######## design 1 ########
`config.mk`:
```
export PLATFORM = sky130hd
export DESIGN_NAME = goertzel_log_serializer_flat
export DESIGN_NICKNAME = d
export VERILOG_FILES = /design/src/rtl/goertzel_log_serializer_pkg.sv /design/src/rtl/goertzel_log_serializer_if.sv /design/src/rtl/goertzel_log_serializer_log2_approx.sv /design/src/rtl/goertzel_log_serializer.sv /design/src/flat_wrapper.sv
export SDC_FILE = /design/constraint.sdc
export NUM_CORES = 1
export LEC_CHECK = 0
export ABC_AREA = 1
export CAP_MARGIN = 10
export CORE_UTILIZATION = 45
export DETAILED_ROUTE_END_ITERATION = 7
export PLACE_DENSITY = 0.74
export SLEW_MARGIN = 20
export SYNTH_ARGS = -nofsm -noshare
export SYNTH_HDL_FRONTEND = slang
export SYNTH_HIERARCHICAL = 1
export SYNTH_SLANG_ARGS = --single-unit
```
`constraint.sdc`:
```
create_clock -name clk -period 3.49 [get_ports clk]
set_clock_uncertainty 0.05 [all_clocks]
set_input_delay 0.698 -clock clk [delete_from_list [all_inputs] [get_ports clk]]
set_output_delay 0.698 -clock clk [all_outputs]
set_load 0.05 [all_outputs]
```
`src/rtl/goertzel_log_serializer_pkg.sv`:
```
// Shared defaults and FSM encoding for the goertzel log2 serializer.
package goertzel_log_serializer_pkg;
  localparam int DEF_DATA_WIDTH = 16;
  localparam int DEF_NUM_FREQS  = 10;
  localparam int DEF_FRAC_BITS  = 3;
  localparam int LOG_INT_W      = 5;

  typedef enum logic [1:0] {
    ST_IDLE    = 2'd0,
    ST_CONVERT = 2'd1,
    ST_OUTPUT  = 2'd2
  } state_e;
endpackage

```
`src/rtl/goertzel_log_serializer_if.sv`:
```
// Log-code stream towards the mel/DCT stage (valid/ready).
interface goertzel_log_serializer_if #(
  parameter int LOG_W = 8,
  parameter int IDX_W = 4
) ();
  logic [LOG_W-1:0] log_out;
  logic [IDX_W-1:0] log_bin;
  logic             log_valid;
  logic             log_last;
  logic             log_ready;

  modport master (output log_out, log_bin, log_valid, log_last, input log_ready);
  modport slave  (input log_out, log_bin, log_valid, log_last, output log_ready);
endinterface

```
`src/rtl/goertzel_log_serializer_log2_approx.sv`:
```
// Combinational log2 approximation: leading-one position plus the bits just below it.
module log2_approx
  import goertzel_log_serializer_pkg::*;
#(
  parameter int MAG_W     = 18,
  parameter int FRAC_BITS = 3,
  localparam int LOG_W    = LOG_INT_W + FRAC_BITS
) (
  input  logic [MAG_W-1:0] i_mag,
  output logic [LOG_W-1:0] o_code,
  output logic             o_neg
);
  logic [MAG_W-2:0]     w_u;
  logic [MAG_W-2:0]     w_norm;
  logic [LOG_INT_W-1:0] w_p;
  logic [LOG_INT_W-1:0] w_sh;
  logic [FRAC_BITS-1:0] w_frac;
  logic                 w_pos;

  always_comb begin
    w_u = i_mag[MAG_W-2:0];
    w_p = '0;
    // ascending scan: the highest set bit is written last and wins
    for (int i = 0; i < MAG_W-1; i++) begin
      if (w_u[i]) w_p = LOG_INT_W'(i);
    end
    w_pos  = (|w_u) & ~i_mag[MAG_W-1];
    w_sh   = LOG_INT_W'(MAG_W-2) - w_p;
    w_norm = w_u << w_sh;
    w_frac = w_norm[MAG_W-3 -: FRAC_BITS];
    o_code = w_pos ? {w_p, w_frac} : '0;
    o_neg  = i_mag[MAG_W-1];
  end
endmodule

```
`src/rtl/goertzel_log_serializer.sv`:
```
// Snapshots a goertzel magnitude frame and streams one log2 code per bin over valid/ready.
module goertzel_log_serializer
  import goertzel_log_serializer_pkg::*;
#(
  parameter int DATA_WIDTH = DEF_DATA_WIDTH,
  parameter int NUM_FREQS  = DEF_NUM_FREQS,
  parameter int FRAC_BITS  = DEF_FRAC_BITS,
  localparam int MAG_W     = DATA_WIDTH + 2,
  localparam int LOG_W     = LOG_INT_W + FRAC_BITS,
  localparam int IDX_W     = $clog2(NUM_FREQS)
) (
  input  logic                       clk,
  input  logic                       rst_n,
  input  logic [NUM_FREQS*MAG_W-1:0] i_mag_in,
  input  logic                       i_mag_valid,
  input  logic                       i_ovf_clr,
  output logic                       o_overrun,
  output logic                       o_neg_seen,
  goertzel_log_serializer_if.master  log_if
);
  state_e                             r_state, w_next;
  logic [NUM_FREQS-1:0][MAG_W-1:0]    r_bank;
  logic [IDX_W-1:0]                   r_idx;
  logic [LOG_W-1:0]                   r_log_out;
  logic [IDX_W-1:0]                   r_log_bin;
  logic                               r_log_last, r_log_valid;
  logic                               r_overrun, r_neg_seen;

  logic [LOG_W-1:0] w_code;
  logic             w_neg, w_hs, w_last, w_accept, w_convert;

  log2_approx #(.MAG_W(MAG_W), .FRAC_BITS(FRAC_BITS)) u_log2 (
    .i_mag  (r_bank[r_idx]),
    .o_code (w_code),
    .o_neg  (w_neg)
  );

  assign w_convert = (r_state == ST_CONVERT);
  assign w_hs      = r_log_valid & log_if.log_ready;
  assign w_last    = (r_idx == IDX_W'(NUM_FREQS-1));
  // a frame arriving on the final handshake is taken without a gap
  assign w_accept  = i_mag_valid & ((r_state == ST_IDLE) | (w_hs & r_log_last));

  always_comb begin
    w_next = r_state;
    case (r_state)
      ST_IDLE:    if (i_mag_valid) w_next = ST_CONVERT;
      ST_CONVERT: w_next = ST_OUTPUT;
      ST_OUTPUT:  if (w_hs) w_next = (r_log_last && !i_mag_valid) ? ST_IDLE : ST_CONVERT;
      default:    w_next = ST_IDLE;
    endcase
  end

  always_ff @(posedge clk or negedge rst_n) begin
    if (!rst_n) r_state <= ST_IDLE;
    else        r_state <= w_next;
  end

  always_ff @(posedge clk or negedge rst_n) begin
    if (!rst_n) begin
      r_bank <= '0;
      r_idx  <= '0;
    end else if (w_accept) begin
      r_bank <= i_mag_in;
      r_idx  <= '0;
    end else if (w_hs && !r_log_last) begin
      r_idx  <= r_idx + 1'b1;
    end
  end

  always_ff @(posedge clk or negedge rst_n) begin
    if (!rst_n) begin
      r_log_out   <= '0;
      r_log_bin   <= '0;
      r_log_last  <= 1'b0;
      r_log_valid <= 1'b0;
    end else if (w_convert) begin
      r_log_out   <= w_code;
      r_log_bin   <= r_idx;
      r_log_last  <= w_last;
      r_log_valid <= 1'b1;
    end else if (w_hs) begin
      r_log_valid <= 1'b0;
    end
  end

  // sticky flags: a set event in the same cycle as a clear takes priority
  always_ff @(posedge clk or negedge rst_n) begin
    if (!rst_n) begin
      r_overrun  <= 1'b0;
      r_neg_seen <= 1'b0;
    end else begin
      r_overrun  <= (r_overrun  & ~i_ovf_clr) | (i_mag_valid & ~w_accept);
      r_neg_seen <= (r_neg_seen & ~i_ovf_clr) | (w_convert & w_neg);
    end
  end

  assign log_if.log_out   = r_log_out;
  assign log_if.log_bin   = r_log_bin;
  assign log_if.log_last  = r_log_last;
  assign log_if.log_valid = r_log_valid;
  assign o_overrun        = r_overrun;
  assign o_neg_seen       = r_neg_seen;
endmodule

```
`src/flat_wrapper.sv`:
```
// flat-port wrapper written by rule: the top's interface ports become plain ports
module goertzel_log_serializer_flat import goertzel_log_serializer_pkg::*;
#(
  parameter int DATA_WIDTH = DEF_DATA_WIDTH,
  parameter int NUM_FREQS  = DEF_NUM_FREQS,
  parameter int FRAC_BITS  = DEF_FRAC_BITS,
  localparam int MAG_W     = DATA_WIDTH + 2,
  localparam int LOG_W     = LOG_INT_W + FRAC_BITS,
  localparam int IDX_W     = $clog2(NUM_FREQS)
)
  (clk, rst_n, i_mag_in, i_mag_valid, i_ovf_clr, o_overrun, o_neg_seen, log_if_log_out, log_if_log_bin, log_if_log_valid, log_if_log_last, log_if_log_ready);
  goertzel_log_serializer_if #(.LOG_W(8), .IDX_W(4)) log_if_i ();
  input  logic clk;
  input  logic rst_n;
  input  logic [NUM_FREQS*MAG_W-1:0] i_mag_in;
  input  logic i_mag_valid;
  input  logic i_ovf_clr;
  output logic o_overrun;
  output logic o_neg_seen;
  output wire logic [$bits(log_if_i.log_out)-1:0] log_if_log_out;
  output wire logic [$bits(log_if_i.log_bin)-1:0] log_if_log_bin;
  output wire logic [$bits(log_if_i.log_valid)-1:0] log_if_log_valid;
  output wire logic [$bits(log_if_i.log_last)-1:0] log_if_log_last;
  input wire logic [$bits(log_if_i.log_ready)-1:0] log_if_log_ready;
  assign log_if_log_out = log_if_i.log_out;
  assign log_if_log_bin = log_if_i.log_bin;
  assign log_if_log_valid = log_if_i.log_valid;
  assign log_if_log_last = log_if_i.log_last;
  assign log_if_i.log_ready = log_if_log_ready;
  goertzel_log_serializer #(.DATA_WIDTH(DATA_WIDTH), .NUM_FREQS(NUM_FREQS), .FRAC_BITS(FRAC_BITS)) u_core (.clk(clk), .rst_n(rst_n), .i_mag_in(i_mag_in), .i_mag_valid(i_mag_valid), .i_ovf_clr(i_ovf_clr), .o_overrun(o_overrun), .o_neg_seen(o_neg_seen), .log_if(log_if_i));
endmodule
```
######## design 2 ########
===== src/rtl/branch_predictor_pkg.sv =====
// Shared types for the branch predictor: BTB entry, 2-bit counter, constants.
package branch_predictor_pkg;

    localparam int DATA_WID = 32;

    typedef logic [1:0] ctr2_t;

    // Weakly not-taken after reset.
    localparam ctr2_t CTR_RESET = 2'b01;
    // Weakly taken on fresh BTB allocation.
    localparam ctr2_t CTR_ALLOC = 2'b10;

    // The tag is kept at full data width and holds pc >> (index bits + 2).
    // This lets one struct serve every BTB_ENTRIES setting.
    typedef struct packed {
        logic                valid;
        logic [DATA_WID-1:0] tag;
        logic [DATA_WID-1:0] target;
    } btb_entry_t;

endpackage


===== src/rtl/branch_predictor_sat_counter2.sv =====
// 2-bit saturating counter next-value logic.
module sat_counter2
    import branch_predictor_pkg::*;
(
    input  ctr2_t cur,
    input  logic  taken,
    output ctr2_t nxt
);

    // Step toward the outcome, holding at 2'b11 and 2'b00.
    always_comb begin
        nxt = cur;
        if (taken) begin
            if (cur != 2'b11) nxt = cur + 2'd1;
        end else begin
            if (cur != 2'b00) nxt = cur - 2'd1;
        end
    end

endmodule


===== src/rtl/branch_predictor.sv =====
// Direct-mapped BTB plus a 2-bit PHT branch predictor with misprediction redirect.
// Optional macro BPU_GSHARE_EN: index the PHT with the PC index XOR the global history.
// Without the macro, no GHR exists and pred_ghr reads 0.
module branch_predictor
    import branch_predictor_pkg::*;
#(
    parameter int BTB_ENTRIES = 16,
    parameter int PHT_ENTRIES = 16,
    parameter int GHR_WID     = 4
) (
    input  logic                clk,
    input  logic                rst,
    input  logic [DATA_WID-1:0] pc,
    output logic                pred_taken,
    output logic [DATA_WID-1:0] pred_pc,
    output logic [GHR_WID-1:0]  pred_ghr,
    input  logic                upd_valid,
    input  logic [DATA_WID-1:0] upd_pc,
    input  logic [DATA_WID-1:0] upd_target,
    input  logic                upd_taken,
    input  logic [DATA_WID-1:0] upd_pred_pc,
    input  logic [GHR_WID-1:0]  upd_ghr,
    output logic                redirect,
    output logic [DATA_WID-1:0] redirect_pc,
    output logic [31:0]         mispred_cnt
);

    localparam int IDX_W = $clog2(BTB_ENTRIES);
    typedef logic [IDX_W-1:0] idx_t;

    function automatic idx_t idx_of(input logic [DATA_WID-1:0] a);
        return a[IDX_W+1:2];
    endfunction

    function automatic logic [DATA_WID-1:0] tag_of(input logic [DATA_WID-1:0] a);
        return a >> (IDX_W + 2);
    endfunction

    btb_entry_t          btb_q [BTB_ENTRIES];
    btb_entry_t          btb_d [BTB_ENTRIES];
    ctr2_t               pht_q [PHT_ENTRIES];
    ctr2_t               pht_d [PHT_ENTRIES];
    logic [31:0]         cnt_q, cnt_d;

    idx_t                lk_idx, lk_pidx, up_idx, up_pidx;
    logic                lk_hit, up_hit;
    logic [DATA_WID-1:0] actual_next;
    ctr2_t               ctr_nxt;

    assign lk_idx = idx_of(pc);
    assign up_idx = idx_of(upd_pc);

`ifdef BPU_GSHARE_EN
    logic [GHR_WID-1:0] ghr_q, ghr_d;
    assign lk_pidx  = lk_idx ^ idx_t'(ghr_q);
    assign up_pidx  = up_idx ^ idx_t'(upd_ghr);
    assign pred_ghr = ghr_q;
`else
    logic unused_upd_ghr;
    assign unused_upd_ghr = ^upd_ghr;
    assign lk_pidx  = lk_idx;
    assign up_pidx  = up_idx;
    assign pred_ghr = '0;
`endif

    // Zero-latency lookup; reads registered state only, so a same-cycle update is not visible.
    assign lk_hit     = btb_q[lk_idx].valid && (btb_q[lk_idx].tag == tag_of(pc));
    assign pred_taken = lk_hit && pht_q[lk_pidx][1];
    assign pred_pc    = pred_taken ? btb_q[lk_idx].target : pc + 32'd4;

    // Resolution compare against what the front end actually fetched next.
    assign actual_next = upd_taken ? upd_target : upd_pc + 32'd4;
    assign redirect    = upd_valid && (actual_next != upd_pred_pc);
    assign redirect_pc = actual_next;
    assign mispred_cnt = cnt_q;

    assign up_hit = btb_q[up_idx].valid && (btb_q[up_idx].tag == tag_of(upd_pc));

    sat_counter2 u_sat (
        .cur   (pht_q[up_pidx]),
        .taken (upd_taken),
        .nxt   (ctr_nxt)
    );

    // Next-state for tables, history and the misprediction counter.
    always_comb begin
        btb_d = btb_q;
        pht_d = pht_q;
        cnt_d = cnt_q;
`ifdef BPU_GSHARE_EN
        ghr_d = ghr_q;
`endif
        if (upd_valid) begin
            pht_d[up_pidx] = ctr_nxt;
            if (upd_taken) begin
                if (up_hit) begin
                    btb_d[up_idx].target = upd_target;
                end else begin
                    btb_d[up_idx] = '{valid: 1'b1, tag: tag_of(upd_pc), target: upd_target};
                    pht_d[up_pidx] = CTR_ALLOC;
                end
            end
`ifdef BPU_GSHARE_EN
            ghr_d = {ghr_q[GHR_WID-2:0], upd_taken};
`endif
        end
        if (redirect && (cnt_q != 32'hFFFF_FFFF)) cnt_d = cnt_q + 32'd1;
    end

    // State registers; reset drops valid bits and any in-flight update.
    always_ff @(posedge clk) begin
        if (rst) begin
            for (int i = 0; i < BTB_ENTRIES; i++) btb_q[i].valid <= 1'b0;
            for (int i = 0; i < PHT_ENTRIES; i++) pht_q[i] <= CTR_RESET;
            cnt_q <= '0;
`ifdef BPU_GSHARE_EN
            ghr_q <= '0;
`endif
        end else begin
            btb_q <= btb_d;
            pht_q <= pht_d;
            cnt_q <= cnt_d;
`ifdef BPU_GSHARE_EN
            ghr_q <= ghr_d;
`endif
        end
    end

endmodule


===== config.mk =====
export PLATFORM = sky130hd
export DESIGN_NAME = branch_predictor
export DESIGN_NICKNAME = d
export VERILOG_FILES = /design/src/rtl/branch_predictor_pkg.sv /design/src/rtl/branch_predictor_sat_counter2.sv /design/src/rtl/branch_predictor.sv
export SDC_FILE = /design/constraint.sdc
export NUM_CORES = 2
export LEC_CHECK = 0
export ABC_AREA = 1
export CAP_MARGIN = 20
export CORE_MARGIN = 5
export CORE_UTILIZATION = 41
export DETAILED_ROUTE_END_ITERATION = 8
export PLACE_DENSITY_LB_ADDON = 0.05
export SLEW_MARGIN = 20
export SYNTH_ARGS = -nofsm -noshare
export SYNTH_HDL_FRONTEND = slang
export SYNTH_SLANG_ARGS = --single-unit
export TNS_END_PERCENT = 50

===== constraint.sdc =====
create_clock -name clk -period 8 [get_ports clk]
set_input_delay 1.6 -clock clk [delete_from_list [all_inputs] [get_ports clk]]
set_output_delay 1.6 -clock clk [all_outputs]
set_load 0.01 [all_outputs]

######## design 3 ########
File: src/rtl/control_unit.sv
// control_unit: multi-cycle control FSM for Data_path.
// Fetches an instruction into IR over the shared bus, decodes it, and
// sequences execute / memory / write-back cycles. HALT is terminal until reset.
module control_unit #(
  parameter int unsigned WIDTH  = 32,
  parameter int unsigned AWIDTH = 32
) (
  input  logic             clk,
  input  logic             reset,
  input  logic [WIDTH-1:0] instr_in,
  input  logic             mem_ready,
  output logic             mem_rd,
  output logic             mem_wr,
  output logic [5:0]       opcode,
  output logic [4:0]       oppA,
  output logic [4:0]       oppB,
  output logic [WIDTH-1:0] literal,
  output logic             regEn,
  output logic             increment,
  output logic             Branch_En,
  output logic             fetch,
  output logic             DataBus_En,
  output logic             store_en,
  output logic             wrData,
  output logic             wrAdd,
  output logic             store_PC,
  output logic             literalEn,
  output logic             PCEn,
  output logic             Valid,
  output logic             halted
);

  // Field positions below assume a 32-bit instruction word.
  if (WIDTH != 32) begin : g_bad_width
    $error("control_unit: WIDTH must be 32");
  end
  if (AWIDTH < 1) begin : g_bad_awidth
    $error("control_unit: AWIDTH must be at least 1");
  end

  localparam logic [5:0] OP_LOAD   = 6'b100000;
  localparam logic [5:0] OP_STORE  = 6'b100001;
  localparam logic [5:0] OP_JUMP   = 6'b110000;
  localparam logic [5:0] OP_HALT   = 6'b111111;
  localparam logic [5:0] ALU_ADDL  = 6'b010000;
  localparam logic [5:0] ALU_PASSB = 6'b001111;

  typedef enum logic [3:0] {
    S_IDLE,
    S_FETCH_A,
    S_FETCH_W,
    S_DECODE,
    S_EXEC,
    S_ADDR,
    S_LD_W,
    S_ST_D,
    S_ST_W,
    S_WB,
    S_JUMP,
    S_JLD,
    S_HALT
  } state_t;

  state_t           state, next;
  logic [WIDTH-1:0] ir;
  logic [5:0]       ir_op;
  logic [1:0]       ir_class;
  logic             is_load, is_store, is_jump, is_halt;

  assign ir_op    = ir[31:26];
  assign ir_class = ir[31:30];
  assign is_load  = (ir_op == OP_LOAD);
  assign is_store = (ir_op == OP_STORE);
  assign is_jump  = (ir_op == OP_JUMP);
  assign is_halt  = (ir_op == OP_HALT);

  // Operand fields come straight from IR, so they hold until the next fetch completes.
  assign oppA    = ir[25:21];
  assign oppB    = ir[20:16];
  assign literal = {{(WIDTH-16){ir[15]}}, ir[15:0]};

  // State register.
  always_ff @(posedge clk or negedge reset) begin
    if (!reset) state <= S_IDLE;
    else        state <= next;
  end

  // Instruction register: loaded only on the edge that completes the fetch.
  always_ff @(posedge clk or negedge reset) begin
    if (!reset)                              ir <= '0;
    else if (state == S_FETCH_W && mem_ready) ir <= instr_in;
  end

  // Next-state and datapath control decode.
  always_comb begin
    next       = state;
    mem_rd     = 1'b0;
    mem_wr     = 1'b0;
    opcode     = ir_op;
    regEn      = 1'b0;
    increment  = 1'b0;
    Branch_En  = 1'b0;
    fetch      = 1'b0;
    DataBus_En = 1'b0;
    store_en   = 1'b0;
    wrData     = 1'b0;
    wrAdd      = 1'b0;
    store_PC   = 1'b0;
    literalEn  = 1'b0;
    PCEn       = 1'b0;
    Valid      = (state != S_IDLE) && (state != S_HALT);
    halted     = 1'b0;
    unique case (state)
      S_IDLE: next = S_FETCH_A;
      S_FETCH_A: begin
        fetch = 1'b1;
        wrAdd = 1'b1;
        next  = S_FETCH_W;
      end
      S_FETCH_W: begin
        mem_rd = 1'b1;
        if (mem_ready) next = S_DECODE;
      end
      S_DECODE: begin
        increment = 1'b1;
        PCEn      = 1'b1;
        if (ir_class == 2'b00 || ir_class == 2'b01) next = S_EXEC;
        else if (is_load || is_store)               next = S_ADDR;
        else if (is_jump)                           next = S_JUMP;
        else if (is_halt)                           next = S_HALT;
        else                                        next = S_FETCH_A;
      end
      S_EXEC: begin
        wrData    = 1'b1;
        literalEn = (ir_class == 2'b01);
        next      = S_WB;
      end
      S_ADDR: begin
        opcode    = ALU_ADDL;
        literalEn = 1'b1;
        wrAdd     = 1'b1;
        next      = is_load ? S_LD_W : S_ST_D;
      end
      S_LD_W: begin
        mem_rd = 1'b1;
        if (mem_ready) begin
          store_en = 1'b1;
          wrData   = 1'b1;
          next     = S_WB;
        end
      end
      S_ST_D: begin
        opcode = ALU_PASSB;
        wrData = 1'b1;
        next   = S_ST_W;
      end
      S_ST_W: begin
        mem_wr     = 1'b1;
        DataBus_En = 1'b1;
        if (mem_ready) next = S_FETCH_A;
      end
      S_WB: begin
        regEn = 1'b1;
        next  = S_FETCH_A;
      end
      S_JUMP: begin
        Branch_En = 1'b1;
        literalEn = 1'b1;
        opcode    = ALU_ADDL;
        wrData    = 1'b1;
        next      = S_JLD;
      end
      S_JLD: begin
        PCEn = 1'b1;
        next = S_FETCH_A;
      end
      S_HALT: begin
        halted = 1'b1;
        next   = S_HALT;
      end
      default: next = S_IDLE;
    endcase
  end

endmodule

File: config.mk
export PLATFORM = sky130hd
export DESIGN_NAME = control_unit
export DESIGN_NICKNAME = d
export VERILOG_FILES = /design/src/rtl/control_unit.sv
export SDC_FILE = /design/constraint.sdc
export NUM_CORES = 1
export LEC_CHECK = 0
export ABC_AREA = 1
export CAP_MARGIN = 30
export CORE_MARGIN = 3
export CORE_UTILIZATION = 37
export DETAILED_ROUTE_END_ITERATION = 8
export GPL_TIMING_DRIVEN = 0
export HOLD_SLACK_MARGIN = 0.15
export PLACE_DENSITY = 0.73
export REMOVE_ABC_BUFFERS = 1
export SYNTH_ARGS = -nofsm -noshare
export SYNTH_HDL_FRONTEND = slang
export SYNTH_SLANG_ARGS = --single-unit
File: constraint.sdc
create_clock -name clk -period 1.1 [get_ports clk]
set_input_delay 0.22 -clock clk [delete_from_list [all_inputs] [get_ports clk]]
set_output_delay 0.22 -clock clk [all_outputs]
set_load 0.1 [all_outputs]

==> gallery <==
Met4 routing.
picture 1
The bar under the picture is 50 um long.
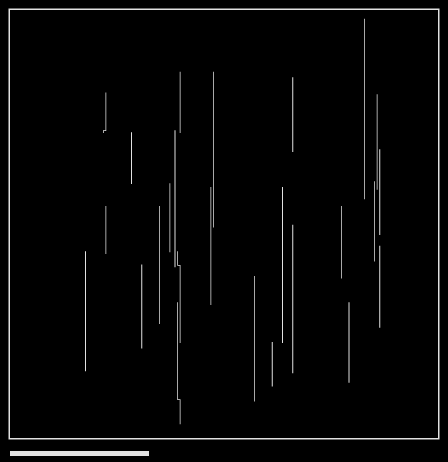
picture 2
The bar under the picture is 100 um long.
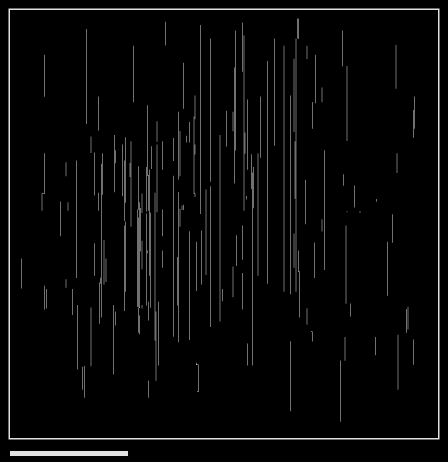
picture 3
The bar under the picture is 20 um long.
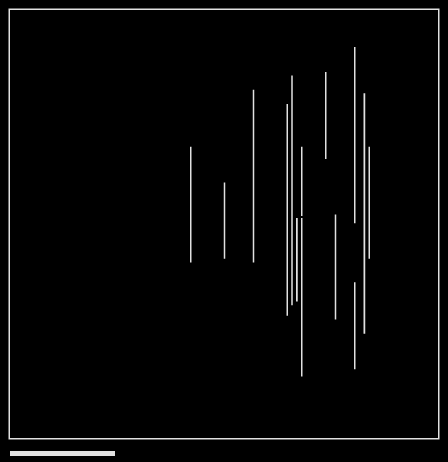
picture 2 -> design 2
picture 3 -> design 3
picture 1 -> design 1
- largest die: picture 2
- smallest die: picture 3

Figure 1. The metal 3 layer (design 2).
The bar under the picture is 100 um long.
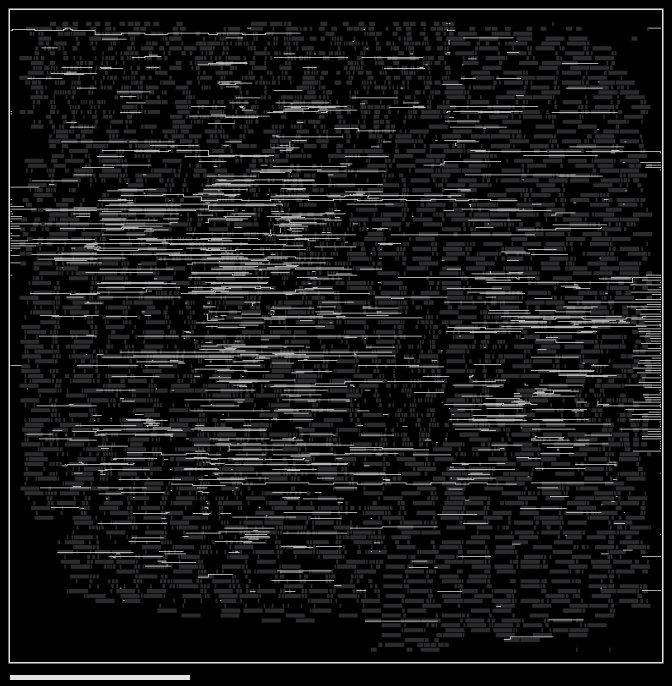
The longest straight run is 151 um. The wires run mostly horizontal. The layer holds 8.1% of the routed length. The layer carries 16000 um of wire.

==> flow_summary.ini, design 2 <==
; yosys + openroad results
[finish]
sh_seq_area = 0.503
clk_share = 0.0604
diodes = 5
buffer_area_frac = 0.0642
n_all_buffers = 392
fin_area_sq_um = 58600

[cts]
cts_tree = built

[place]
place_ws_ns = 0.781
dp_cells = 7221

[final_timing]
rsz0062_at_grt = false
max_freq_mhz = 136

[yosys]
synthesis.area_sq_um = 51000
ys_ff = 1008
most_common_cell = nor2_1
area_leaders = edfxtp_1 (55%), nor2_1 (8.1%), o21ai_0 (7.8%), nand2_1 (6.1%), a21oi_1 (3.1%)
ys_types = 51

[global_route]
grtUsageMet3 = 0.0474

[status]
status = finished clean

[routing]
wl_mm = 196

[floorplanning]
rows = 129

[worst_setup_path]
cp-start-kind = input pin
==> design 2: cells by family after synthesis <==
| kind of cell | synth area share |
|---|---|
| AND-OR/OR-AND | 0.157 |
| XOR/XNOR | 0.0141 |
| adder cells (fa/ha/maj) | 0.00172 |
| buffers and inverters | 0.0642 |
| flip-flops | 0.578 |
| other | 0.0000735 |
| AND/OR/NAND/NOR | 0.185 |
==> design 2: path summary, 6_finish.rpt <==
path	start	to	slack, ns
max reg2reg	btb_q[967]	btb_q[828]	4.13
min reg2reg	pht_q[4]	pht_q[4]	0.47
min	pht_q[4]	pht_q[4]	0.47
max	pc[5]	pred_pc[6]	0.64
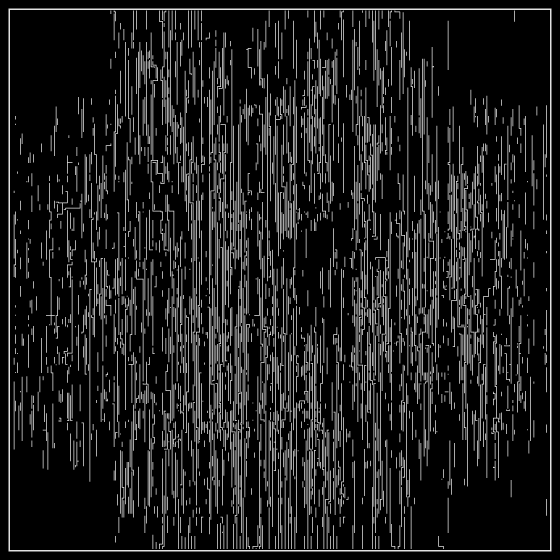
Figure 2: design 1, met2 routing.
The layer holds 45% of the routed length. The wires run mostly vertical. 1455 nets have wire on it. The layer carries 14200 um of wire.

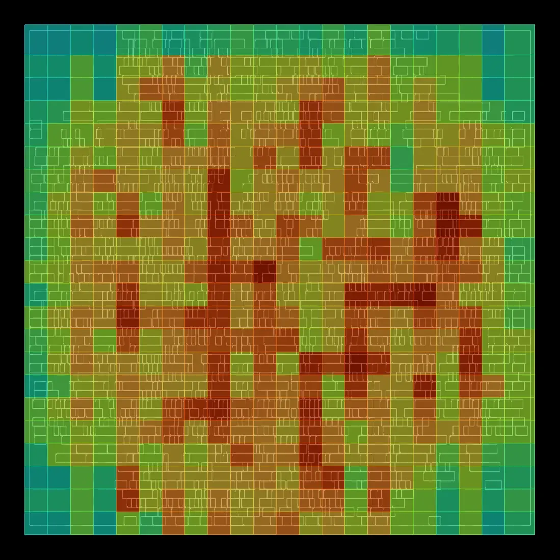
Figure 3: design 1, congestion heat map.
routed wire length per instance: 16.1 um
Top Usage Layer GRT: met2
met2 GRT Util: 0.408
met3 usage: 0.0403

==> flow_summary.ini, design 1 <==
; yosys + openroad results
[status]
status = finished clean

[cts]
cts_resized = 4
clk_latency_ns = 0.52
path_clk_slew_ns = 0.06

[final_timing]
max_slew.worst_pin.slew_ns = 0.700
setup_viol = 0
whs_ns = 0.165

[routing]
detail-route-antenna-nets = 0
vias = 9887
met2_length_mm = 14.2

[finish]
syn2layout_area_growth_pct = 35.0
clk_share = 0.0510
comb_share = 0.311
nClkBuffers = 34
comb_area_sq_um = 4360
largest_reg_flops = 180

[worst_setup_path]
crit_end = u_core/log_if.log_out[2]
startpoint = u_core/r_idx[0]
cp_slowest_cell = dfrtp_4
cp_num_cells = 26
reg2reg_to = u_core/log_if.log_out[2]

[yosys]
avgSynthCellArea_sq_um = 7.29
most_common_cell = nand2_1
logic_family = simple AND/OR/NAND/NOR gates

[place]
placed_cell_area_sq_um = 12800
dp_cells = 1885

[hold_path]
hp-class = in2async
design 1: cells in the final DEF (no fill, tap or decap), types with 2 or more instances in the layout:
cell,count
buf_12,10
dfrtp_1,200
nor2_2,2
inv_6,2
nand2_2,12
inv_4,2
ha_1,2
nand2_4,4
clkinv_2,4
clkbuf_16,30
clkbuf_8,4
mux2_2,8
nor3_1,2
clkbuf_1,8
a21oi_2,2
nand2_1,581
inv_2,6
a21oi_1,6
nor2_4,4
o21ai_0,127
nand3_2,16
buf_4,55
buf_6,4
nand3_1,134
o21ai_1,9
inv_1,156
nor2_1,55
buf_8,3
clkdlybuf4s50_1,199
inv_8,2
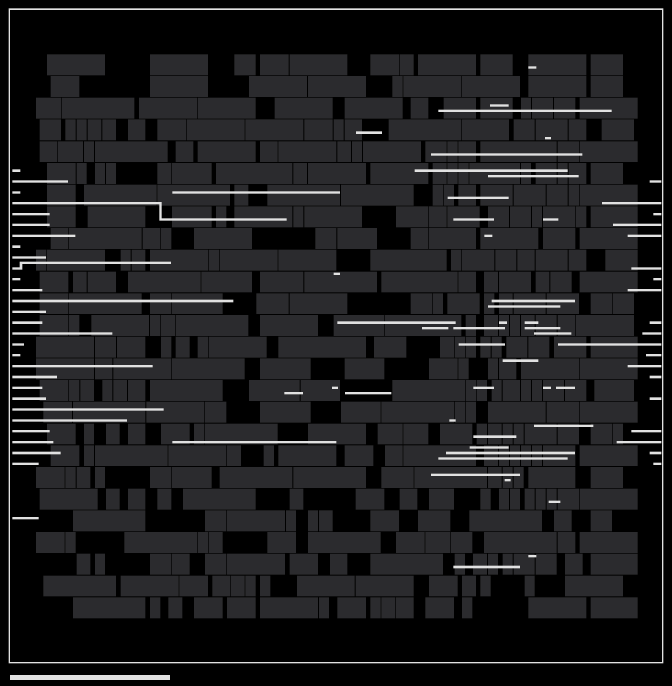
Figure 4: design 3, the metal 3 layer.
The bar under the picture is 20 um long.
The layer holds 7.0% of the routed length. 73 nets have wire on it. The longest straight run is 27.4 um.

==> flow_summary.ini, design 3 <==
; yosys + openroad results
[status]
status = finished with violations
violations = setup timing

[place]
routabilityCongestion = 0.857
hpwl_mm = 3.26

[final_timing]
setup_viol = 88
setup_ws_ns = -0.911
finClkSkew_ns = 0.00431

[global_route]
use_met2 = 0.379
grt_max_degree = 37
grt_usage = 0.204

[cts]
cts_made_buffers = 5

[finish]
sh_seq_area = 0.205
comb.multi_input.count = 149
ff_count = 36

[yosys]
synthesis.area_sq_um = 2120
yosys_warnings = 0

[job]
warning_count = 29
[design 3: cells by family after synthesis]
family | count (synthesis) | synth area share
other | 1 | 0.00177
buffers and inverters | 99 | 0.259
DFF | 36 | 0.425
AOI/OAI and AO/OA | 40 | 0.101
and+or+nand+nor | 102 | 0.213
[design 3: flip-flops by register name (all words and copies together), names as in the netlist]
name   cells
ir        32
state      4

######## design 4 ########
### src/rtl/psp_trace_recorder.sv
// psp_trace_recorder: decimated circular history of the PSP trace plus threshold spike detect/count.
// Define PSP_PEAK_HOLD_EN to store the per-window peak instead of the tick-cycle sample.
module psp_trace_recorder #(
    parameter int c_THRESHOLD = 500,
    parameter int c_DEPTH     = 64,
    parameter int c_DECIMATE  = 1024
) (
    input  logic                       i_Clk,
    input  logic                       i_Reset,
    input  logic [9:0]                 i_PSP_Trace,
    input  logic                       i_Freeze,
    input  logic [$clog2(c_DEPTH)-1:0] i_Rd_Addr,
    output logic [9:0]                 o_Rd_Data,
    output logic                       o_Sample_Valid,
    output logic                       o_Spike,
    output logic [15:0]                o_Spike_Count,
    output logic                       o_Full
);
    localparam int AW = $clog2(c_DEPTH);
    localparam int CW = $clog2(c_DECIMATE);

    logic [9:0]    mem [c_DEPTH];
    logic [AW-1:0] wr_ptr;
    logic [AW-1:0] rd_phys;
    logic [AW:0]   fill;
    logic [CW-1:0] dec_cnt;
    logic [9:0]    prev;
    logic [9:0]    sample;
    logic          tick;
    logic          crossing;

    assign o_Full   = fill == (AW+1)'(c_DEPTH);
    assign tick     = dec_cnt == CW'(c_DECIMATE - 1) && !i_Freeze;
    assign crossing = prev < 10'(c_THRESHOLD) && i_PSP_Trace >= 10'(c_THRESHOLD);
    // Once full, the write pointer sits on the oldest entry.
    assign rd_phys  = o_Full ? wr_ptr + i_Rd_Addr : i_Rd_Addr;

`ifdef PSP_PEAK_HOLD_EN
    logic [9:0] peak;
    assign sample = i_PSP_Trace > peak ? i_PSP_Trace : peak;
    always_ff @(posedge i_Clk) peak <= (i_Reset || tick) ? '0 : sample;
`else
    assign sample = i_PSP_Trace;
`endif

    always_ff @(posedge i_Clk) begin
        if (i_Reset) begin
            wr_ptr         <= '0;
            fill           <= '0;
            dec_cnt        <= '0;
            prev           <= '0;
            o_Rd_Data      <= '0;
            o_Sample_Valid <= 1'b0;
            o_Spike        <= 1'b0;
            o_Spike_Count  <= '0;
        end else begin
            dec_cnt <= tick ? '0 : i_Freeze ? dec_cnt : dec_cnt + 1'b1;
            if (tick) begin
                wr_ptr <= wr_ptr + 1'b1;
                if (!o_Full) fill <= fill + 1'b1;
            end
            prev           <= i_PSP_Trace;
            o_Rd_Data      <= (!o_Full && {1'b0, i_Rd_Addr} >= fill) ? '0 : mem[rd_phys];
            o_Sample_Valid <= tick;
            o_Spike        <= crossing;
            if (crossing && o_Spike_Count != 16'hFFFF) o_Spike_Count <= o_Spike_Count + 1'b1;
        end
    end

    // Memory has no reset; the fill count masks stale contents.
    always_ff @(posedge i_Clk) begin
        if (tick && !i_Reset) mem[wr_ptr] <= sample;
    end
endmodule

### config.mk
export PLATFORM = sky130hd
export DESIGN_NAME = psp_trace_recorder
export DESIGN_NICKNAME = d
export VERILOG_FILES = /design/src/rtl/psp_trace_recorder.sv
export SDC_FILE = /design/constraint.sdc
export NUM_CORES = 1
export LEC_CHECK = 0
export CAP_MARGIN = 15
export CORE_MARGIN = 4
export CORE_UTILIZATION = 30
export CTS_CLUSTER_SIZE = 24
export DETAILED_ROUTE_END_ITERATION = 8
export GPL_TIMING_DRIVEN = 1
export PLACE_DENSITY = 0.42
export RECOVER_POWER = 25
export SYNTH_ARGS = -nofsm -noshare
export SYNTH_HDL_FRONTEND = slang
export SYNTH_SLANG_ARGS = --single-unit
export TNS_END_PERCENT = 10
### constraint.sdc
create_clock -name i_Clk -period 9.4 [get_ports i_Clk]
set_clock_uncertainty 0.15 [all_clocks]
set_input_delay 0.94 -clock i_Clk [delete_from_list [all_inputs] [get_ports i_Clk]]
set_output_delay 0.94 -clock i_Clk [all_outputs]
set_load 0.005 [all_outputs]
######## design 5 ########
--- config.mk ---
export PLATFORM = sky130hd
export DESIGN_NAME = yuv422_to_444
export DESIGN_NICKNAME = d
export VERILOG_FILES = /design/src/rtl/yuv_pkg.sv /design/src/rtl/yuv422_to_444.sv
export SDC_FILE = /design/constraint.sdc
export NUM_CORES = 1
export LEC_CHECK = 0
export CORE_MARGIN = 5
export CORE_UTILIZATION = 55
export CTS_BUF_LIST = sky130_fd_sc_hd__clkbuf_8
export DETAILED_ROUTE_END_ITERATION = 10
export GPL_TIMING_DRIVEN = 0
export HOLD_SLACK_MARGIN = 0.02
export PLACE_DENSITY_LB_ADDON = 0.15
export SYNTH_ARGS = -nofsm -noshare
export SYNTH_HDL_FRONTEND = slang
export SYNTH_SLANG_ARGS = --single-unit
--- constraint.sdc ---
create_clock -name clock -period 3.4 [get_ports clock]
set_input_delay 0.34 -clock clock [delete_from_list [all_inputs] [get_ports clock]]
set_output_delay 0.34 -clock clock [all_outputs]
set_load 0.01 [all_outputs]
--- src/rtl/yuv_pkg.sv ---
// Shared definitions for the YUV pixel pipeline (4:2:2 upsampler, yuv2rgb).
package yuv_pkg;

   // Default bits per colour component.
   localparam int unsigned DsizeDefault = 8;

   // Field offsets within a packed {Y, Cb, Cr} word, in units of one component.
   localparam int unsigned YOffset  = 2;
   localparam int unsigned CbOffset = 1;
   localparam int unsigned CrOffset = 0;

   // Pair phase: StEven expects pixel 0 of a pair, StOdd holds pixel 0.
   typedef enum logic {
      StEven,
      StOdd
   } phase_e;

endpackage

--- src/rtl/yuv422_to_444.sv ---
// 4:2:2 to 4:4:4 chroma upsampler by replication. Each input pair
// (Y0,C0),(Y1,C1) yields (Y0,Cb,Cr) then (Y1,Cb,Cr); outputs come straight from flops.
module yuv422_to_444
   import yuv_pkg::*;
#(
   parameter int unsigned DSIZE    = DsizeDefault,
   parameter bit          CB_FIRST = 1'b1
) (
   input  logic               clock,
   input  logic               reset,
   input  logic               in_vld,
   input  logic               in_sol,
   input  logic [2*DSIZE-1:0] in_data,
   output logic               y_cb_cr_vld,
   output logic [3*DSIZE-1:0] y_cb_cr,
   output logic               err_odd
);

   phase_e             state_q, state_d;
   logic [DSIZE-1:0]   hold_y_q, hold_y_d;
   logic [DSIZE-1:0]   hold_c_q, hold_c_d;
   logic [DSIZE-1:0]   pend_y_q, pend_y_d;
   logic               pend_vld_q, pend_vld_d;
   logic [DSIZE-1:0]   cb_q, cb_d;
   logic [DSIZE-1:0]   cr_q, cr_d;
   logic [3*DSIZE-1:0] out_q, out_d;
   logic               out_vld_q, out_vld_d;
   logic               err_q, err_d;

   logic [DSIZE-1:0]   in_y;
   logic [DSIZE-1:0]   in_c;

   assign in_y = in_data[2*DSIZE-1:DSIZE];
   assign in_c = in_data[DSIZE-1:0];

   // Phase FSM next state, hold/pending capture and registered output selection.
   always_comb begin
      state_d    = state_q;
      hold_y_d   = hold_y_q;
      hold_c_d   = hold_c_q;
      pend_y_d   = pend_y_q;
      pend_vld_d = 1'b0;
      cb_d       = cb_q;
      cr_d       = cr_q;
      out_d      = out_q;
      out_vld_d  = 1'b0;
      err_d      = 1'b0;

      // Pending Y1 always goes out; an odd-pixel accept cannot coincide since
      // the cycle after one leaves the FSM in StEven.
      if (pend_vld_q) begin
         out_vld_d                            = 1'b1;
         out_d[YOffset*DSIZE +: DSIZE]  = pend_y_q;
         out_d[CbOffset*DSIZE +: DSIZE] = cb_q;
         out_d[CrOffset*DSIZE +: DSIZE] = cr_q;
      end

      if (in_vld) begin
         if (in_sol || (state_q == StEven)) begin
            // Start of a pair; a line restart while holding drops the held pixel.
            hold_y_d = in_y;
            hold_c_d = in_c;
            state_d  = StOdd;
            err_d    = in_sol && (state_q == StOdd);
         end else begin
            cb_d                                 = CB_FIRST ? hold_c_q : in_c;
            cr_d                                 = CB_FIRST ? in_c : hold_c_q;
            out_vld_d                            = 1'b1;
            out_d[YOffset*DSIZE +: DSIZE]  = hold_y_q;
            out_d[CbOffset*DSIZE +: DSIZE] = cb_d;
            out_d[CrOffset*DSIZE +: DSIZE] = cr_d;
            pend_y_d                             = in_y;
            pend_vld_d                           = 1'b1;
            state_d                              = StEven;
         end
      end
   end

   // State and datapath registers with synchronous reset.
   always_ff @(posedge clock) begin
      if (reset) begin
         state_q    <= StEven;
         hold_y_q   <= '0;
         hold_c_q   <= '0;
         pend_y_q   <= '0;
         pend_vld_q <= 1'b0;
         cb_q       <= '0;
         cr_q       <= '0;
         out_q      <= '0;
         out_vld_q  <= 1'b0;
         err_q      <= 1'b0;
      end else begin
         state_q    <= state_d;
         hold_y_q   <= hold_y_d;
         hold_c_q   <= hold_c_d;
         pend_y_q   <= pend_y_d;
         pend_vld_q <= pend_vld_d;
         cb_q       <= cb_d;
         cr_q       <= cr_d;
         out_q      <= out_d;
         out_vld_q  <= out_vld_d;
         err_q      <= err_d;
      end
   end

   assign y_cb_cr_vld = out_vld_q;
   assign y_cb_cr     = out_q;
   assign err_odd     = err_q;

endmodule

######## design 6 ########
===== src/rtl/mem_if_pkg.sv =====
// mem_if_pkg: shared types and constants for the single-port memory request interface
package mem_if_pkg;

    localparam int DEF_WIDTH      = 16;
    localparam int DEF_DEPTH      = 64;
    localparam int DEF_ADDR_WIDTH = $clog2(DEF_DEPTH);
    localparam int DEF_TIMEOUT    = 8;

    localparam logic MEM_WR = 1'b1;
    localparam logic MEM_RD = 1'b0;

    typedef enum logic [1:0] {IDLE, ISSUE, WAIT, RESP} state_t;

    typedef struct packed {
        logic                      wr;
        logic [DEF_ADDR_WIDTH-1:0] addr;
        logic [DEF_WIDTH-1:0]      wdata;
    } mem_req_t;

    // 16-bit increment that sticks at all-ones
    function automatic logic [15:0] sat_inc(input logic [15:0] v);
        return (v == 16'hFFFF) ? v : v + 16'd1;
    endfunction

endpackage


===== src/rtl/mem_init_timeout.sv =====
// mem_init_timeout: loadable down-counter; expired is high once the count reaches zero
module mem_init_timeout #(
    parameter int TIMEOUT = 8
) (
    input  logic clk,
    input  logic res,
    input  logic load,
    input  logic dec,
    output logic expired
);

    localparam int CW = $clog2(TIMEOUT);

    logic [CW-1:0] cnt;

    // load arms a full window of TIMEOUT wait cycles; dec counts one of them down
    always_ff @(posedge clk) begin
        if (res)
            cnt <= '0;
        else if (load)
            cnt <= CW'(TIMEOUT - 1);
        else if (dec && cnt != '0)
            cnt <= cnt - CW'(1);
    end

    assign expired = (cnt == '0);

endmodule


===== src/rtl/mem_initiator.sv =====
// mem_initiator: one-at-a-time memory initiator; MEM_INITIATOR_STATS_EN enables the stat_* counters
module mem_initiator
#(
    parameter int WIDTH      = mem_if_pkg::DEF_WIDTH,
    parameter int DEPTH      = mem_if_pkg::DEF_DEPTH,
    parameter int ADDR_WIDTH = $clog2(DEPTH),
    parameter int TIMEOUT    = mem_if_pkg::DEF_TIMEOUT
) (
    input  logic                  clk,
    input  logic                  res,
    input  logic                  req_valid,
    output logic                  req_ready,
    input  logic                  req_wr,
    input  logic [ADDR_WIDTH-1:0] req_addr,
    input  logic [WIDTH-1:0]      req_wdata,
    output logic                  mem_valid,
    output logic                  mem_wr_rd,
    output logic [ADDR_WIDTH-1:0] mem_addr,
    output logic [WIDTH-1:0]      mem_wdata,
    input  logic [WIDTH-1:0]      mem_rdata,
    input  logic                  mem_ready,
    output logic                  rsp_valid,
    input  logic                  rsp_ready,
    output logic                  rsp_wr,
    output logic [WIDTH-1:0]      rsp_rdata,
    output logic                  rsp_err,
    output logic [15:0]           stat_rd,
    output logic [15:0]           stat_wr,
    output logic [15:0]           stat_err
);

    import mem_if_pkg::*;

    state_t                state, state_n;
    logic                  mv_n, mwr_n, rv_n, rwr_n, rerr_n;
    logic [ADDR_WIDTH-1:0] maddr_n;
    logic [WIDTH-1:0]      mwd_n, rd_n;
    logic                  load, dec, expired;

    mem_init_timeout #(.TIMEOUT(TIMEOUT)) u_timeout (
        .clk     (clk),
        .res     (res),
        .load    (load),
        .dec     (dec),
        .expired (expired)
    );

    assign req_ready = (state == IDLE);

    // next state and next value of every registered output; everything holds by default
    always_comb begin
        state_n = state;
        mv_n    = 1'b0;
        mwr_n   = mem_wr_rd;
        maddr_n = mem_addr;
        mwd_n   = mem_wdata;
        rv_n    = rsp_valid;
        rwr_n   = rsp_wr;
        rd_n    = rsp_rdata;
        rerr_n  = rsp_err;
        load    = 1'b0;
        dec     = 1'b0;
        case (state)
            IDLE: if (req_valid) begin
                state_n = ISSUE;
                mv_n    = 1'b1;
                mwr_n   = req_wr;
                maddr_n = req_addr;
                mwd_n   = req_wdata;
            end
            ISSUE: begin
                state_n = WAIT;
                load    = 1'b1;
            end
            WAIT: if (mem_ready) begin
                state_n = RESP;
                rv_n    = 1'b1;
                rwr_n   = mem_wr_rd;
                rerr_n  = 1'b0;
                rd_n    = (mem_wr_rd == MEM_RD) ? mem_rdata : '0;
            end else if (expired) begin
                state_n = RESP;
                rv_n    = 1'b1;
                rwr_n   = mem_wr_rd;
                rerr_n  = 1'b1;
                rd_n    = '0;
            end else begin
                dec = 1'b1;
            end
            RESP: if (rsp_ready) begin
                state_n = IDLE;
                rv_n    = 1'b0;
            end
            default: state_n = IDLE;
        endcase
    end

    // state and output registers; reset aborts any transaction in flight
    always_ff @(posedge clk) begin
        if (res) begin
            state     <= IDLE;
            mem_valid <= 1'b0;
            mem_wr_rd <= 1'b0;
            mem_addr  <= '0;
            mem_wdata <= '0;
            rsp_valid <= 1'b0;
            rsp_wr    <= 1'b0;
            rsp_rdata <= '0;
            rsp_err   <= 1'b0;
        end else begin
            state     <= state_n;
            mem_valid <= mv_n;
            mem_wr_rd <= mwr_n;
            mem_addr  <= maddr_n;
            mem_wdata <= mwd_n;
            rsp_valid <= rv_n;
            rsp_wr    <= rwr_n;
            rsp_rdata <= rd_n;
            rsp_err   <= rerr_n;
        end
    end

`ifdef MEM_INITIATOR_STATS_EN
    logic hs;

    assign hs = (state == RESP) && rsp_ready;

    // count each completed response by outcome on the response handshake
    always_ff @(posedge clk) begin
        if (res) begin
            stat_rd  <= '0;
            stat_wr  <= '0;
            stat_err <= '0;
        end else if (hs) begin
            if (rsp_err)
                stat_err <= sat_inc(stat_err);
            else if (rsp_wr)
                stat_wr <= sat_inc(stat_wr);
            else
                stat_rd <= sat_inc(stat_rd);
        end
    end
`else
    assign stat_rd  = '0;
    assign stat_wr  = '0;
    assign stat_err = '0;
`endif

endmodule


===== config.mk =====
export PLATFORM = sky130hd
export DESIGN_NAME = mem_initiator
export DESIGN_NICKNAME = d
export VERILOG_FILES = /design/src/rtl/mem_if_pkg.sv /design/src/rtl/mem_init_timeout.sv /design/src/rtl/mem_initiator.sv
export SDC_FILE = /design/constraint.sdc
export NUM_CORES = 1
export LEC_CHECK = 0
export CORE_MARGIN = 2
export CORE_UTILIZATION = 38
export CTS_CLUSTER_DIAMETER = 40
export DETAILED_ROUTE_END_ITERATION = 8
export PLACE_DENSITY = 0.93
export SLEW_MARGIN = 10
export SYNTH_ARGS = -nofsm -noshare
export SYNTH_HDL_FRONTEND = slang
export SYNTH_HIERARCHICAL = 1
export SYNTH_SLANG_ARGS = --single-unit

===== constraint.sdc =====
create_clock -name clk -period 1.8 [get_ports clk]
set_input_delay 0.36 -clock clk [delete_from_list [all_inputs] [get_ports clk]]
set_output_delay 0.36 -clock clk [all_outputs]
set_load 0.05 [all_outputs]

Figure 5. Where the registers sit (design 6).
The bar under the picture is 20 um long.
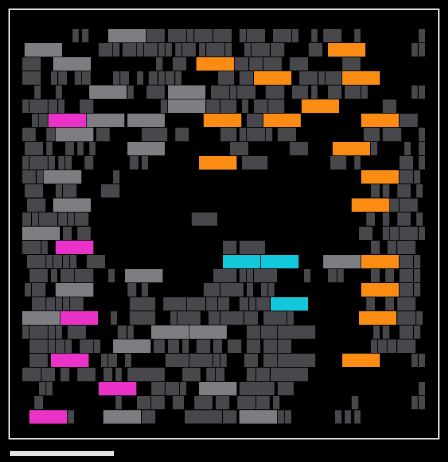
Key: cyan = `u_timeout/cnt` [placed flops 3]; orange = `rsp_rdata` [placed flops 16]; magenta = `mem_addr` [placed flops 6]

==> flow_summary.ini, design 6 <==
; yosys + openroad results
[job]
cap_violations = 0

[final_timing]
finalSetupTns_ns = 0

[status]
status = finished clean

[worst_setup_path]
critPathMaxFanout = 6
crit_arrival_ns = 1.92

[routing]
met2_length_mm = 2.70
drt-initial-drc-count = 107

[yosys]
xor_share = 0
synth.top_cell.area_share = 0.411
simple_gate_area_frac = 0.217
async_flop_share = 0
avgSynthCellArea_sq_um = 8.51
yosys_warnings = 6
ys_ff = 48

[floorplanning]
coreArea_sq_um = 5920
die_x_um = 82.5
die_area_sq_um = 6800

[global_route]
use_met2 = 0.277

[cts]
postCtsSetupRepairBufs = 0

[pwr]
powerDensity_nw_per_um2 = 1220

[finish]
syn2layout_area_growth_pct = 34.9
fin_area_sq_um = 3160

[place]
hpwl_mm = 3.85
-- design 6: flip-flops by register name, summed over array words and instances (netlist names) --
register	cells
rsp_wr	1
rsp_valid	1
mem_valid	1
rsp_rdata	16
mem_addr	6
mem_wdata	16
mem_wr_rd	1
state	2
rsp_err	1
u_timeout/cnt	3
-- design 6: area by class of cell --
cell class                      instances  area share
Multi-Input combinational cell        206       0.346
Sequential cell                        48       0.304
Timing Repair Buffer                   98       0.285
Tap cell                               75      0.0297
Clock buffer                            8      0.0285
Inverter                                5     0.00595
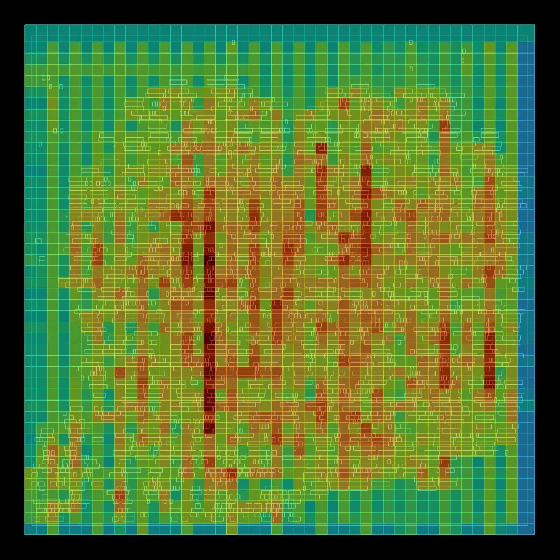
Figure 6: design 4, congestion heat map.
Top Usage Layer GRT: met2
met2 GRT Util: 0.287
routed wire length per instance: 26.4 um
met1 usage: 0.264

==> flow_summary.ini, design 4 <==
; yosys + openroad results
[status]
status = finished with violations
violations = capacitance limit, slew limit

[worst_setup_path]
critPathMaxFanout = 54
reg2reg_slack_ns = 4.30
critPathKind = in2reg

[routing]
drt-initial-drc-count = 1702
detail-route-antenna-nets = 0

[global_route]
grtUsageMet3 = 0.0248
grt_pass1_vias = 17200
grt.overflow.total = 0
grt_max_degree = 126

[floorplanning]
rows = 111
io-pin-count = 48
die_area_sq_um = 98600

[final_timing]
final_max_slew_viol_count = 516
slew_headroom = -1.37
period_minus_slack_ns = 5.46

[yosys]
ys_seq_share = 0.726

[job]
cap_violations = 10
warning_count = 30

[finish]
reg_top3 = mem (640), o_Spike_Count (16)

[place]
place_ws_ns = 3.39
-- design 4: kinds of logic (layout without fill, tap and decap cells) --
logic type,after synthesis,count (layout),share of synthesized area
AND/OR/NAND/NOR,724,724,0.113
XOR/XNOR,33,33,0.0103
flip-flops,699,699,0.726
AND-OR/OR-AND,361,361,0.0909
buffers and inverters,132,278,0.0238
other,0,1,0
adder cells (fa/ha/maj),17,17,0.00784
multiplexers,79,79,0.0281
-- design 4: critical path, delay by kind of cell --
kind	cells	cell delay [ns]
buffers and inverters	4	1.54
AND-OR/OR-AND	3	1.06
AND/OR/NAND/NOR	5	1.70
adder cells (fa/ha/maj)	1	0.45
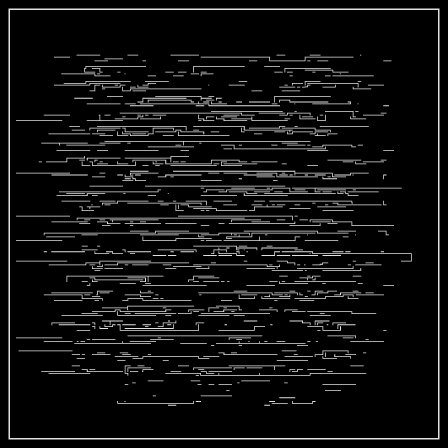
Figure 7: design 5, the metal 1 layer.
306 nets have wire on it. The layer carries 2690 um of wire.
met1 usage: 0.269
vias: 2011
WL final: 5.78 mm

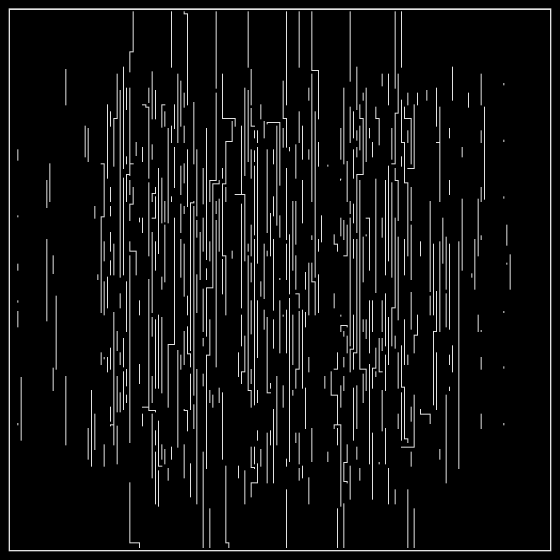
Figure 8: design 5, met2 routing.
283 nets have wire on it. The longest straight run is 32.6 um. The layer holds 46% of the routed length.
met2 GRT Util: 0.315

==> flow_summary.ini, design 5 <==
; yosys + openroad results
[final_timing]
max_freq_mhz = 612
min_period_over_period = 0.481

[finish]
final_nets = 335
regArea_sq_um = 1360
final_common_cell = dfxtp_1

[floorplanning]
die_area_sq_um = 6040

[cts]
cts-htree-levels = 3
clockRootBuffer = clkbuf_8

[yosys]
ys_sh_mux = 0.0952
ys_types = 21
ys_ff = 68
area_leaders = dfxtp_1 (54%), o21ai_0 (10%), mux2i_1 (9.5%), nand3b_1 (4.8%), nand2_1 (3.7%)

[worst_setup_path]
cp-start-kind = input pin
reg2reg_to = hold_y_q[5]
cpPeakStageDelay_ns = 0.54

[job]
cap_violations = 0

[pwr]
static-leakage-power_nw = 1.14

[global_route]
grt_usage = 0.202

[hold_path]
whs_path_depth = 2

[status]
status = finished clean
-- design 5: metrics by stage --
| step | hold slack, ns | cells | area [sq um] | power, mW | worst slack, ns |
|---|---|---|---|---|---|
| final | 0.444 | 370 | 3230 | 1.61 | 1.77 |
| after floorplan | 0.418 | 259 | 2520 | 0.913 | 2.20 |
| after global routing | 0.481 | 370 | 3230 | 1.67 | 1.70 |
| after CTS | 0.455 | 370 | 3230 | 1.61 | 1.82 |
| after detailed placement | 0.440 | 356 | 3040 | 0.973 | 1.48 |
| after global placement | 0.434 | 356 | 3040 | 0.970 | 1.48 |

######## design 7 ########
Figure 9. Congestion heat map (design 7).
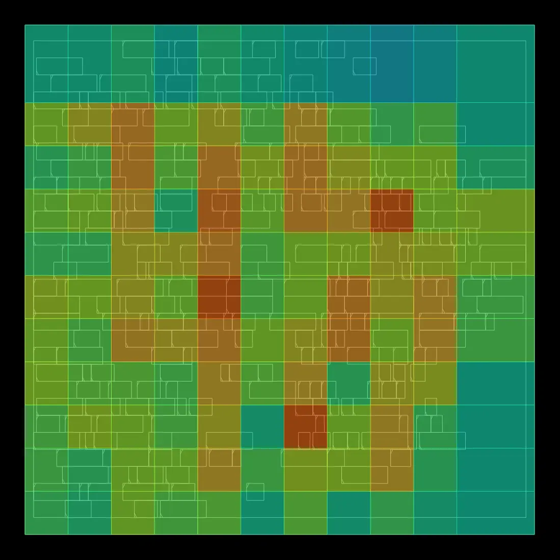

<file path="src/rtl/stopwatch_ctrl.sv">
// Stopwatch control FSM.
// Divides the system clock down to the count tick, turns the start/stop and
// lap/reset button levels into the datapath's enable and clear controls,
// freezes a lap value for display, and stops at 9:59.99 instead of wrapping.
//
// Button inputs are plain levels; only a rising edge (level high now, low
// on the previous cycle) has an effect. An edge acts in the cycle it is seen
// and STATE moves on the following clock edge. SW_ENABLE is a single-cycle
// strobe that the datapath samples on the same rising edge of CLK.
module stopwatch_ctrl #(
  parameter int DIV = 500000
) (
  input  logic        CLK,
  input  logic        RESET,
  input  logic        START_STOP,
  input  logic        LAP_RESET,
  input  logic [19:0] TIME,
  output logic        SW_ENABLE,
  output logic        SW_RESET,
  output logic [19:0] DISPLAY,
  output logic [1:0]  STATE,
  output logic        OVF
);

  localparam int PW = $clog2(DIV);
  localparam logic [PW-1:0] PRESC_MAX = PW'(DIV - 1);
  localparam logic [19:0]   TIME_MAX  = 20'h95999;

  typedef enum logic [1:0] {
    S_IDLE = 2'd0,
    S_RUN  = 2'd1,
    S_STOP = 2'd2,
    S_LAP  = 2'd3
  } state_t;

  state_t        state_q;
  state_t        state_d;
  logic [PW-1:0] presc_q;
  logic [19:0]   lap_q;
  logic          ovf_q;
  logic          ovf_d;
  logic          lap_load;
  logic          ss_q;
  logic          lr_q;

  logic ss_edge;
  logic lr_edge;
  logic running;
  logic tick;
  logic at_max;

  assign ss_edge = START_STOP & ~ss_q;
  assign lr_edge = LAP_RESET & ~lr_q;
  assign running = (state_q == S_RUN) | (state_q == S_LAP);
  assign tick    = running & (presc_q == PRESC_MAX);
  assign at_max  = (TIME == TIME_MAX);

  // Previous button levels for rising-edge detection.
  always_ff @(posedge CLK) begin
    if (RESET) begin
      ss_q <= 1'b0;
      lr_q <= 1'b0;
    end else begin
      ss_q <= START_STOP;
      lr_q <= LAP_RESET;
    end
  end

  // Prescaler: counts while running, holds in STOP so a resume keeps the
  // partial tick, and is cleared in IDLE.
  always_ff @(posedge CLK) begin
    if (RESET) begin
      presc_q <= '0;
    end else if (state_q == S_IDLE) begin
      presc_q <= '0;
    end else if (running) begin
      presc_q <= tick ? '0 : presc_q + PW'(1);
    end
  end

  // Lap register captures live TIME on the cycle the lap press is taken.
  always_ff @(posedge CLK) begin
    if (RESET) begin
      lap_q <= '0;
    end else if (lap_load) begin
      lap_q <= TIME;
    end
  end

  // State and sticky overflow registers.
  always_ff @(posedge CLK) begin
    if (RESET) begin
      state_q <= S_IDLE;
      ovf_q   <= 1'b0;
    end else begin
      state_q <= state_d;
      ovf_q   <= ovf_d;
    end
  end

  // Next-state logic; start/stop always wins over a simultaneous lap/reset.
  always_comb begin
    state_d  = state_q;
    ovf_d    = ovf_q;
    lap_load = 1'b0;
    case (state_q)
      S_IDLE: begin
        if (ss_edge) begin
          state_d = S_RUN;
        end
      end
      S_RUN: begin
        if (ss_edge) begin
          state_d = S_STOP;
          if (tick & at_max) begin
            ovf_d = 1'b1;
          end
        end else if (lr_edge) begin
          state_d  = S_LAP;
          lap_load = 1'b1;
        end else if (tick & at_max) begin
          state_d = S_STOP;
          ovf_d   = 1'b1;
        end
      end
      S_LAP: begin
        if (ss_edge) begin
          state_d = S_STOP;
          if (tick & at_max) begin
            ovf_d = 1'b1;
          end
        end else if (lr_edge) begin
          state_d = S_RUN;
        end else if (tick & at_max) begin
          state_d = S_STOP;
          ovf_d   = 1'b1;
        end
      end
      S_STOP: begin
        if (ss_edge) begin
          // After an overflow the run cannot be resumed, only cleared.
          if (!ovf_q) begin
            state_d = S_RUN;
          end
        end else if (lr_edge) begin
          state_d = S_IDLE;
          ovf_d   = 1'b0;
        end
      end
      default: begin
        state_d = S_IDLE;
      end
    endcase
  end

  // Datapath controls and display select; reset forces the safe values
  // immediately rather than waiting for the state register.
  always_comb begin
    SW_RESET  = RESET | (state_q == S_IDLE);
    SW_ENABLE = ~RESET & tick & ~at_max;
    DISPLAY   = (~RESET & (state_q == S_LAP)) ? lap_q : TIME;
  end

  assign STATE = state_q;
  assign OVF   = ovf_q;

endmodule

</file>
<file path="config.mk">
export PLATFORM = sky130hd
export DESIGN_NAME = stopwatch_ctrl
export DESIGN_NICKNAME = d
export VERILOG_FILES = /design/src/rtl/stopwatch_ctrl.sv
export SDC_FILE = /design/constraint.sdc
export NUM_CORES = 1
export LEC_CHECK = 0
export CAP_MARGIN = 15
export CORE_UTILIZATION = 35
export CTS_CLUSTER_SIZE = 12
export DETAILED_ROUTE_END_ITERATION = 10
export SLEW_MARGIN = 0
export SYNTH_ARGS = -nofsm -noshare
export SYNTH_HDL_FRONTEND = slang
export SYNTH_SLANG_ARGS = --single-unit
</file>
<file path="constraint.sdc">
create_clock -name CLK -period 7.7 [get_ports CLK]
set_input_delay 2.31 -clock CLK [delete_from_list [all_inputs] [get_ports CLK]]
set_output_delay 2.31 -clock CLK [all_outputs]
set_load 0.1 [all_outputs]
</file>
######## design 8 ########
<file path="src/rtl/ramb4_s8_fifo_ctrl.sv">
// ramb4_s8_fifo_ctrl
// Single-clock FIFO controller for a 512x8 dual-port block RAM.
// Port A of the RAM is the write port and port B is the read port.
// This block owns the pointers, the occupancy count and the flags.
// It presents a push/pop interface to the surrounding logic.
//
// Optional feature macro: RAMB4_FIFO_ERR_EN
//   When defined, this block adds the sticky o_overflow and o_underflow outputs.
//
// Ports:
//   i_clk        single clock (also clocks both RAM ports)
//   i_rst        synchronous active-high reset
//   i_wr_en      push request            i_wr_data  push data
//   i_rd_en      pop request             o_rd_data  pop data (from i_dob)
//   o_full       count == 2^ADDR_W       o_empty    count == 0
//   o_rd_valid   o_rd_data holds a popped word
//   o_count      current occupancy (ADDR_W+1 bits)
//   o_addra/o_dia/o_ena/o_wea   RAM port A (write)
//   o_addrb/o_enb/o_web         RAM port B (read), o_web tied low
//   o_rsta/o_rstb               RAM output resets, tied low
//   i_dob        RAM port B read data
//   o_overflow/o_underflow      sticky error flags (only with RAMB4_FIFO_ERR_EN)
module ramb4_s8_fifo_ctrl #(
  parameter int ADDR_W = 9,
  parameter int DATA_W = 8
) (
  input  logic              i_clk,
  input  logic              i_rst,
  input  logic              i_wr_en,
  input  logic [DATA_W-1:0] i_wr_data,
  output logic              o_full,
  input  logic              i_rd_en,
  output logic [DATA_W-1:0] o_rd_data,
  output logic              o_rd_valid,
  output logic              o_empty,
  output logic [ADDR_W:0]   o_count,
  output logic [ADDR_W-1:0] o_addra,
  output logic [DATA_W-1:0] o_dia,
  output logic              o_ena,
  output logic              o_wea,
  output logic [ADDR_W-1:0] o_addrb,
  output logic              o_enb,
  output logic              o_web,
  output logic              o_rsta,
  output logic              o_rstb,
`ifdef RAMB4_FIFO_ERR_EN
  output logic              o_overflow,
  output logic              o_underflow,
`endif
  input  logic [DATA_W-1:0] i_dob
);

  localparam logic [ADDR_W:0] DEPTH = {1'b1, {ADDR_W{1'b0}}};

  logic [ADDR_W-1:0] r_wr_ptr;
  logic [ADDR_W-1:0] r_rd_ptr;
  logic [ADDR_W:0]   r_count;
  logic              r_full;
  logic              r_empty;
  logic              r_rd_valid;
  logic              w_push_ok;
  logic              w_pop_ok;
  logic [ADDR_W:0]   w_count_nxt;

  // Acceptance uses only the registered flags. Reset masks both RAM enables.
  // With registered flags the read and write addresses never collide:
  // equal pointers mean empty (pop blocked) or full (push blocked).
  assign w_push_ok = i_wr_en & ~r_full  & ~i_rst;
  assign w_pop_ok  = i_rd_en & ~r_empty & ~i_rst;

  assign o_addra    = r_wr_ptr;
  assign o_dia      = i_wr_data;
  assign o_ena      = w_push_ok;
  assign o_wea      = w_push_ok;
  assign o_addrb    = r_rd_ptr;
  assign o_enb      = w_pop_ok;
  assign o_web      = 1'b0;
  assign o_rsta     = 1'b0;
  assign o_rstb     = 1'b0;
  assign o_rd_data  = i_dob;
  assign o_rd_valid = r_rd_valid;
  assign o_count    = r_count;
  assign o_full     = r_full;
  assign o_empty    = r_empty;

  // Next occupancy: a simultaneous push and pop leaves the count unchanged.
  always_comb begin
    w_count_nxt = r_count;
    case ({w_push_ok, w_pop_ok})
      2'b10:   w_count_nxt = r_count + {{ADDR_W{1'b0}}, 1'b1};
      2'b01:   w_count_nxt = r_count - {{ADDR_W{1'b0}}, 1'b1};
      default: w_count_nxt = r_count;
    endcase
  end

  // Pointers, count, flags and the read-valid strobe.
  always_ff @(posedge i_clk) begin
    if (i_rst) begin
      r_wr_ptr   <= {ADDR_W{1'b0}};
      r_rd_ptr   <= {ADDR_W{1'b0}};
      r_count    <= {(ADDR_W+1){1'b0}};
      r_full     <= 1'b0;
      r_empty    <= 1'b1;
      r_rd_valid <= 1'b0;
    end else begin
      if (w_push_ok) begin
        r_wr_ptr <= r_wr_ptr + {{(ADDR_W-1){1'b0}}, 1'b1};
      end else begin
        r_wr_ptr <= r_wr_ptr;
      end
      if (w_pop_ok) begin
        r_rd_ptr <= r_rd_ptr + {{(ADDR_W-1){1'b0}}, 1'b1};
      end else begin
        r_rd_ptr <= r_rd_ptr;
      end
      r_count    <= w_count_nxt;
      r_full     <= (w_count_nxt == DEPTH);
      r_empty    <= (w_count_nxt == {(ADDR_W+1){1'b0}});
      r_rd_valid <= w_pop_ok;
    end
  end

`ifdef RAMB4_FIFO_ERR_EN
  logic r_overflow;
  logic r_underflow;

  assign o_overflow  = r_overflow;
  assign o_underflow = r_underflow;

  // Sticky error flags: set on a request against a blocking flag, clear only on reset.
  always_ff @(posedge i_clk) begin
    if (i_rst) begin
      r_overflow  <= 1'b0;
      r_underflow <= 1'b0;
    end else begin
      r_overflow  <= r_overflow  | (i_wr_en & r_full);
      r_underflow <= r_underflow | (i_rd_en & r_empty);
    end
  end
`endif

endmodule
</file>
<file path="config.mk">
export PLATFORM = sky130hd
export DESIGN_NAME = ramb4_s8_fifo_ctrl
export DESIGN_NICKNAME = d
export VERILOG_FILES = /design/src/rtl/ramb4_s8_fifo_ctrl.sv
export SDC_FILE = /design/constraint.sdc
export NUM_CORES = 1
export LEC_CHECK = 0
export ABC_AREA = 1
export CORE_AREA = 4 4 89 91
export CTS_BUF_LIST = sky130_fd_sc_hd__clkbuf_4 sky130_fd_sc_hd__clkbuf_8
export DETAILED_ROUTE_END_ITERATION = 10
export DIE_AREA = 0 0 93 95
export HOLD_SLACK_MARGIN = 0.03
export SYNTH_ARGS = -nofsm -noshare
export SYNTH_HDL_FRONTEND = slang
export SYNTH_SLANG_ARGS = --single-unit
export TNS_END_PERCENT = 20
</file>
<file path="constraint.sdc">
create_clock -name i_clk -period 3 [get_ports i_clk]
set_input_delay 0.3 -clock i_clk [delete_from_list [all_inputs] [get_ports i_clk]]
set_output_delay 0.3 -clock i_clk [all_outputs]
set_load 0.01 [all_outputs]
</file>
######## design 9 ########
==> config.mk <==
export PLATFORM = sky130hd
export DESIGN_NAME = dram_axi_rd_slv_flat
export DESIGN_NICKNAME = d
export VERILOG_FILES = /design/src/rtl/dram_axi_rd_slv_pkg.sv /design/src/rtl/dram_axi_rd_slv_if.sv /design/src/rtl/dram_axi_rd_slv_fifo.sv /design/src/rtl/dram_axi_rd_slv.sv /design/src/flat_wrapper.sv
export SDC_FILE = /design/constraint.sdc
export NUM_CORES = 1
export LEC_CHECK = 0
export ABC_AREA = 1
export ABC_CLOCK_PERIOD_IN_PS = 3250
export CAP_MARGIN = 20
export CORE_MARGIN = 1.5
export CORE_UTILIZATION = 45
export CTS_BUF_LIST = sky130_fd_sc_hd__clkbuf_8
export DETAILED_ROUTE_END_ITERATION = 8
export GPL_TIMING_DRIVEN = 1
export MAX_ROUTING_LAYER = met4
export PLACE_DENSITY = 0.8
export SYNTH_ARGS = -nofsm -noshare
export SYNTH_HDL_FRONTEND = slang
export SYNTH_SLANG_ARGS = --single-unit
==> constraint.sdc <==
create_clock -name clk -period 3.25 [get_ports clk]
set_input_delay 0.4875 -clock clk [delete_from_list [all_inputs] [get_ports clk]]
set_output_delay 0.4875 -clock clk [all_outputs]
set_load 0.02 [all_outputs]
==> src/rtl/dram_axi_rd_slv_pkg.sv <==
// Shared types and constants for the DRAM AXI read slave: burst encodings,
// response codes, FSM state and the R-beat record carried through the output buffer.
package dram_axi_pkg;

  typedef enum logic [1:0] {
    BURST_FIXED = 2'd0,
    BURST_INCR  = 2'd1,
    BURST_WRAP  = 2'd2,
    BURST_RSVD  = 2'd3
  } burst_e;

  localparam logic [1:0] RESP_OKAY   = 2'd0;
  localparam logic [1:0] RESP_SLVERR = 2'd2;
  localparam logic [2:0] AXI_SIZE_8B = 3'd3;

  typedef enum logic {
    ST_IDLE  = 1'b0,
    ST_BURST = 1'b1
  } state_e;

  // Default-width beat; the top re-declares the same layout at its own widths.
  typedef struct packed {
    logic [7:0]  id;
    logic [63:0] data;
    logic [1:0]  resp;
    logic        last;
  } r_beat_t;

endpackage

==> src/rtl/dram_axi_rd_slv_if.sv <==
// Read-address and read-data channel bundle between the LSU (master) and the DRAM read slave.
interface dram_axi_rd_slv_if #(
  parameter int ADDR_W = 10,
  parameter int DATA_W = 64,
  parameter int ID_W   = 8
);
  logic              lsu_axi_arvld;
  logic [ID_W-1:0]   lsu_axi_arid;
  logic [ADDR_W-1:0] lsu_axi_araddr;
  logic [7:0]        lsu_axi_arlen;
  logic [2:0]        lsu_axi_arsize;
  logic [1:0]        lsu_axi_arburst;
  logic [2:0]        lsu_axi_arstr;
  logic              axi_lsu_arrdy;
  logic              axi_lsu_rvld;
  logic              lsu_axi_rrdy;
  logic [ID_W-1:0]   axi_lsu_rid;
  logic [DATA_W-1:0] axi_lsu_rdata;
  logic [1:0]        axi_lsu_rresp;
  logic              axi_lsu_rlast;

  modport master (
    output lsu_axi_arvld, lsu_axi_arid, lsu_axi_araddr, lsu_axi_arlen,
           lsu_axi_arsize, lsu_axi_arburst, lsu_axi_arstr, lsu_axi_rrdy,
    input  axi_lsu_arrdy, axi_lsu_rvld, axi_lsu_rid, axi_lsu_rdata,
           axi_lsu_rresp, axi_lsu_rlast
  );

  modport slave (
    input  lsu_axi_arvld, lsu_axi_arid, lsu_axi_araddr, lsu_axi_arlen,
           lsu_axi_arsize, lsu_axi_arburst, lsu_axi_arstr, lsu_axi_rrdy,
    output axi_lsu_arrdy, axi_lsu_rvld, axi_lsu_rid, axi_lsu_rdata,
           axi_lsu_rresp, axi_lsu_rlast
  );
endinterface

==> src/rtl/dram_axi_rd_slv_fifo.sv <==
// Two-entry R-beat buffer. The head is read straight from storage registers, so a
// push into an empty buffer becomes visible only in the following cycle.
module axi_rd_skid_fifo
  import dram_axi_pkg::*;
#(
  parameter type T = r_beat_t
) (
  input  logic       clk,
  input  logic       rst_n,
  input  logic       push_i,
  input  T           din_i,
  input  logic       pop_i,
  output T           dout_o,
  output logic       full_o,
  output logic       empty_o,
  output logic [1:0] count_o
);

  T           mem_q [2];
  logic       wr_ptr_q;
  logic       rd_ptr_q;
  logic [1:0] cnt_q;
  logic       do_pop;

  assign do_pop = pop_i && (cnt_q != 2'd0);

  for (genvar gi = 0; gi < 2; gi++) begin : g_ent
    always_ff @(posedge clk or negedge rst_n) begin
      if (!rst_n) begin
        mem_q[gi] <= '0;
      end else if (push_i && (wr_ptr_q == 1'(gi))) begin
        mem_q[gi] <= din_i;
      end
    end
  end

  // Issue is credit-limited upstream, so a push while full always coincides with a pop.
  always_ff @(posedge clk or negedge rst_n) begin
    if (!rst_n) begin
      wr_ptr_q <= 1'b0;
      rd_ptr_q <= 1'b0;
      cnt_q    <= 2'd0;
    end else begin
      if (push_i) wr_ptr_q <= ~wr_ptr_q;
      if (do_pop) rd_ptr_q <= ~rd_ptr_q;
      cnt_q <= cnt_q + {1'b0, push_i} - {1'b0, do_pop};
    end
  end

  assign dout_o  = mem_q[rd_ptr_q];
  assign full_o  = (cnt_q == 2'd2);
  assign empty_o = (cnt_q == 2'd0);
  assign count_o = cnt_q;

endmodule

==> src/rtl/dram_axi_rd_slv.sv <==
// AXI-style read slave over a 1-cycle-latency DRAM-model SRAM, stride-stepped bursts.
// Optional burst error checking is enabled by defining DRAM_AXI_RD_SLV_ERR_CHK_EN.
module dram_axi_rd_slv
  import dram_axi_pkg::*;
#(
  parameter int ADDR_W = 10,
  parameter int DATA_W = 64,
  parameter int ID_W   = 8
) (
  input  logic              clk,
  input  logic              rst_n,
  dram_axi_rd_slv_if.slave  axi,
  output logic              mem_rd_en,
  output logic [ADDR_W-1:0] mem_rd_addr,
  input  logic [DATA_W-1:0] mem_rd_data
);

  typedef struct packed {
    logic [ID_W-1:0]   id;
    logic [DATA_W-1:0] data;
    logic [1:0]        resp;
    logic              last;
  } beat_t;

  state_e            state_q, state_d;
  logic [ID_W-1:0]   id_q;
  logic [ADDR_W-1:0] addr_q;
  logic [7:0]        len_q;
  logic [2:0]        str_q;
  logic              fixed_q;
  logic              err_q;
  logic [8:0]        issued_q;
  logic [7:0]        beat_q;
  logic              infl_q;

  logic       ar_hs, issue, pop, ar_err;
  logic [2:0] credits_used;
  beat_t      push_beat, head;
  logic       fifo_full, fifo_empty;
  logic [1:0] fifo_cnt;
  logic       unused_ok;

`ifdef DRAM_AXI_RD_SLV_ERR_CHK_EN
  assign ar_err = (axi.lsu_axi_arsize != AXI_SIZE_8B) ||
                  (axi.lsu_axi_arburst == BURST_WRAP) ||
                  (axi.lsu_axi_arburst == BURST_RSVD);
  assign unused_ok = fifo_full;
`else
  assign ar_err    = 1'b0;
  assign unused_ok = ^{fifo_full, axi.lsu_axi_arsize};
`endif

  assign pop = axi.axi_lsu_rvld && axi.lsu_axi_rrdy;
  // A beat leaving this cycle frees its slot, keeping back-to-back issue under full rrdy.
  assign credits_used = {1'b0, fifo_cnt} + {2'b0, infl_q} - {2'b0, pop};

  always_comb begin
    state_d = state_q;
    ar_hs   = 1'b0;
    issue   = 1'b0;
    case (state_q)
      ST_IDLE: begin
        if (axi.lsu_axi_arvld) begin
          ar_hs   = 1'b1;
          state_d = ST_BURST;
        end
      end
      ST_BURST: begin
        issue = (issued_q <= {1'b0, len_q}) && (credits_used < 3'd2);
        if (pop && head.last) state_d = ST_IDLE;
      end
      default: state_d = ST_IDLE;
    endcase
  end

  always_ff @(posedge clk or negedge rst_n) begin
    if (!rst_n) begin
      state_q  <= ST_IDLE;
      id_q     <= '0;
      addr_q   <= '0;
      len_q    <= '0;
      str_q    <= '0;
      fixed_q  <= 1'b0;
      err_q    <= 1'b0;
      issued_q <= '0;
      beat_q   <= '0;
      infl_q   <= 1'b0;
    end else begin
      state_q <= state_d;
      infl_q  <= issue;
      if (ar_hs) begin
        id_q     <= axi.lsu_axi_arid;
        addr_q   <= axi.lsu_axi_araddr;
        len_q    <= axi.lsu_axi_arlen;
        str_q    <= axi.lsu_axi_arstr;
        fixed_q  <= (axi.lsu_axi_arburst == BURST_FIXED);
        err_q    <= ar_err;
        issued_q <= '0;
        beat_q   <= '0;
      end else begin
        if (issue) begin
          issued_q <= issued_q + 9'd1;
          if (!fixed_q) addr_q <= addr_q + ADDR_W'({1'b0, str_q} + 4'd1);
        end
        if (infl_q) beat_q <= beat_q + 8'd1;
      end
    end
  end

  // Error bursts keep the same pacing: infl_q stands in for the SRAM latency.
  assign mem_rd_en   = issue && !err_q;
  assign mem_rd_addr = addr_q;

  always_comb begin
    push_beat.id   = id_q;
    push_beat.data = err_q ? '0 : mem_rd_data;
    push_beat.resp = err_q ? RESP_SLVERR : RESP_OKAY;
    push_beat.last = (beat_q == len_q);
  end

  axi_rd_skid_fifo #(.T(beat_t)) u_fifo (
    .clk     (clk),
    .rst_n   (rst_n),
    .push_i  (infl_q),
    .din_i   (push_beat),
    .pop_i   (pop),
    .dout_o  (head),
    .full_o  (fifo_full),
    .empty_o (fifo_empty),
    .count_o (fifo_cnt)
  );

  assign axi.axi_lsu_arrdy = (state_q == ST_IDLE);
  assign axi.axi_lsu_rvld  = !fifo_empty;
  assign axi.axi_lsu_rid   = head.id;
  assign axi.axi_lsu_rdata = head.data;
  assign axi.axi_lsu_rresp = head.resp;
  assign axi.axi_lsu_rlast = head.last;

endmodule

==> src/flat_wrapper.sv <==
// flat-port wrapper written by rule: the top's interface ports become plain ports
module dram_axi_rd_slv_flat import dram_axi_pkg::*;
#(
  parameter int ADDR_W = 10,
  parameter int DATA_W = 64,
  parameter int ID_W   = 8
)
  (clk, rst_n, mem_rd_en, mem_rd_addr, mem_rd_data, axi_lsu_axi_arvld, axi_lsu_axi_arid, axi_lsu_axi_araddr, axi_lsu_axi_arlen, axi_lsu_axi_arsize, axi_lsu_axi_arburst, axi_lsu_axi_arstr, axi_lsu_axi_rrdy, axi_axi_lsu_arrdy, axi_axi_lsu_rvld, axi_axi_lsu_rid, axi_axi_lsu_rdata, axi_axi_lsu_rresp, axi_axi_lsu_rlast);
  dram_axi_rd_slv_if #(.ADDR_W(ADDR_W), .DATA_W(DATA_W), .ID_W(ID_W)) axi_i ();
  input  logic clk;
  input  logic rst_n;
  output logic mem_rd_en;
  output logic [ADDR_W-1:0] mem_rd_addr;
  input  logic [DATA_W-1:0] mem_rd_data;
  input wire logic [$bits(axi_i.lsu_axi_arvld)-1:0] axi_lsu_axi_arvld;
  input wire logic [$bits(axi_i.lsu_axi_arid)-1:0] axi_lsu_axi_arid;
  input wire logic [$bits(axi_i.lsu_axi_araddr)-1:0] axi_lsu_axi_araddr;
  input wire logic [$bits(axi_i.lsu_axi_arlen)-1:0] axi_lsu_axi_arlen;
  input wire logic [$bits(axi_i.lsu_axi_arsize)-1:0] axi_lsu_axi_arsize;
  input wire logic [$bits(axi_i.lsu_axi_arburst)-1:0] axi_lsu_axi_arburst;
  input wire logic [$bits(axi_i.lsu_axi_arstr)-1:0] axi_lsu_axi_arstr;
  input wire logic [$bits(axi_i.lsu_axi_rrdy)-1:0] axi_lsu_axi_rrdy;
  output wire logic [$bits(axi_i.axi_lsu_arrdy)-1:0] axi_axi_lsu_arrdy;
  output wire logic [$bits(axi_i.axi_lsu_rvld)-1:0] axi_axi_lsu_rvld;
  output wire logic [$bits(axi_i.axi_lsu_rid)-1:0] axi_axi_lsu_rid;
  output wire logic [$bits(axi_i.axi_lsu_rdata)-1:0] axi_axi_lsu_rdata;
  output wire logic [$bits(axi_i.axi_lsu_rresp)-1:0] axi_axi_lsu_rresp;
  output wire logic [$bits(axi_i.axi_lsu_rlast)-1:0] axi_axi_lsu_rlast;
  assign axi_i.lsu_axi_arvld = axi_lsu_axi_arvld;
  assign axi_i.lsu_axi_arid = axi_lsu_axi_arid;
  assign axi_i.lsu_axi_araddr = axi_lsu_axi_araddr;
  assign axi_i.lsu_axi_arlen = axi_lsu_axi_arlen;
  assign axi_i.lsu_axi_arsize = axi_lsu_axi_arsize;
  assign axi_i.lsu_axi_arburst = axi_lsu_axi_arburst;
  assign axi_i.lsu_axi_arstr = axi_lsu_axi_arstr;
  assign axi_i.lsu_axi_rrdy = axi_lsu_axi_rrdy;
  assign axi_axi_lsu_arrdy = axi_i.axi_lsu_arrdy;
  assign axi_axi_lsu_rvld = axi_i.axi_lsu_rvld;
  assign axi_axi_lsu_rid = axi_i.axi_lsu_rid;
  assign axi_axi_lsu_rdata = axi_i.axi_lsu_rdata;
  assign axi_axi_lsu_rresp = axi_i.axi_lsu_rresp;
  assign axi_axi_lsu_rlast = axi_i.axi_lsu_rlast;
  dram_axi_rd_slv #(.ADDR_W(ADDR_W), .DATA_W(DATA_W), .ID_W(ID_W)) u_core (.clk(clk), .rst_n(rst_n), .axi(axi_i), .mem_rd_en(mem_rd_en), .mem_rd_addr(mem_rd_addr), .mem_rd_data(mem_rd_data));
endmodule
######## design 10 ########
--- config.mk ---
export PLATFORM = sky130hd
export DESIGN_NAME = rstseq_pll
export DESIGN_NICKNAME = d
export VERILOG_FILES = /design/src/rtl/rstseq_pll.sv
export SDC_FILE = /design/constraint.sdc
export NUM_CORES = 1
export LEC_CHECK = 0
export ABC_AREA = 0
export ABC_CLOCK_PERIOD_IN_PS = 2100
export CAP_MARGIN = 10
export CORE_AREA = 2 2 39 41
export CTS_CLUSTER_SIZE = 28
export DETAILED_ROUTE_END_ITERATION = 7
export DIE_AREA = 0 0 41 43
export MAX_ROUTING_LAYER = met4
export PLACE_DENSITY = 0.7
export SLEW_MARGIN = 0
export SYNTH_ARGS = -nofsm -noshare
export SYNTH_HDL_FRONTEND = slang
export SYNTH_SLANG_ARGS = --single-unit
--- constraint.sdc ---
create_clock -name i_clk -period 2.1 [get_ports i_clk]
set_input_delay 0.21 -clock i_clk [delete_from_list [all_inputs] [get_ports i_clk]]
set_output_delay 0.21 -clock i_clk [all_outputs]
set_load 0.01 [all_outputs]
--- src/rtl/rstseq_pll.sv ---
// rstseq_pll: reset sequencer for the 48MHz domain, driven by the PLL lock flag.
// The asynchronous lock flag passes through a SYNC_STAGES flop synchroniser.
// A WAIT_LOCK -> HOLDOFF -> RUN state machine then keeps o_rst high until lock
// has been stable for HOLDOFF_CYCLES cycles. Losing lock re-asserts reset.
// Optional feature macro: RSTSEQ_LOSSCOUNT_EN builds the saturating lock-loss
// counter. When the macro is undefined, o_nLockLoss is tied to zero.
module rstseq_pll #(
  parameter int SYNC_STAGES    = 2,
  parameter int HOLDOFF_CYCLES = 16,
  parameter int LOSSCNT_W      = 8
) (
  input  logic                 i_clk,
  input  logic                 i_rst,
  input  logic                 i_pllLocked,
  output logic                 o_rst,
  output logic                 o_running,
  output logic [LOSSCNT_W-1:0] o_nLockLoss
);

  localparam int CNT_W = $clog2(HOLDOFF_CYCLES + 1);
  localparam logic [CNT_W-1:0] CNT_LAST = CNT_W'(HOLDOFF_CYCLES - 1);

  typedef enum logic [1:0] {
    WAIT_LOCK = 2'd0,
    HOLDOFF   = 2'd1,
    RUN       = 2'd2
  } state_t;

  logic [SYNC_STAGES-1:0] sync_q;
  logic                   locked_sync;
  state_t                 state_q, state_d;
  logic [CNT_W-1:0]       cnt_q, cnt_d;
  logic                   rst_q;
  logic                   running_q;

  // Shift the asynchronous lock flag through the synchroniser chain.
  always_ff @(posedge i_clk) begin
    if (i_rst) begin
      sync_q <= '0;
    end else begin
      sync_q <= {sync_q[SYNC_STAGES-2:0], i_pllLocked};
    end
  end

  assign locked_sync = sync_q[SYNC_STAGES-1];

  // Next-state and holdoff-count logic. Any drop of lock restarts the sequence.
  always_comb begin
    state_d = state_q;
    cnt_d   = cnt_q;
    unique case (state_q)
      WAIT_LOCK: begin
        if (locked_sync) begin
          state_d = HOLDOFF;
          cnt_d   = '0;
        end
      end
      HOLDOFF: begin
        if (!locked_sync) begin
          state_d = WAIT_LOCK;
          cnt_d   = '0;
        end else if (cnt_q == CNT_LAST) begin
          state_d = RUN;
        end else begin
          cnt_d = cnt_q + CNT_W'(1);
        end
      end
      RUN: begin
        if (!locked_sync) begin
          state_d = WAIT_LOCK;
          cnt_d   = '0;
        end
      end
      default: begin
        state_d = WAIT_LOCK;
        cnt_d   = '0;
      end
    endcase
  end

  // State register. Outputs are registered from the next state so they
  // change on the same edge as the state.
  always_ff @(posedge i_clk) begin
    if (i_rst) begin
      state_q   <= WAIT_LOCK;
      cnt_q     <= '0;
      rst_q     <= 1'b1;
      running_q <= 1'b0;
    end else begin
      state_q   <= state_d;
      cnt_q     <= cnt_d;
      rst_q     <= (state_d != RUN);
      running_q <= (state_d == RUN);
    end
  end

  assign o_rst     = rst_q;
  assign o_running = running_q;

`ifdef RSTSEQ_LOSSCOUNT_EN
  logic [LOSSCNT_W-1:0] loss_q;

  // Count RUN -> WAIT_LOCK transitions caused by lock loss. Saturates at all-ones.
  always_ff @(posedge i_clk) begin
    if (i_rst) begin
      loss_q <= '0;
    end else if ((state_q == RUN) && !locked_sync && (loss_q != '1)) begin
      loss_q <= loss_q + LOSSCNT_W'(1);
    end
  end

  assign o_nLockLoss = loss_q;
`else
  assign o_nLockLoss = '0;
`endif

endmodule

Figure 10. Met2 routing (design 8).
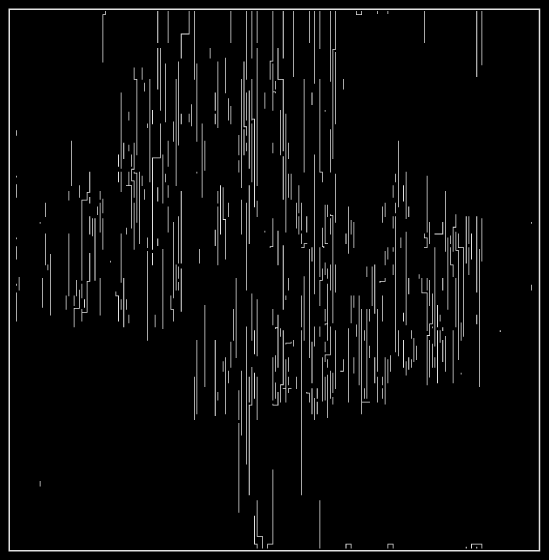
274 nets have wire on it. The layer carries 2270 um of wire. The layer holds 49% of the routed length. The wires run mostly vertical.
vias: 1826
WL final: 4.67 mm

==> flow_summary.ini, design 8 <==
; yosys + openroad results
[status]
status = finished clean

[routing]
met2_length_mm = 2.27
detail-route-antenna-nets = 0

[yosys]
synthesis.area_sq_um = 2070
synth.top_cells.by_count = nand2_1 (70), inv_1 (48), nor2_1 (32)
ys_ff = 31
simple_gate_area_frac = 0.347

[pwr]
static-leakage-power_nw = 1.15
combPwrFrac = 0.236

[worst_setup_path]
cp.buffers_inverters = 4
crit_arrival_ns = 2.77

[finish]
syn2layout_area_growth_pct = 21.8

[cts]
postCtsSetupRepairBufs = 0

[final_timing]
final_max_slew_viol_count = 0
whs_ns = 0.500

[floorplanning]
die_x_um = 93
die_area_sq_um = 8840

[place]
portBuffers = 37
## design 8: cell type report
cell class                 count  area (sq um)  area share
clock buffer                   7          96.3      0.0382
clock inverter                 1          7.51     0.00297
inverter                      53           204      0.0808
multi-input combinational    201          1060       0.422
sequential                    31           621       0.246
tap                           99           124      0.0491
timing repair buffer          42           408       0.162
## design 8: path summary, 6_finish.rpt
kind / from / endpoint / slack (ns) / cells past startpoint
setup / recovery: i_rst / o_empty / 0.41 / 16
hold / removal: o_addrb[8] / o_addrb[8] / 0.50 / 2
setup reg to reg: o_full / o_empty / 0.59 / 14
hold reg to reg: o_addrb[8] / o_addrb[8] / 0.50 / 2
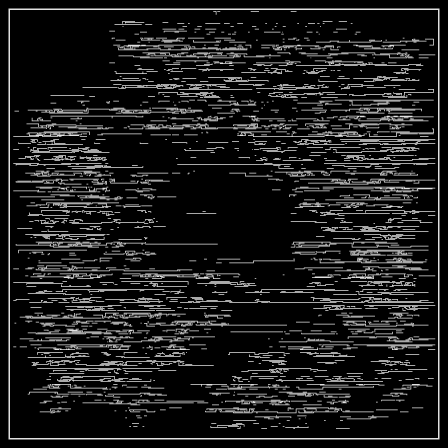
Figure 11: design 9, the metal 1 layer.
The wires run mostly horizontal. The layer holds 46% of the routed length. The longest straight run is 39.1 um. The layer carries 10100 um of wire. 1304 nets have wire on it.

==> flow_summary.ini, design 9 <==
; yosys + openroad results
[status]
status = finished clean

[yosys]
synthesis.area_sq_um = 9400
yosysCellCount = 1161
async_flop_share = 1.00
edf_count = 0
yosys_most_used_dff = dfrtp_1
simple_gate_area_frac = 0.239

[routing]
detail-route-antenna-nets = 0
drt_first_pass_iters = 8

[worst_setup_path]
reg2reg_to = u_core.mem_rd_addr[1]
critPathMaxFanout = 2
cp.buffers_inverters = 3

[final_timing]
setup_viol = 0
slew_headroom = 0.424
setup_ws_ns = 0.0645

[cts]
cts_tree = built

[floorplanning]
nWellTaps = 270
fp_util = 0.462
die_area_sq_um = 21800

[pwr]
top_power_group = combinational cells
ir_worst_vdd_mv = 0.380
powerDensity_nw_per_um2 = 575
seqPwrFrac = 0.365

[global_route]
grtUsageMet3 = 0.0466
grt.overflow.total = 0

[finish]
sh_seq_area = 0.417
fin_area_sq_um = 12000

[place]
placed_cell_area_sq_um = 11500
==> design 9: registers in the layout, summed over array words and instances, names as in the netlist, 2 cells and up <==
register               count
u_core.u_fifo.mem_q      146
u_core.mem_rd_addr        10
u_core.issued_q            9
u_core.beat_q              8
u_core.id_q                8
u_core.len_q               8
u_core.str_q               3
u_core.u_fifo.count_o      2
==> design 9: logic make-up (layout without fill, tap and decap cells) <==
kind of cell	count (synthesis)	after routing
other cells	1	2
buf+inv	169	343
compound gates	192	192
fa+ha+maj	20	20
xor+xnor	22	22
flops	199	199
simple gates	558	558
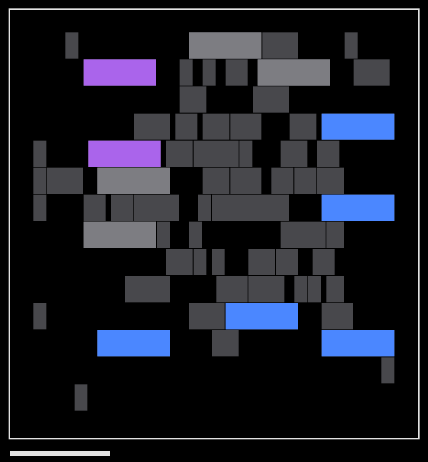
Figure 12: design 10, where the registers sit.
The bar under the picture is 10 um long.
Key: blue = `cnt_q` [placed flops 5]; purple = `state_q` [placed flops 2]
Another 4 sequential cells are not coloured.

==> flow_summary.ini, design 10 <==
; yosys + openroad results
[cts]
postCtsSetupRepairBufs = 0
cts_tree = built

[place]
place_ws_ns = 0.298
routabilityCongestion = 0.713
dp_cells = 78

[finish]
inverters_excl_clock = 2
clk_share = 0.0420
fin_area_sq_um = 626
regArea_sq_um = 220
drive_above_1_share = 0.152

[status]
status = finished clean

[pwr]
static-leakage-power_nw = 0.236
top_power_group = registers

[worst_setup_path]
path_common_cell = ha_1
critPathMaxFanout = 4
cpPeakStageDelay_ns = 0.36

[global_route]
use_met2 = 0.175
grt.overflow.total = 0

[floorplanning]
coreArea_sq_um = 1380

[final_timing]
final_max_slew_viol_count = 0

[yosys]
most_common_cell = dfxtp_1
## design 10: layout by cell type, fill, tap and decap left out, drive strengths merged
master          n
dfxtp          11
conb            8
nor2            5
nand3b          4
clkdlybuf4s50   4
clkbuf          4
nand2b          3
and3            2
inv             2
nor2b           2
nand2           2
mux2i           2
ha              2
and3b           2
or2b            2
and2b           1
o21bai          1
o31ai           1
or2             1
and4bb          1
o21ai           1
a211oi          1
o311ai          1
a31oi           1
a21oi           1
a311oi          1
## design 10: metal layers
metal	share of wire	wire length (um)
met1	0.47	443
met2	0.47	441
met3	0.037	35
met4	0.015	14
met5	0	0
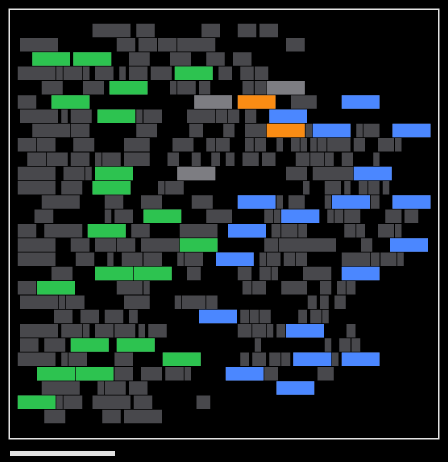
Figure 13: design 7, where the registers sit.
The bar under the picture is 20 um long.
Key: blue = `presc_q` [placed flops 19]; orange = `STATE` [placed flops 2]; green = `lap_q` [placed flops 20]

## Picture notes: Figure 9
met3 usage: 0.0456
Top Usage Layer GRT: met2
routed wire length per instance: 13.6 um
Final Util: 0.512
met2 GRT Util: 0.251

==> flow_summary.ini, design 7 <==
; yosys + openroad results
[hold_path]
whs_endpoint = presc_q[1]
hp-class = reg2reg

[pwr]
comb_power_uw = 132
sw_frac_of_total = 0.298
combPwrFrac = 0.234
static-leakage-power_nw = 1.05
clock_power_uw = 196

[worst_setup_path]
cp-end-kind = primary output
critPathKind = in2out
crit_chain = clkdlybuf4s50_1 -> nor4bb_1 -> nand3_1 -> nor2_1 -> nor4_2 -> buf_4
cpPeakStageDelay_ns = 0.50
crit_end = SW_ENABLE
cp.buffers_inverters = 2
startpoint = TIME[4]

[yosys]
synth.top_cells.by_count = dfxtp_1 (44), nor2_1 (31), mux2_2 (20), mux2i_1 (20), a21oi_1 (12)
most_common_cell = dfxtp_1
yosysChipArea_sq_um = 2210
ys_sh_aoi = 0.0890

[status]
status = finished clean

[final_timing]
finClkSkew_ns = 0.00606
whs_ns = 0.491
setup_ws_ns = 1.59

[floorplanning]
die_x_um = 81.4

[cts]
postCtsSetupRepairBufs = 0

[finish]
final_nets = 304
comb_area_sq_um = 1250
nClkBuffers = 7
[design 7: registers in the layout, indices dropped and copies added, names as in the netlist]
register,flops
OVF,1
lap_q,20
STATE,2
ss_q,1
presc_q,19
lr_q,1
[design 7: layer usage]
layer / global-route usage / part of all wire / up-vias
met5: 0 / 0 / -
met4: 0.0589 / 0.016 / 0
met3: 0.0456 / 0.048 / 8
met2: 0.251 / 0.45 / 38
met1: 0.211 / 0.49 / 813
li1: - / - / 931

## Gallery

The metal 3 layer.
image #1
The bar under the picture is 20 um long.
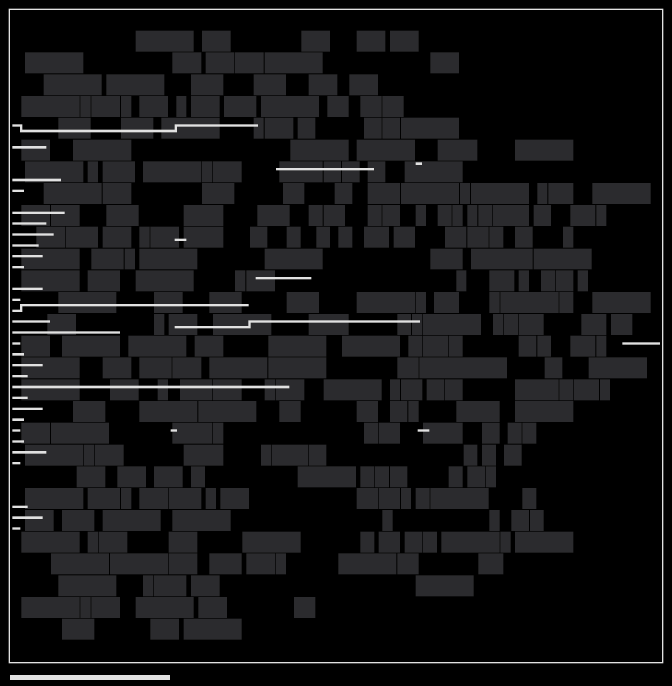
image #2
The bar under the picture is 50 um long.
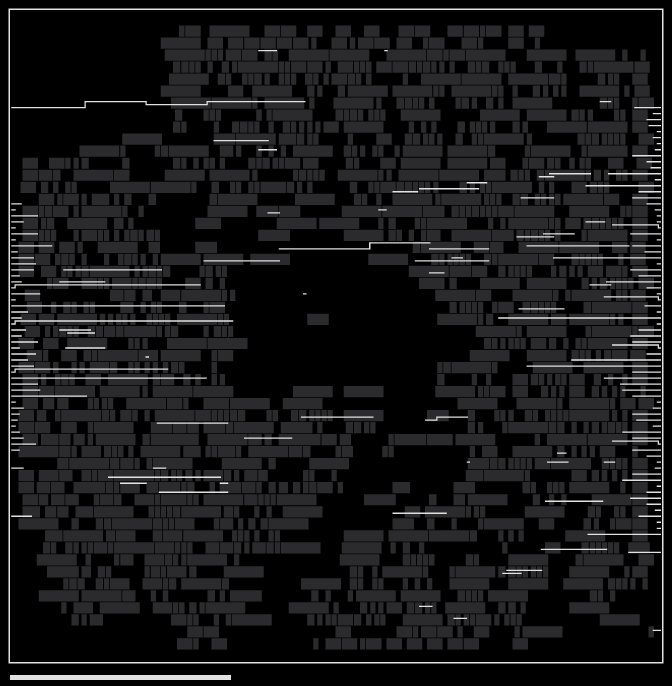
image #3
The bar under the picture is 20 um long.
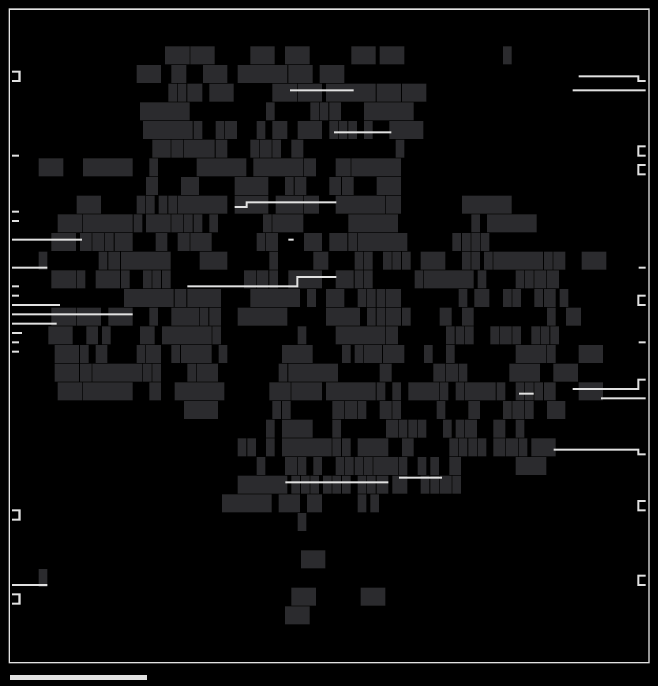
image #4
The bar under the picture is 10 um long.
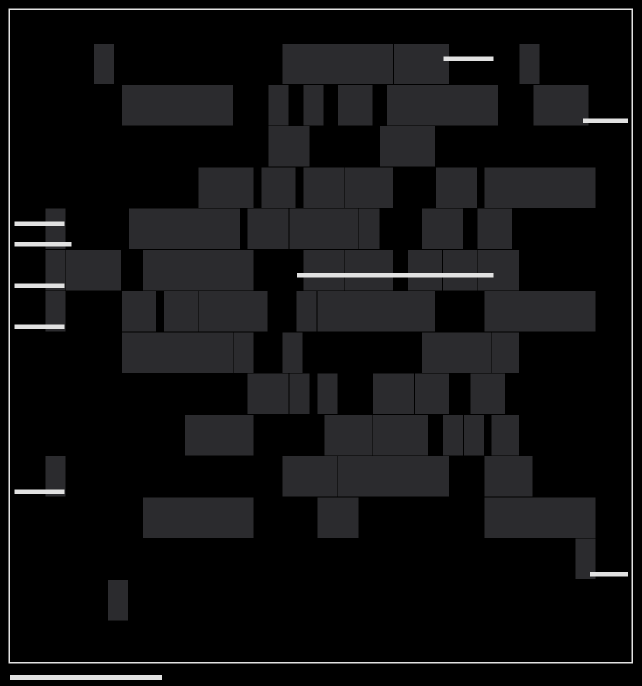
| picture | from |
|---|---|
| image #1 | design 7 |
| image #3 | design 8 |
| image #2 | design 9 |
| image #4 | design 10 |
Of these, smallest die: image #4
Of these, largest die: image #2


######## design 11 ########
Figure 14. Congestion heat map (design 11).
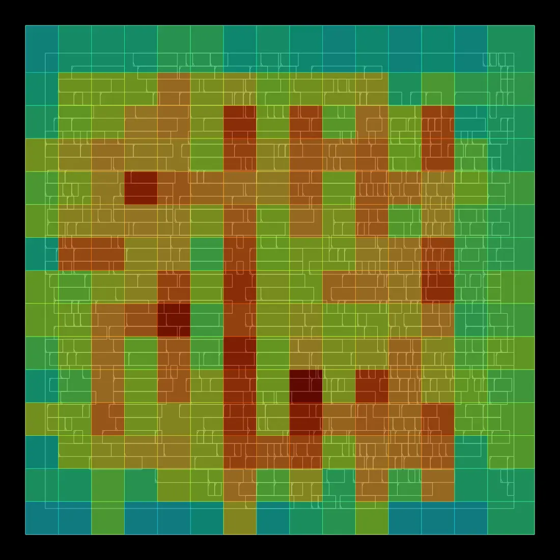
Figure 15. The metal 3 layer (design 11).
The bar under the picture is 20 um long.
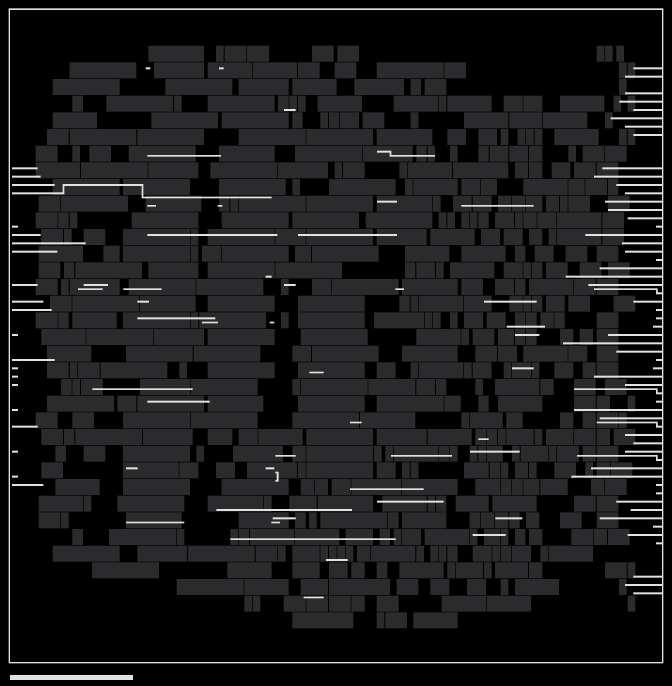
Figure 16. The metal 1 layer (design 11).
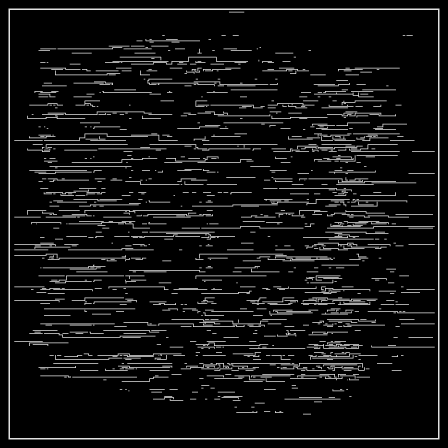
## config.mk

```make
export PLATFORM = sky130hd
export DESIGN_NAME = alu_req_driver_flat
export DESIGN_NICKNAME = d
export VERILOG_FILES = /design/src/rtl/alu_req_driver_if.sv /design/src/rtl/alu_req_driver.sv /design/src/flat_wrapper.sv
export SDC_FILE = /design/constraint.sdc
export NUM_CORES = 1
export LEC_CHECK = 0
export CAP_MARGIN = 30
export CORE_MARGIN = 4
export CORE_UTILIZATION = 55
export DETAILED_ROUTE_END_ITERATION = 6
export GPL_ROUTABILITY_DRIVEN = 0
export PLACE_DENSITY = 0.88
export REMOVE_ABC_BUFFERS = 1
export SYNTH_ARGS = -nofsm -noshare
export SYNTH_HDL_FRONTEND = slang
export SYNTH_SLANG_ARGS = --single-unit
```

## constraint.sdc

```tcl
create_clock -name clk -period 7.5 [get_ports clk]
set_clock_uncertainty 0.1 [all_clocks]
set_input_delay 1.5 -clock clk [delete_from_list [all_inputs] [get_ports clk]]
set_output_delay 1.5 -clock clk [all_outputs]
set_load 0.05 [all_outputs]
```

## src/rtl/alu_req_driver_if.sv

```systemverilog
// rtl/alu_req_driver_if.sv - signal bundle between alu_req_driver and its environment
//
// Purpose: carries the command input stream, the ALU request/response
// handshakes, the downstream response stream and the status outputs.
// Modports:
//   master - the driver side (alu_req_driver itself)
//   slave  - the environment side (command source, ALU, response sink)
// Signals:
//   cmd_valid/cmd_ready/cmd_a/cmd_b/cmd_op         command input
//   alu_in_valid/alu_in_ready/alu_a/alu_b/alu_op   request to the ALU
//   alu_out_valid/alu_out_ready/alu_result         result from the ALU
//   rsp_valid/rsp_ready/rsp_data/rsp_mismatch      downstream response
//   err_timeout/txn_count/mismatch_count           status
interface alu_req_driver_if #(
  parameter int DATA_WIDTH = 8,
  parameter int OP_WIDTH   = 3,
  parameter int CNT_WIDTH  = 16
);
  logic                  cmd_valid;
  logic                  cmd_ready;
  logic [DATA_WIDTH-1:0] cmd_a;
  logic [DATA_WIDTH-1:0] cmd_b;
  logic [OP_WIDTH-1:0]   cmd_op;

  logic                  alu_in_valid;
  logic                  alu_in_ready;
  logic [DATA_WIDTH-1:0] alu_a;
  logic [DATA_WIDTH-1:0] alu_b;
  logic [OP_WIDTH-1:0]   alu_op;

  logic                  alu_out_valid;
  logic                  alu_out_ready;
  logic [DATA_WIDTH-1:0] alu_result;

  logic                  rsp_valid;
  logic                  rsp_ready;
  logic [DATA_WIDTH-1:0] rsp_data;
  logic                  rsp_mismatch;

  logic                  err_timeout;
  logic [CNT_WIDTH-1:0]  txn_count;
  logic [CNT_WIDTH-1:0]  mismatch_count;

  modport master (
    input  cmd_valid, cmd_a, cmd_b, cmd_op,
    input  alu_in_ready, alu_out_valid, alu_result, rsp_ready,
    output cmd_ready, alu_in_valid, alu_a, alu_b, alu_op, alu_out_ready,
    output rsp_valid, rsp_data, rsp_mismatch,
    output err_timeout, txn_count, mismatch_count
  );

  modport slave (
    output cmd_valid, cmd_a, cmd_b, cmd_op,
    output alu_in_ready, alu_out_valid, alu_result, rsp_ready,
    input  cmd_ready, alu_in_valid, alu_a, alu_b, alu_op, alu_out_ready,
    input  rsp_valid, rsp_data, rsp_mismatch,
    input  err_timeout, txn_count, mismatch_count
  );
endinterface

```

## src/rtl/alu_req_driver.sv

```systemverilog
// rtl/alu_req_driver.sv - command FIFO and one-at-a-time request driver for the valid/ready ALU
//
// Purpose: buffers (a, b, op) commands, issues them to the ALU one at a time,
// forwards each result downstream, flags ALU stalls with a timeout abort and
// keeps saturating transaction statistics.
// Ports:
//   clk  - clock, all logic on posedge
//   rst  - synchronous active-high reset
//   bus  - alu_req_driver_if.master (command, ALU, response and status signals)
// Optional feature: define ALU_DRV_CHECK_EN to build the golden-model check
// (rsp_mismatch, mismatch_count); otherwise both are tied to 0.
module alu_req_driver #(
  parameter int DATA_WIDTH = 8,
  parameter int OP_WIDTH   = 3,
  parameter int DEPTH      = 4,
  parameter int TIMEOUT    = 64,
  parameter int CNT_WIDTH  = 16
) (
  input  logic clk,
  input  logic rst,
  alu_req_driver_if.master bus
);
  localparam int PTR_W = $clog2(DEPTH);
  localparam int TMO_W = $clog2(TIMEOUT);

  typedef enum logic [1:0] {IDLE, ISSUE, WAIT_RSP} state_t;

  state_t state, next_state;

  logic [DATA_WIDTH-1:0] mem_a  [DEPTH];
  logic [DATA_WIDTH-1:0] mem_b  [DEPTH];
  logic [OP_WIDTH-1:0]   mem_op [DEPTH];
  logic [PTR_W-1:0]      wr_ptr, rd_ptr;
  logic [PTR_W:0]        fifo_count;

  logic [DATA_WIDTH-1:0] iss_a, iss_b;
  logic [OP_WIDTH-1:0]   iss_op;

  logic [TMO_W-1:0]      tmo_cnt;
  logic                  tmo_hit;
  logic                  err_timeout_q;
  logic [CNT_WIDTH-1:0]  txn_count_q;

  logic push, pop;
  logic alu_in_valid_c, alu_out_ready_c, rsp_valid_c;
  logic [DATA_WIDTH-1:0] rsp_data_c;
  logic done, abort, tick;

  // Ready comes from the registered count only; a full FIFO never accepts,
  // even if the head is popped in the same cycle.
  assign bus.cmd_ready = (fifo_count < (PTR_W + 1)'(DEPTH));
  assign push = bus.cmd_valid && bus.cmd_ready;
  assign pop  = (state == IDLE) && (fifo_count != '0);

  assign tmo_hit = (tmo_cnt == TMO_W'(TIMEOUT - 1));

  always_comb begin
    next_state      = state;
    alu_in_valid_c  = 1'b0;
    alu_out_ready_c = 1'b0;
    rsp_valid_c     = 1'b0;
    rsp_data_c      = '0;
    done            = 1'b0;
    abort           = 1'b0;
    tick            = 1'b0;
    case (state)
      IDLE: begin
        if (fifo_count != '0) next_state = ISSUE;
      end
      ISSUE: begin
        alu_in_valid_c = 1'b1;
        if (bus.alu_in_ready) begin
          next_state = WAIT_RSP;
        end else if (tmo_hit) begin
          abort      = 1'b1;
          next_state = IDLE;
        end else begin
          tick = 1'b1;
        end
      end
      WAIT_RSP: begin
        // The ALU result passes straight through; downstream back-pressure
        // is handed to the ALU and does not count toward the timeout.
        alu_out_ready_c = bus.rsp_ready;
        rsp_valid_c     = bus.alu_out_valid;
        rsp_data_c      = bus.alu_result;
        if (bus.alu_out_valid && bus.rsp_ready) begin
          done       = 1'b1;
          next_state = IDLE;
        end else if (!bus.alu_out_valid) begin
          if (tmo_hit) begin
            abort      = 1'b1;
            next_state = IDLE;
          end else begin
            tick = 1'b1;
          end
        end
      end
      default: next_state = IDLE;
    endcase
  end

  always_ff @(posedge clk) begin
    if (rst) begin
      state         <= IDLE;
      wr_ptr        <= '0;
      rd_ptr        <= '0;
      fifo_count    <= '0;
      iss_a         <= '0;
      iss_b         <= '0;
      iss_op        <= '0;
      tmo_cnt       <= '0;
      err_timeout_q <= 1'b0;
      txn_count_q   <= '0;
    end else begin
      state <= next_state;

      if (push) begin
        mem_a[wr_ptr]  <= bus.cmd_a;
        mem_b[wr_ptr]  <= bus.cmd_b;
        mem_op[wr_ptr] <= bus.cmd_op;
        wr_ptr         <= wr_ptr + PTR_W'(1);
      end

      if (pop) begin
        iss_a  <= mem_a[rd_ptr];
        iss_b  <= mem_b[rd_ptr];
        iss_op <= mem_op[rd_ptr];
        rd_ptr <= rd_ptr + PTR_W'(1);
      end

      case ({push, pop})
        2'b10:   fifo_count <= fifo_count + (PTR_W + 1)'(1);
        2'b01:   fifo_count <= fifo_count - (PTR_W + 1)'(1);
        default: fifo_count <= fifo_count;
      endcase

      // Any state change restarts the timeout window.
      if (next_state != state) tmo_cnt <= '0;
      else if (tick)           tmo_cnt <= tmo_cnt + TMO_W'(1);

      if (abort) err_timeout_q <= 1'b1;

      if (done && (txn_count_q != '1)) txn_count_q <= txn_count_q + CNT_WIDTH'(1);
    end
  end

  assign bus.alu_in_valid  = alu_in_valid_c;
  assign bus.alu_out_ready = alu_out_ready_c;
  assign bus.alu_a         = iss_a;
  assign bus.alu_b         = iss_b;
  assign bus.alu_op        = iss_op;
  assign bus.rsp_valid     = rsp_valid_c;
  assign bus.rsp_data      = rsp_data_c;
  assign bus.err_timeout   = err_timeout_q;
  assign bus.txn_count     = txn_count_q;

`ifdef ALU_DRV_CHECK_EN
  logic [DATA_WIDTH-1:0] expected;
  logic [CNT_WIDTH-1:0]  mismatch_count_q;

  function automatic logic [DATA_WIDTH-1:0] golden(
    input logic [DATA_WIDTH-1:0] a,
    input logic [DATA_WIDTH-1:0] b,
    input logic [OP_WIDTH-1:0]   op
  );
    logic [DATA_WIDTH-1:0] sh;
    sh = b & DATA_WIDTH'(DATA_WIDTH - 1);
    case (op)
      OP_WIDTH'(0): golden = a + b;
      OP_WIDTH'(1): golden = a - b;
      OP_WIDTH'(2): golden = a & b;
      OP_WIDTH'(3): golden = a | b;
      OP_WIDTH'(4): golden = a ^ b;
      OP_WIDTH'(5): golden = a << sh;
      OP_WIDTH'(6): golden = a >> sh;
      default:      golden = '0;
    endcase
  endfunction

  // The expected value is captured alongside the issue registers so it
  // always belongs to the command currently outstanding.
  always_ff @(posedge clk) begin
    if (rst) begin
      expected         <= '0;
      mismatch_count_q <= '0;
    end else begin
      if (pop) expected <= golden(mem_a[rd_ptr], mem_b[rd_ptr], mem_op[rd_ptr]);
      if (done && (bus.alu_result != expected) && (mismatch_count_q != '1))
        mismatch_count_q <= mismatch_count_q + CNT_WIDTH'(1);
    end
  end

  assign bus.rsp_mismatch   = rsp_valid_c && (bus.alu_result != expected);
  assign bus.mismatch_count = mismatch_count_q;
`else
  assign bus.rsp_mismatch   = 1'b0;
  assign bus.mismatch_count = '0;
`endif

endmodule

```

## src/flat_wrapper.sv

```systemverilog
// flat-port wrapper written by rule: the top's interface ports become plain ports
module alu_req_driver_flat 
#(
  parameter int DATA_WIDTH = 8,
  parameter int OP_WIDTH   = 3,
  parameter int DEPTH      = 4,
  parameter int TIMEOUT    = 64,
  parameter int CNT_WIDTH  = 16
)
  (clk, rst, bus_cmd_valid, bus_cmd_a, bus_cmd_b, bus_cmd_op, bus_alu_in_ready, bus_alu_out_valid, bus_alu_result, bus_rsp_ready, bus_cmd_ready, bus_alu_in_valid, bus_alu_a, bus_alu_b, bus_alu_op, bus_alu_out_ready, bus_rsp_valid, bus_rsp_data, bus_rsp_mismatch, bus_err_timeout, bus_txn_count, bus_mismatch_count);
  alu_req_driver_if #(.DATA_WIDTH(DATA_WIDTH), .OP_WIDTH(OP_WIDTH), .CNT_WIDTH(CNT_WIDTH)) bus_i ();
  input  logic clk;
  input  logic rst;
  input wire logic [$bits(bus_i.cmd_valid)-1:0] bus_cmd_valid;
  input wire logic [$bits(bus_i.cmd_a)-1:0] bus_cmd_a;
  input wire logic [$bits(bus_i.cmd_b)-1:0] bus_cmd_b;
  input wire logic [$bits(bus_i.cmd_op)-1:0] bus_cmd_op;
  input wire logic [$bits(bus_i.alu_in_ready)-1:0] bus_alu_in_ready;
  input wire logic [$bits(bus_i.alu_out_valid)-1:0] bus_alu_out_valid;
  input wire logic [$bits(bus_i.alu_result)-1:0] bus_alu_result;
  input wire logic [$bits(bus_i.rsp_ready)-1:0] bus_rsp_ready;
  output wire logic [$bits(bus_i.cmd_ready)-1:0] bus_cmd_ready;
  output wire logic [$bits(bus_i.alu_in_valid)-1:0] bus_alu_in_valid;
  output wire logic [$bits(bus_i.alu_a)-1:0] bus_alu_a;
  output wire logic [$bits(bus_i.alu_b)-1:0] bus_alu_b;
  output wire logic [$bits(bus_i.alu_op)-1:0] bus_alu_op;
  output wire logic [$bits(bus_i.alu_out_ready)-1:0] bus_alu_out_ready;
  output wire logic [$bits(bus_i.rsp_valid)-1:0] bus_rsp_valid;
  output wire logic [$bits(bus_i.rsp_data)-1:0] bus_rsp_data;
  output wire logic [$bits(bus_i.rsp_mismatch)-1:0] bus_rsp_mismatch;
  output wire logic [$bits(bus_i.err_timeout)-1:0] bus_err_timeout;
  output wire logic [$bits(bus_i.txn_count)-1:0] bus_txn_count;
  output wire logic [$bits(bus_i.mismatch_count)-1:0] bus_mismatch_count;
  assign bus_i.cmd_valid = bus_cmd_valid;
  assign bus_i.cmd_a = bus_cmd_a;
  assign bus_i.cmd_b = bus_cmd_b;
  assign bus_i.cmd_op = bus_cmd_op;
  assign bus_i.alu_in_ready = bus_alu_in_ready;
  assign bus_i.alu_out_valid = bus_alu_out_valid;
  assign bus_i.alu_result = bus_alu_result;
  assign bus_i.rsp_ready = bus_rsp_ready;
  assign bus_cmd_ready = bus_i.cmd_ready;
  assign bus_alu_in_valid = bus_i.alu_in_valid;
  assign bus_alu_a = bus_i.alu_a;
  assign bus_alu_b = bus_i.alu_b;
  assign bus_alu_op = bus_i.alu_op;
  assign bus_alu_out_ready = bus_i.alu_out_ready;
  assign bus_rsp_valid = bus_i.rsp_valid;
  assign bus_rsp_data = bus_i.rsp_data;
  assign bus_rsp_mismatch = bus_i.rsp_mismatch;
  assign bus_err_timeout = bus_i.err_timeout;
  assign bus_txn_count = bus_i.txn_count;
  assign bus_mismatch_count = bus_i.mismatch_count;
  alu_req_driver #(.DATA_WIDTH(DATA_WIDTH), .OP_WIDTH(OP_WIDTH), .DEPTH(DEPTH), .TIMEOUT(TIMEOUT), .CNT_WIDTH(CNT_WIDTH)) u_core (.clk(clk), .rst(rst), .bus(bus_i));
endmodule
```

==> flow_summary.ini <==
; yosys + openroad results
[routing]
via_per_inst = 5.59

[status]
status = finished clean

[job]
warning_count = 31

[yosys]
async_flop_share = 0
ys_ff = 127
xor_share = 0.0378
simple_gate_area_frac = 0.127
ys_sh_mux = 0.0822

[hold_path]
worstHoldStart = u_core.bus.alu_op[2]

[worst_setup_path]
reg2reg_to = u_core.fifo_count[2]
reg2reg_depth = 11
cpPeakStageDelay_ns = 0.79
required_ns = 5.90

[floorplanning]
io-pin-count = 98

[pwr]
top_power_group = registers
static-leakage-power_nw = 2.34

[place]
place_ws_ns = 2.93

[finish]
largest_class = registers
diodes = 0
comb.multi_input.count = 260

[final_timing]
finalSetupTns_ns = 0
whs_ns = 0.361

[global_route]
grt_max_degree = 49

[cts]
cts_resized = 0
clockRootBuffer = clkbuf_8
cts_tree = built
About Figure 14:
met3 usage: 0.0577
Top Usage Layer GRT: met2
GRT Util Overall: 0.209
met1 usage: 0.231
routed wire length per instance: 18.0 um

About Figure 15:
105 nets have wire on it. The wires run mostly horizontal. The layer holds 6.8% of the routed length. The longest straight run is 26.7 um. The layer carries 790 um of wire.

About Figure 16:
The layer carries 4380 um of wire. The wires run mostly horizontal. The longest straight run is 22.5 um. The layer holds 38% of the routed length. 464 nets have wire on it.

## cells in the mapped netlist (5+ instances only)
library cell / n / area (sq um)
xor2_1: 14 / 123
nand2_1: 49 / 184
inv_1: 10 / 37.5
nand4_1: 8 / 50.1
and2_1: 16 / 100
nor3_1: 6 / 30.0
a21oi_1: 28 / 140
clkbuf_1: 10 / 37.5
dfxtp_1: 51 / 1020
edfxtp_1: 76 / 2280
buf_4: 18 / 135
nor2_1: 35 / 131
xnor2_1: 9 / 78.8
o21ai_0: 5 / 25.0
nand3_1: 7 / 35.0
ha_1: 11 / 138
mux4_2: 19 / 428


## Gallery

Met4 routing.
panel A
The bar under the picture is 50 um long.
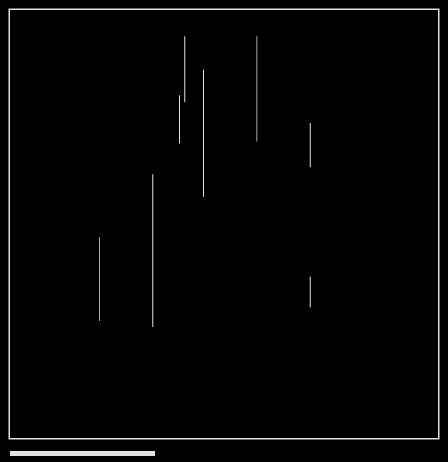
panel B
The bar under the picture is 20 um long.
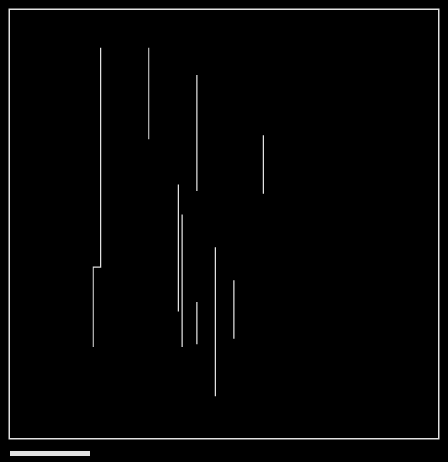
- largest die: panel A
- panel B = design 11
- panel A = design 9

Key to panel B:
The longest straight run is 54.4 um. The layer carries 266 um of wire. The wires run mostly vertical. The layer holds 2.3% of the routed length.


==> notes/layouts.md <==
Pictures saved along the way, in no particular order.

Met2 routing.
shot_01.png
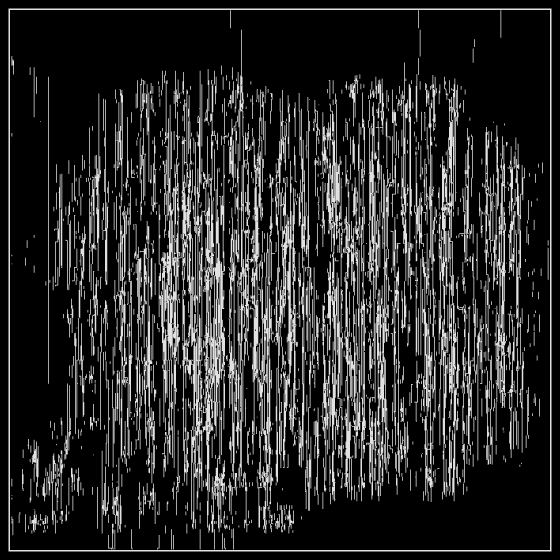
shot_02.png
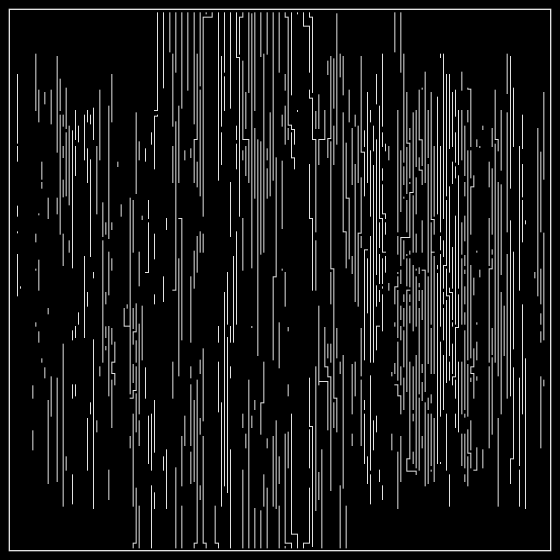
shot_03.png
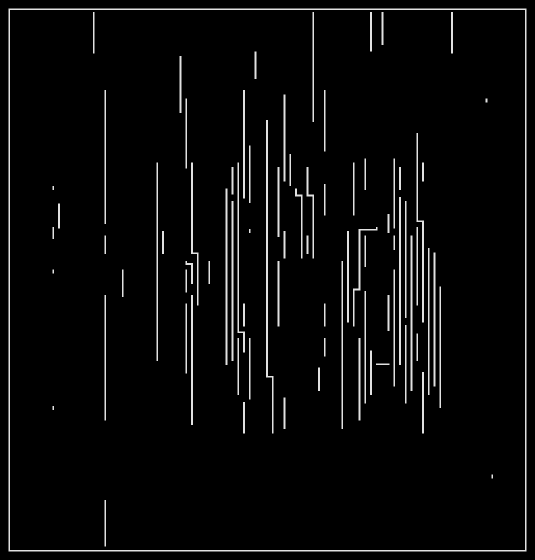
shot_04.png
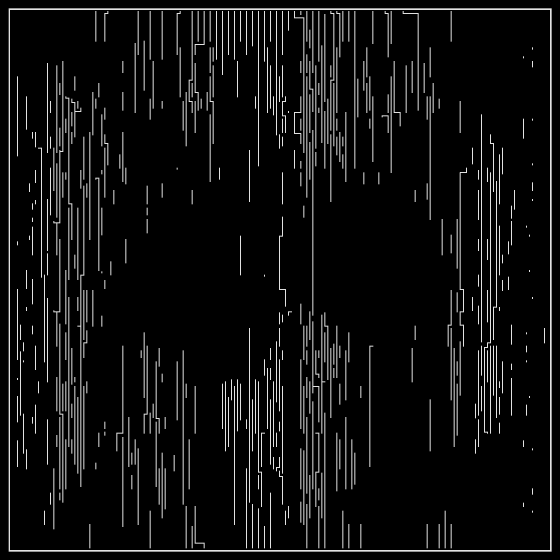
shot_05.png
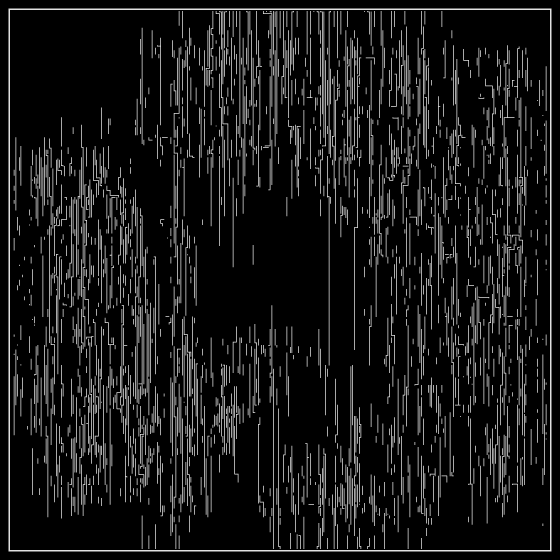
shot_06.png
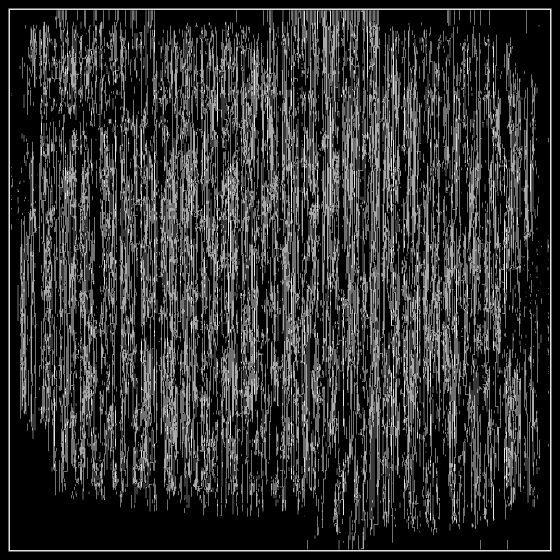
| picture | from |
|---|---|
| shot_04.png | design 6 |
| shot_01.png | design 4 |
| shot_05.png | design 9 |
| shot_03.png | design 10 |
| shot_02.png | design 3 |
| shot_06.png | design 2 |

No activity file was given, so power comes from the tool's default toggle rates.
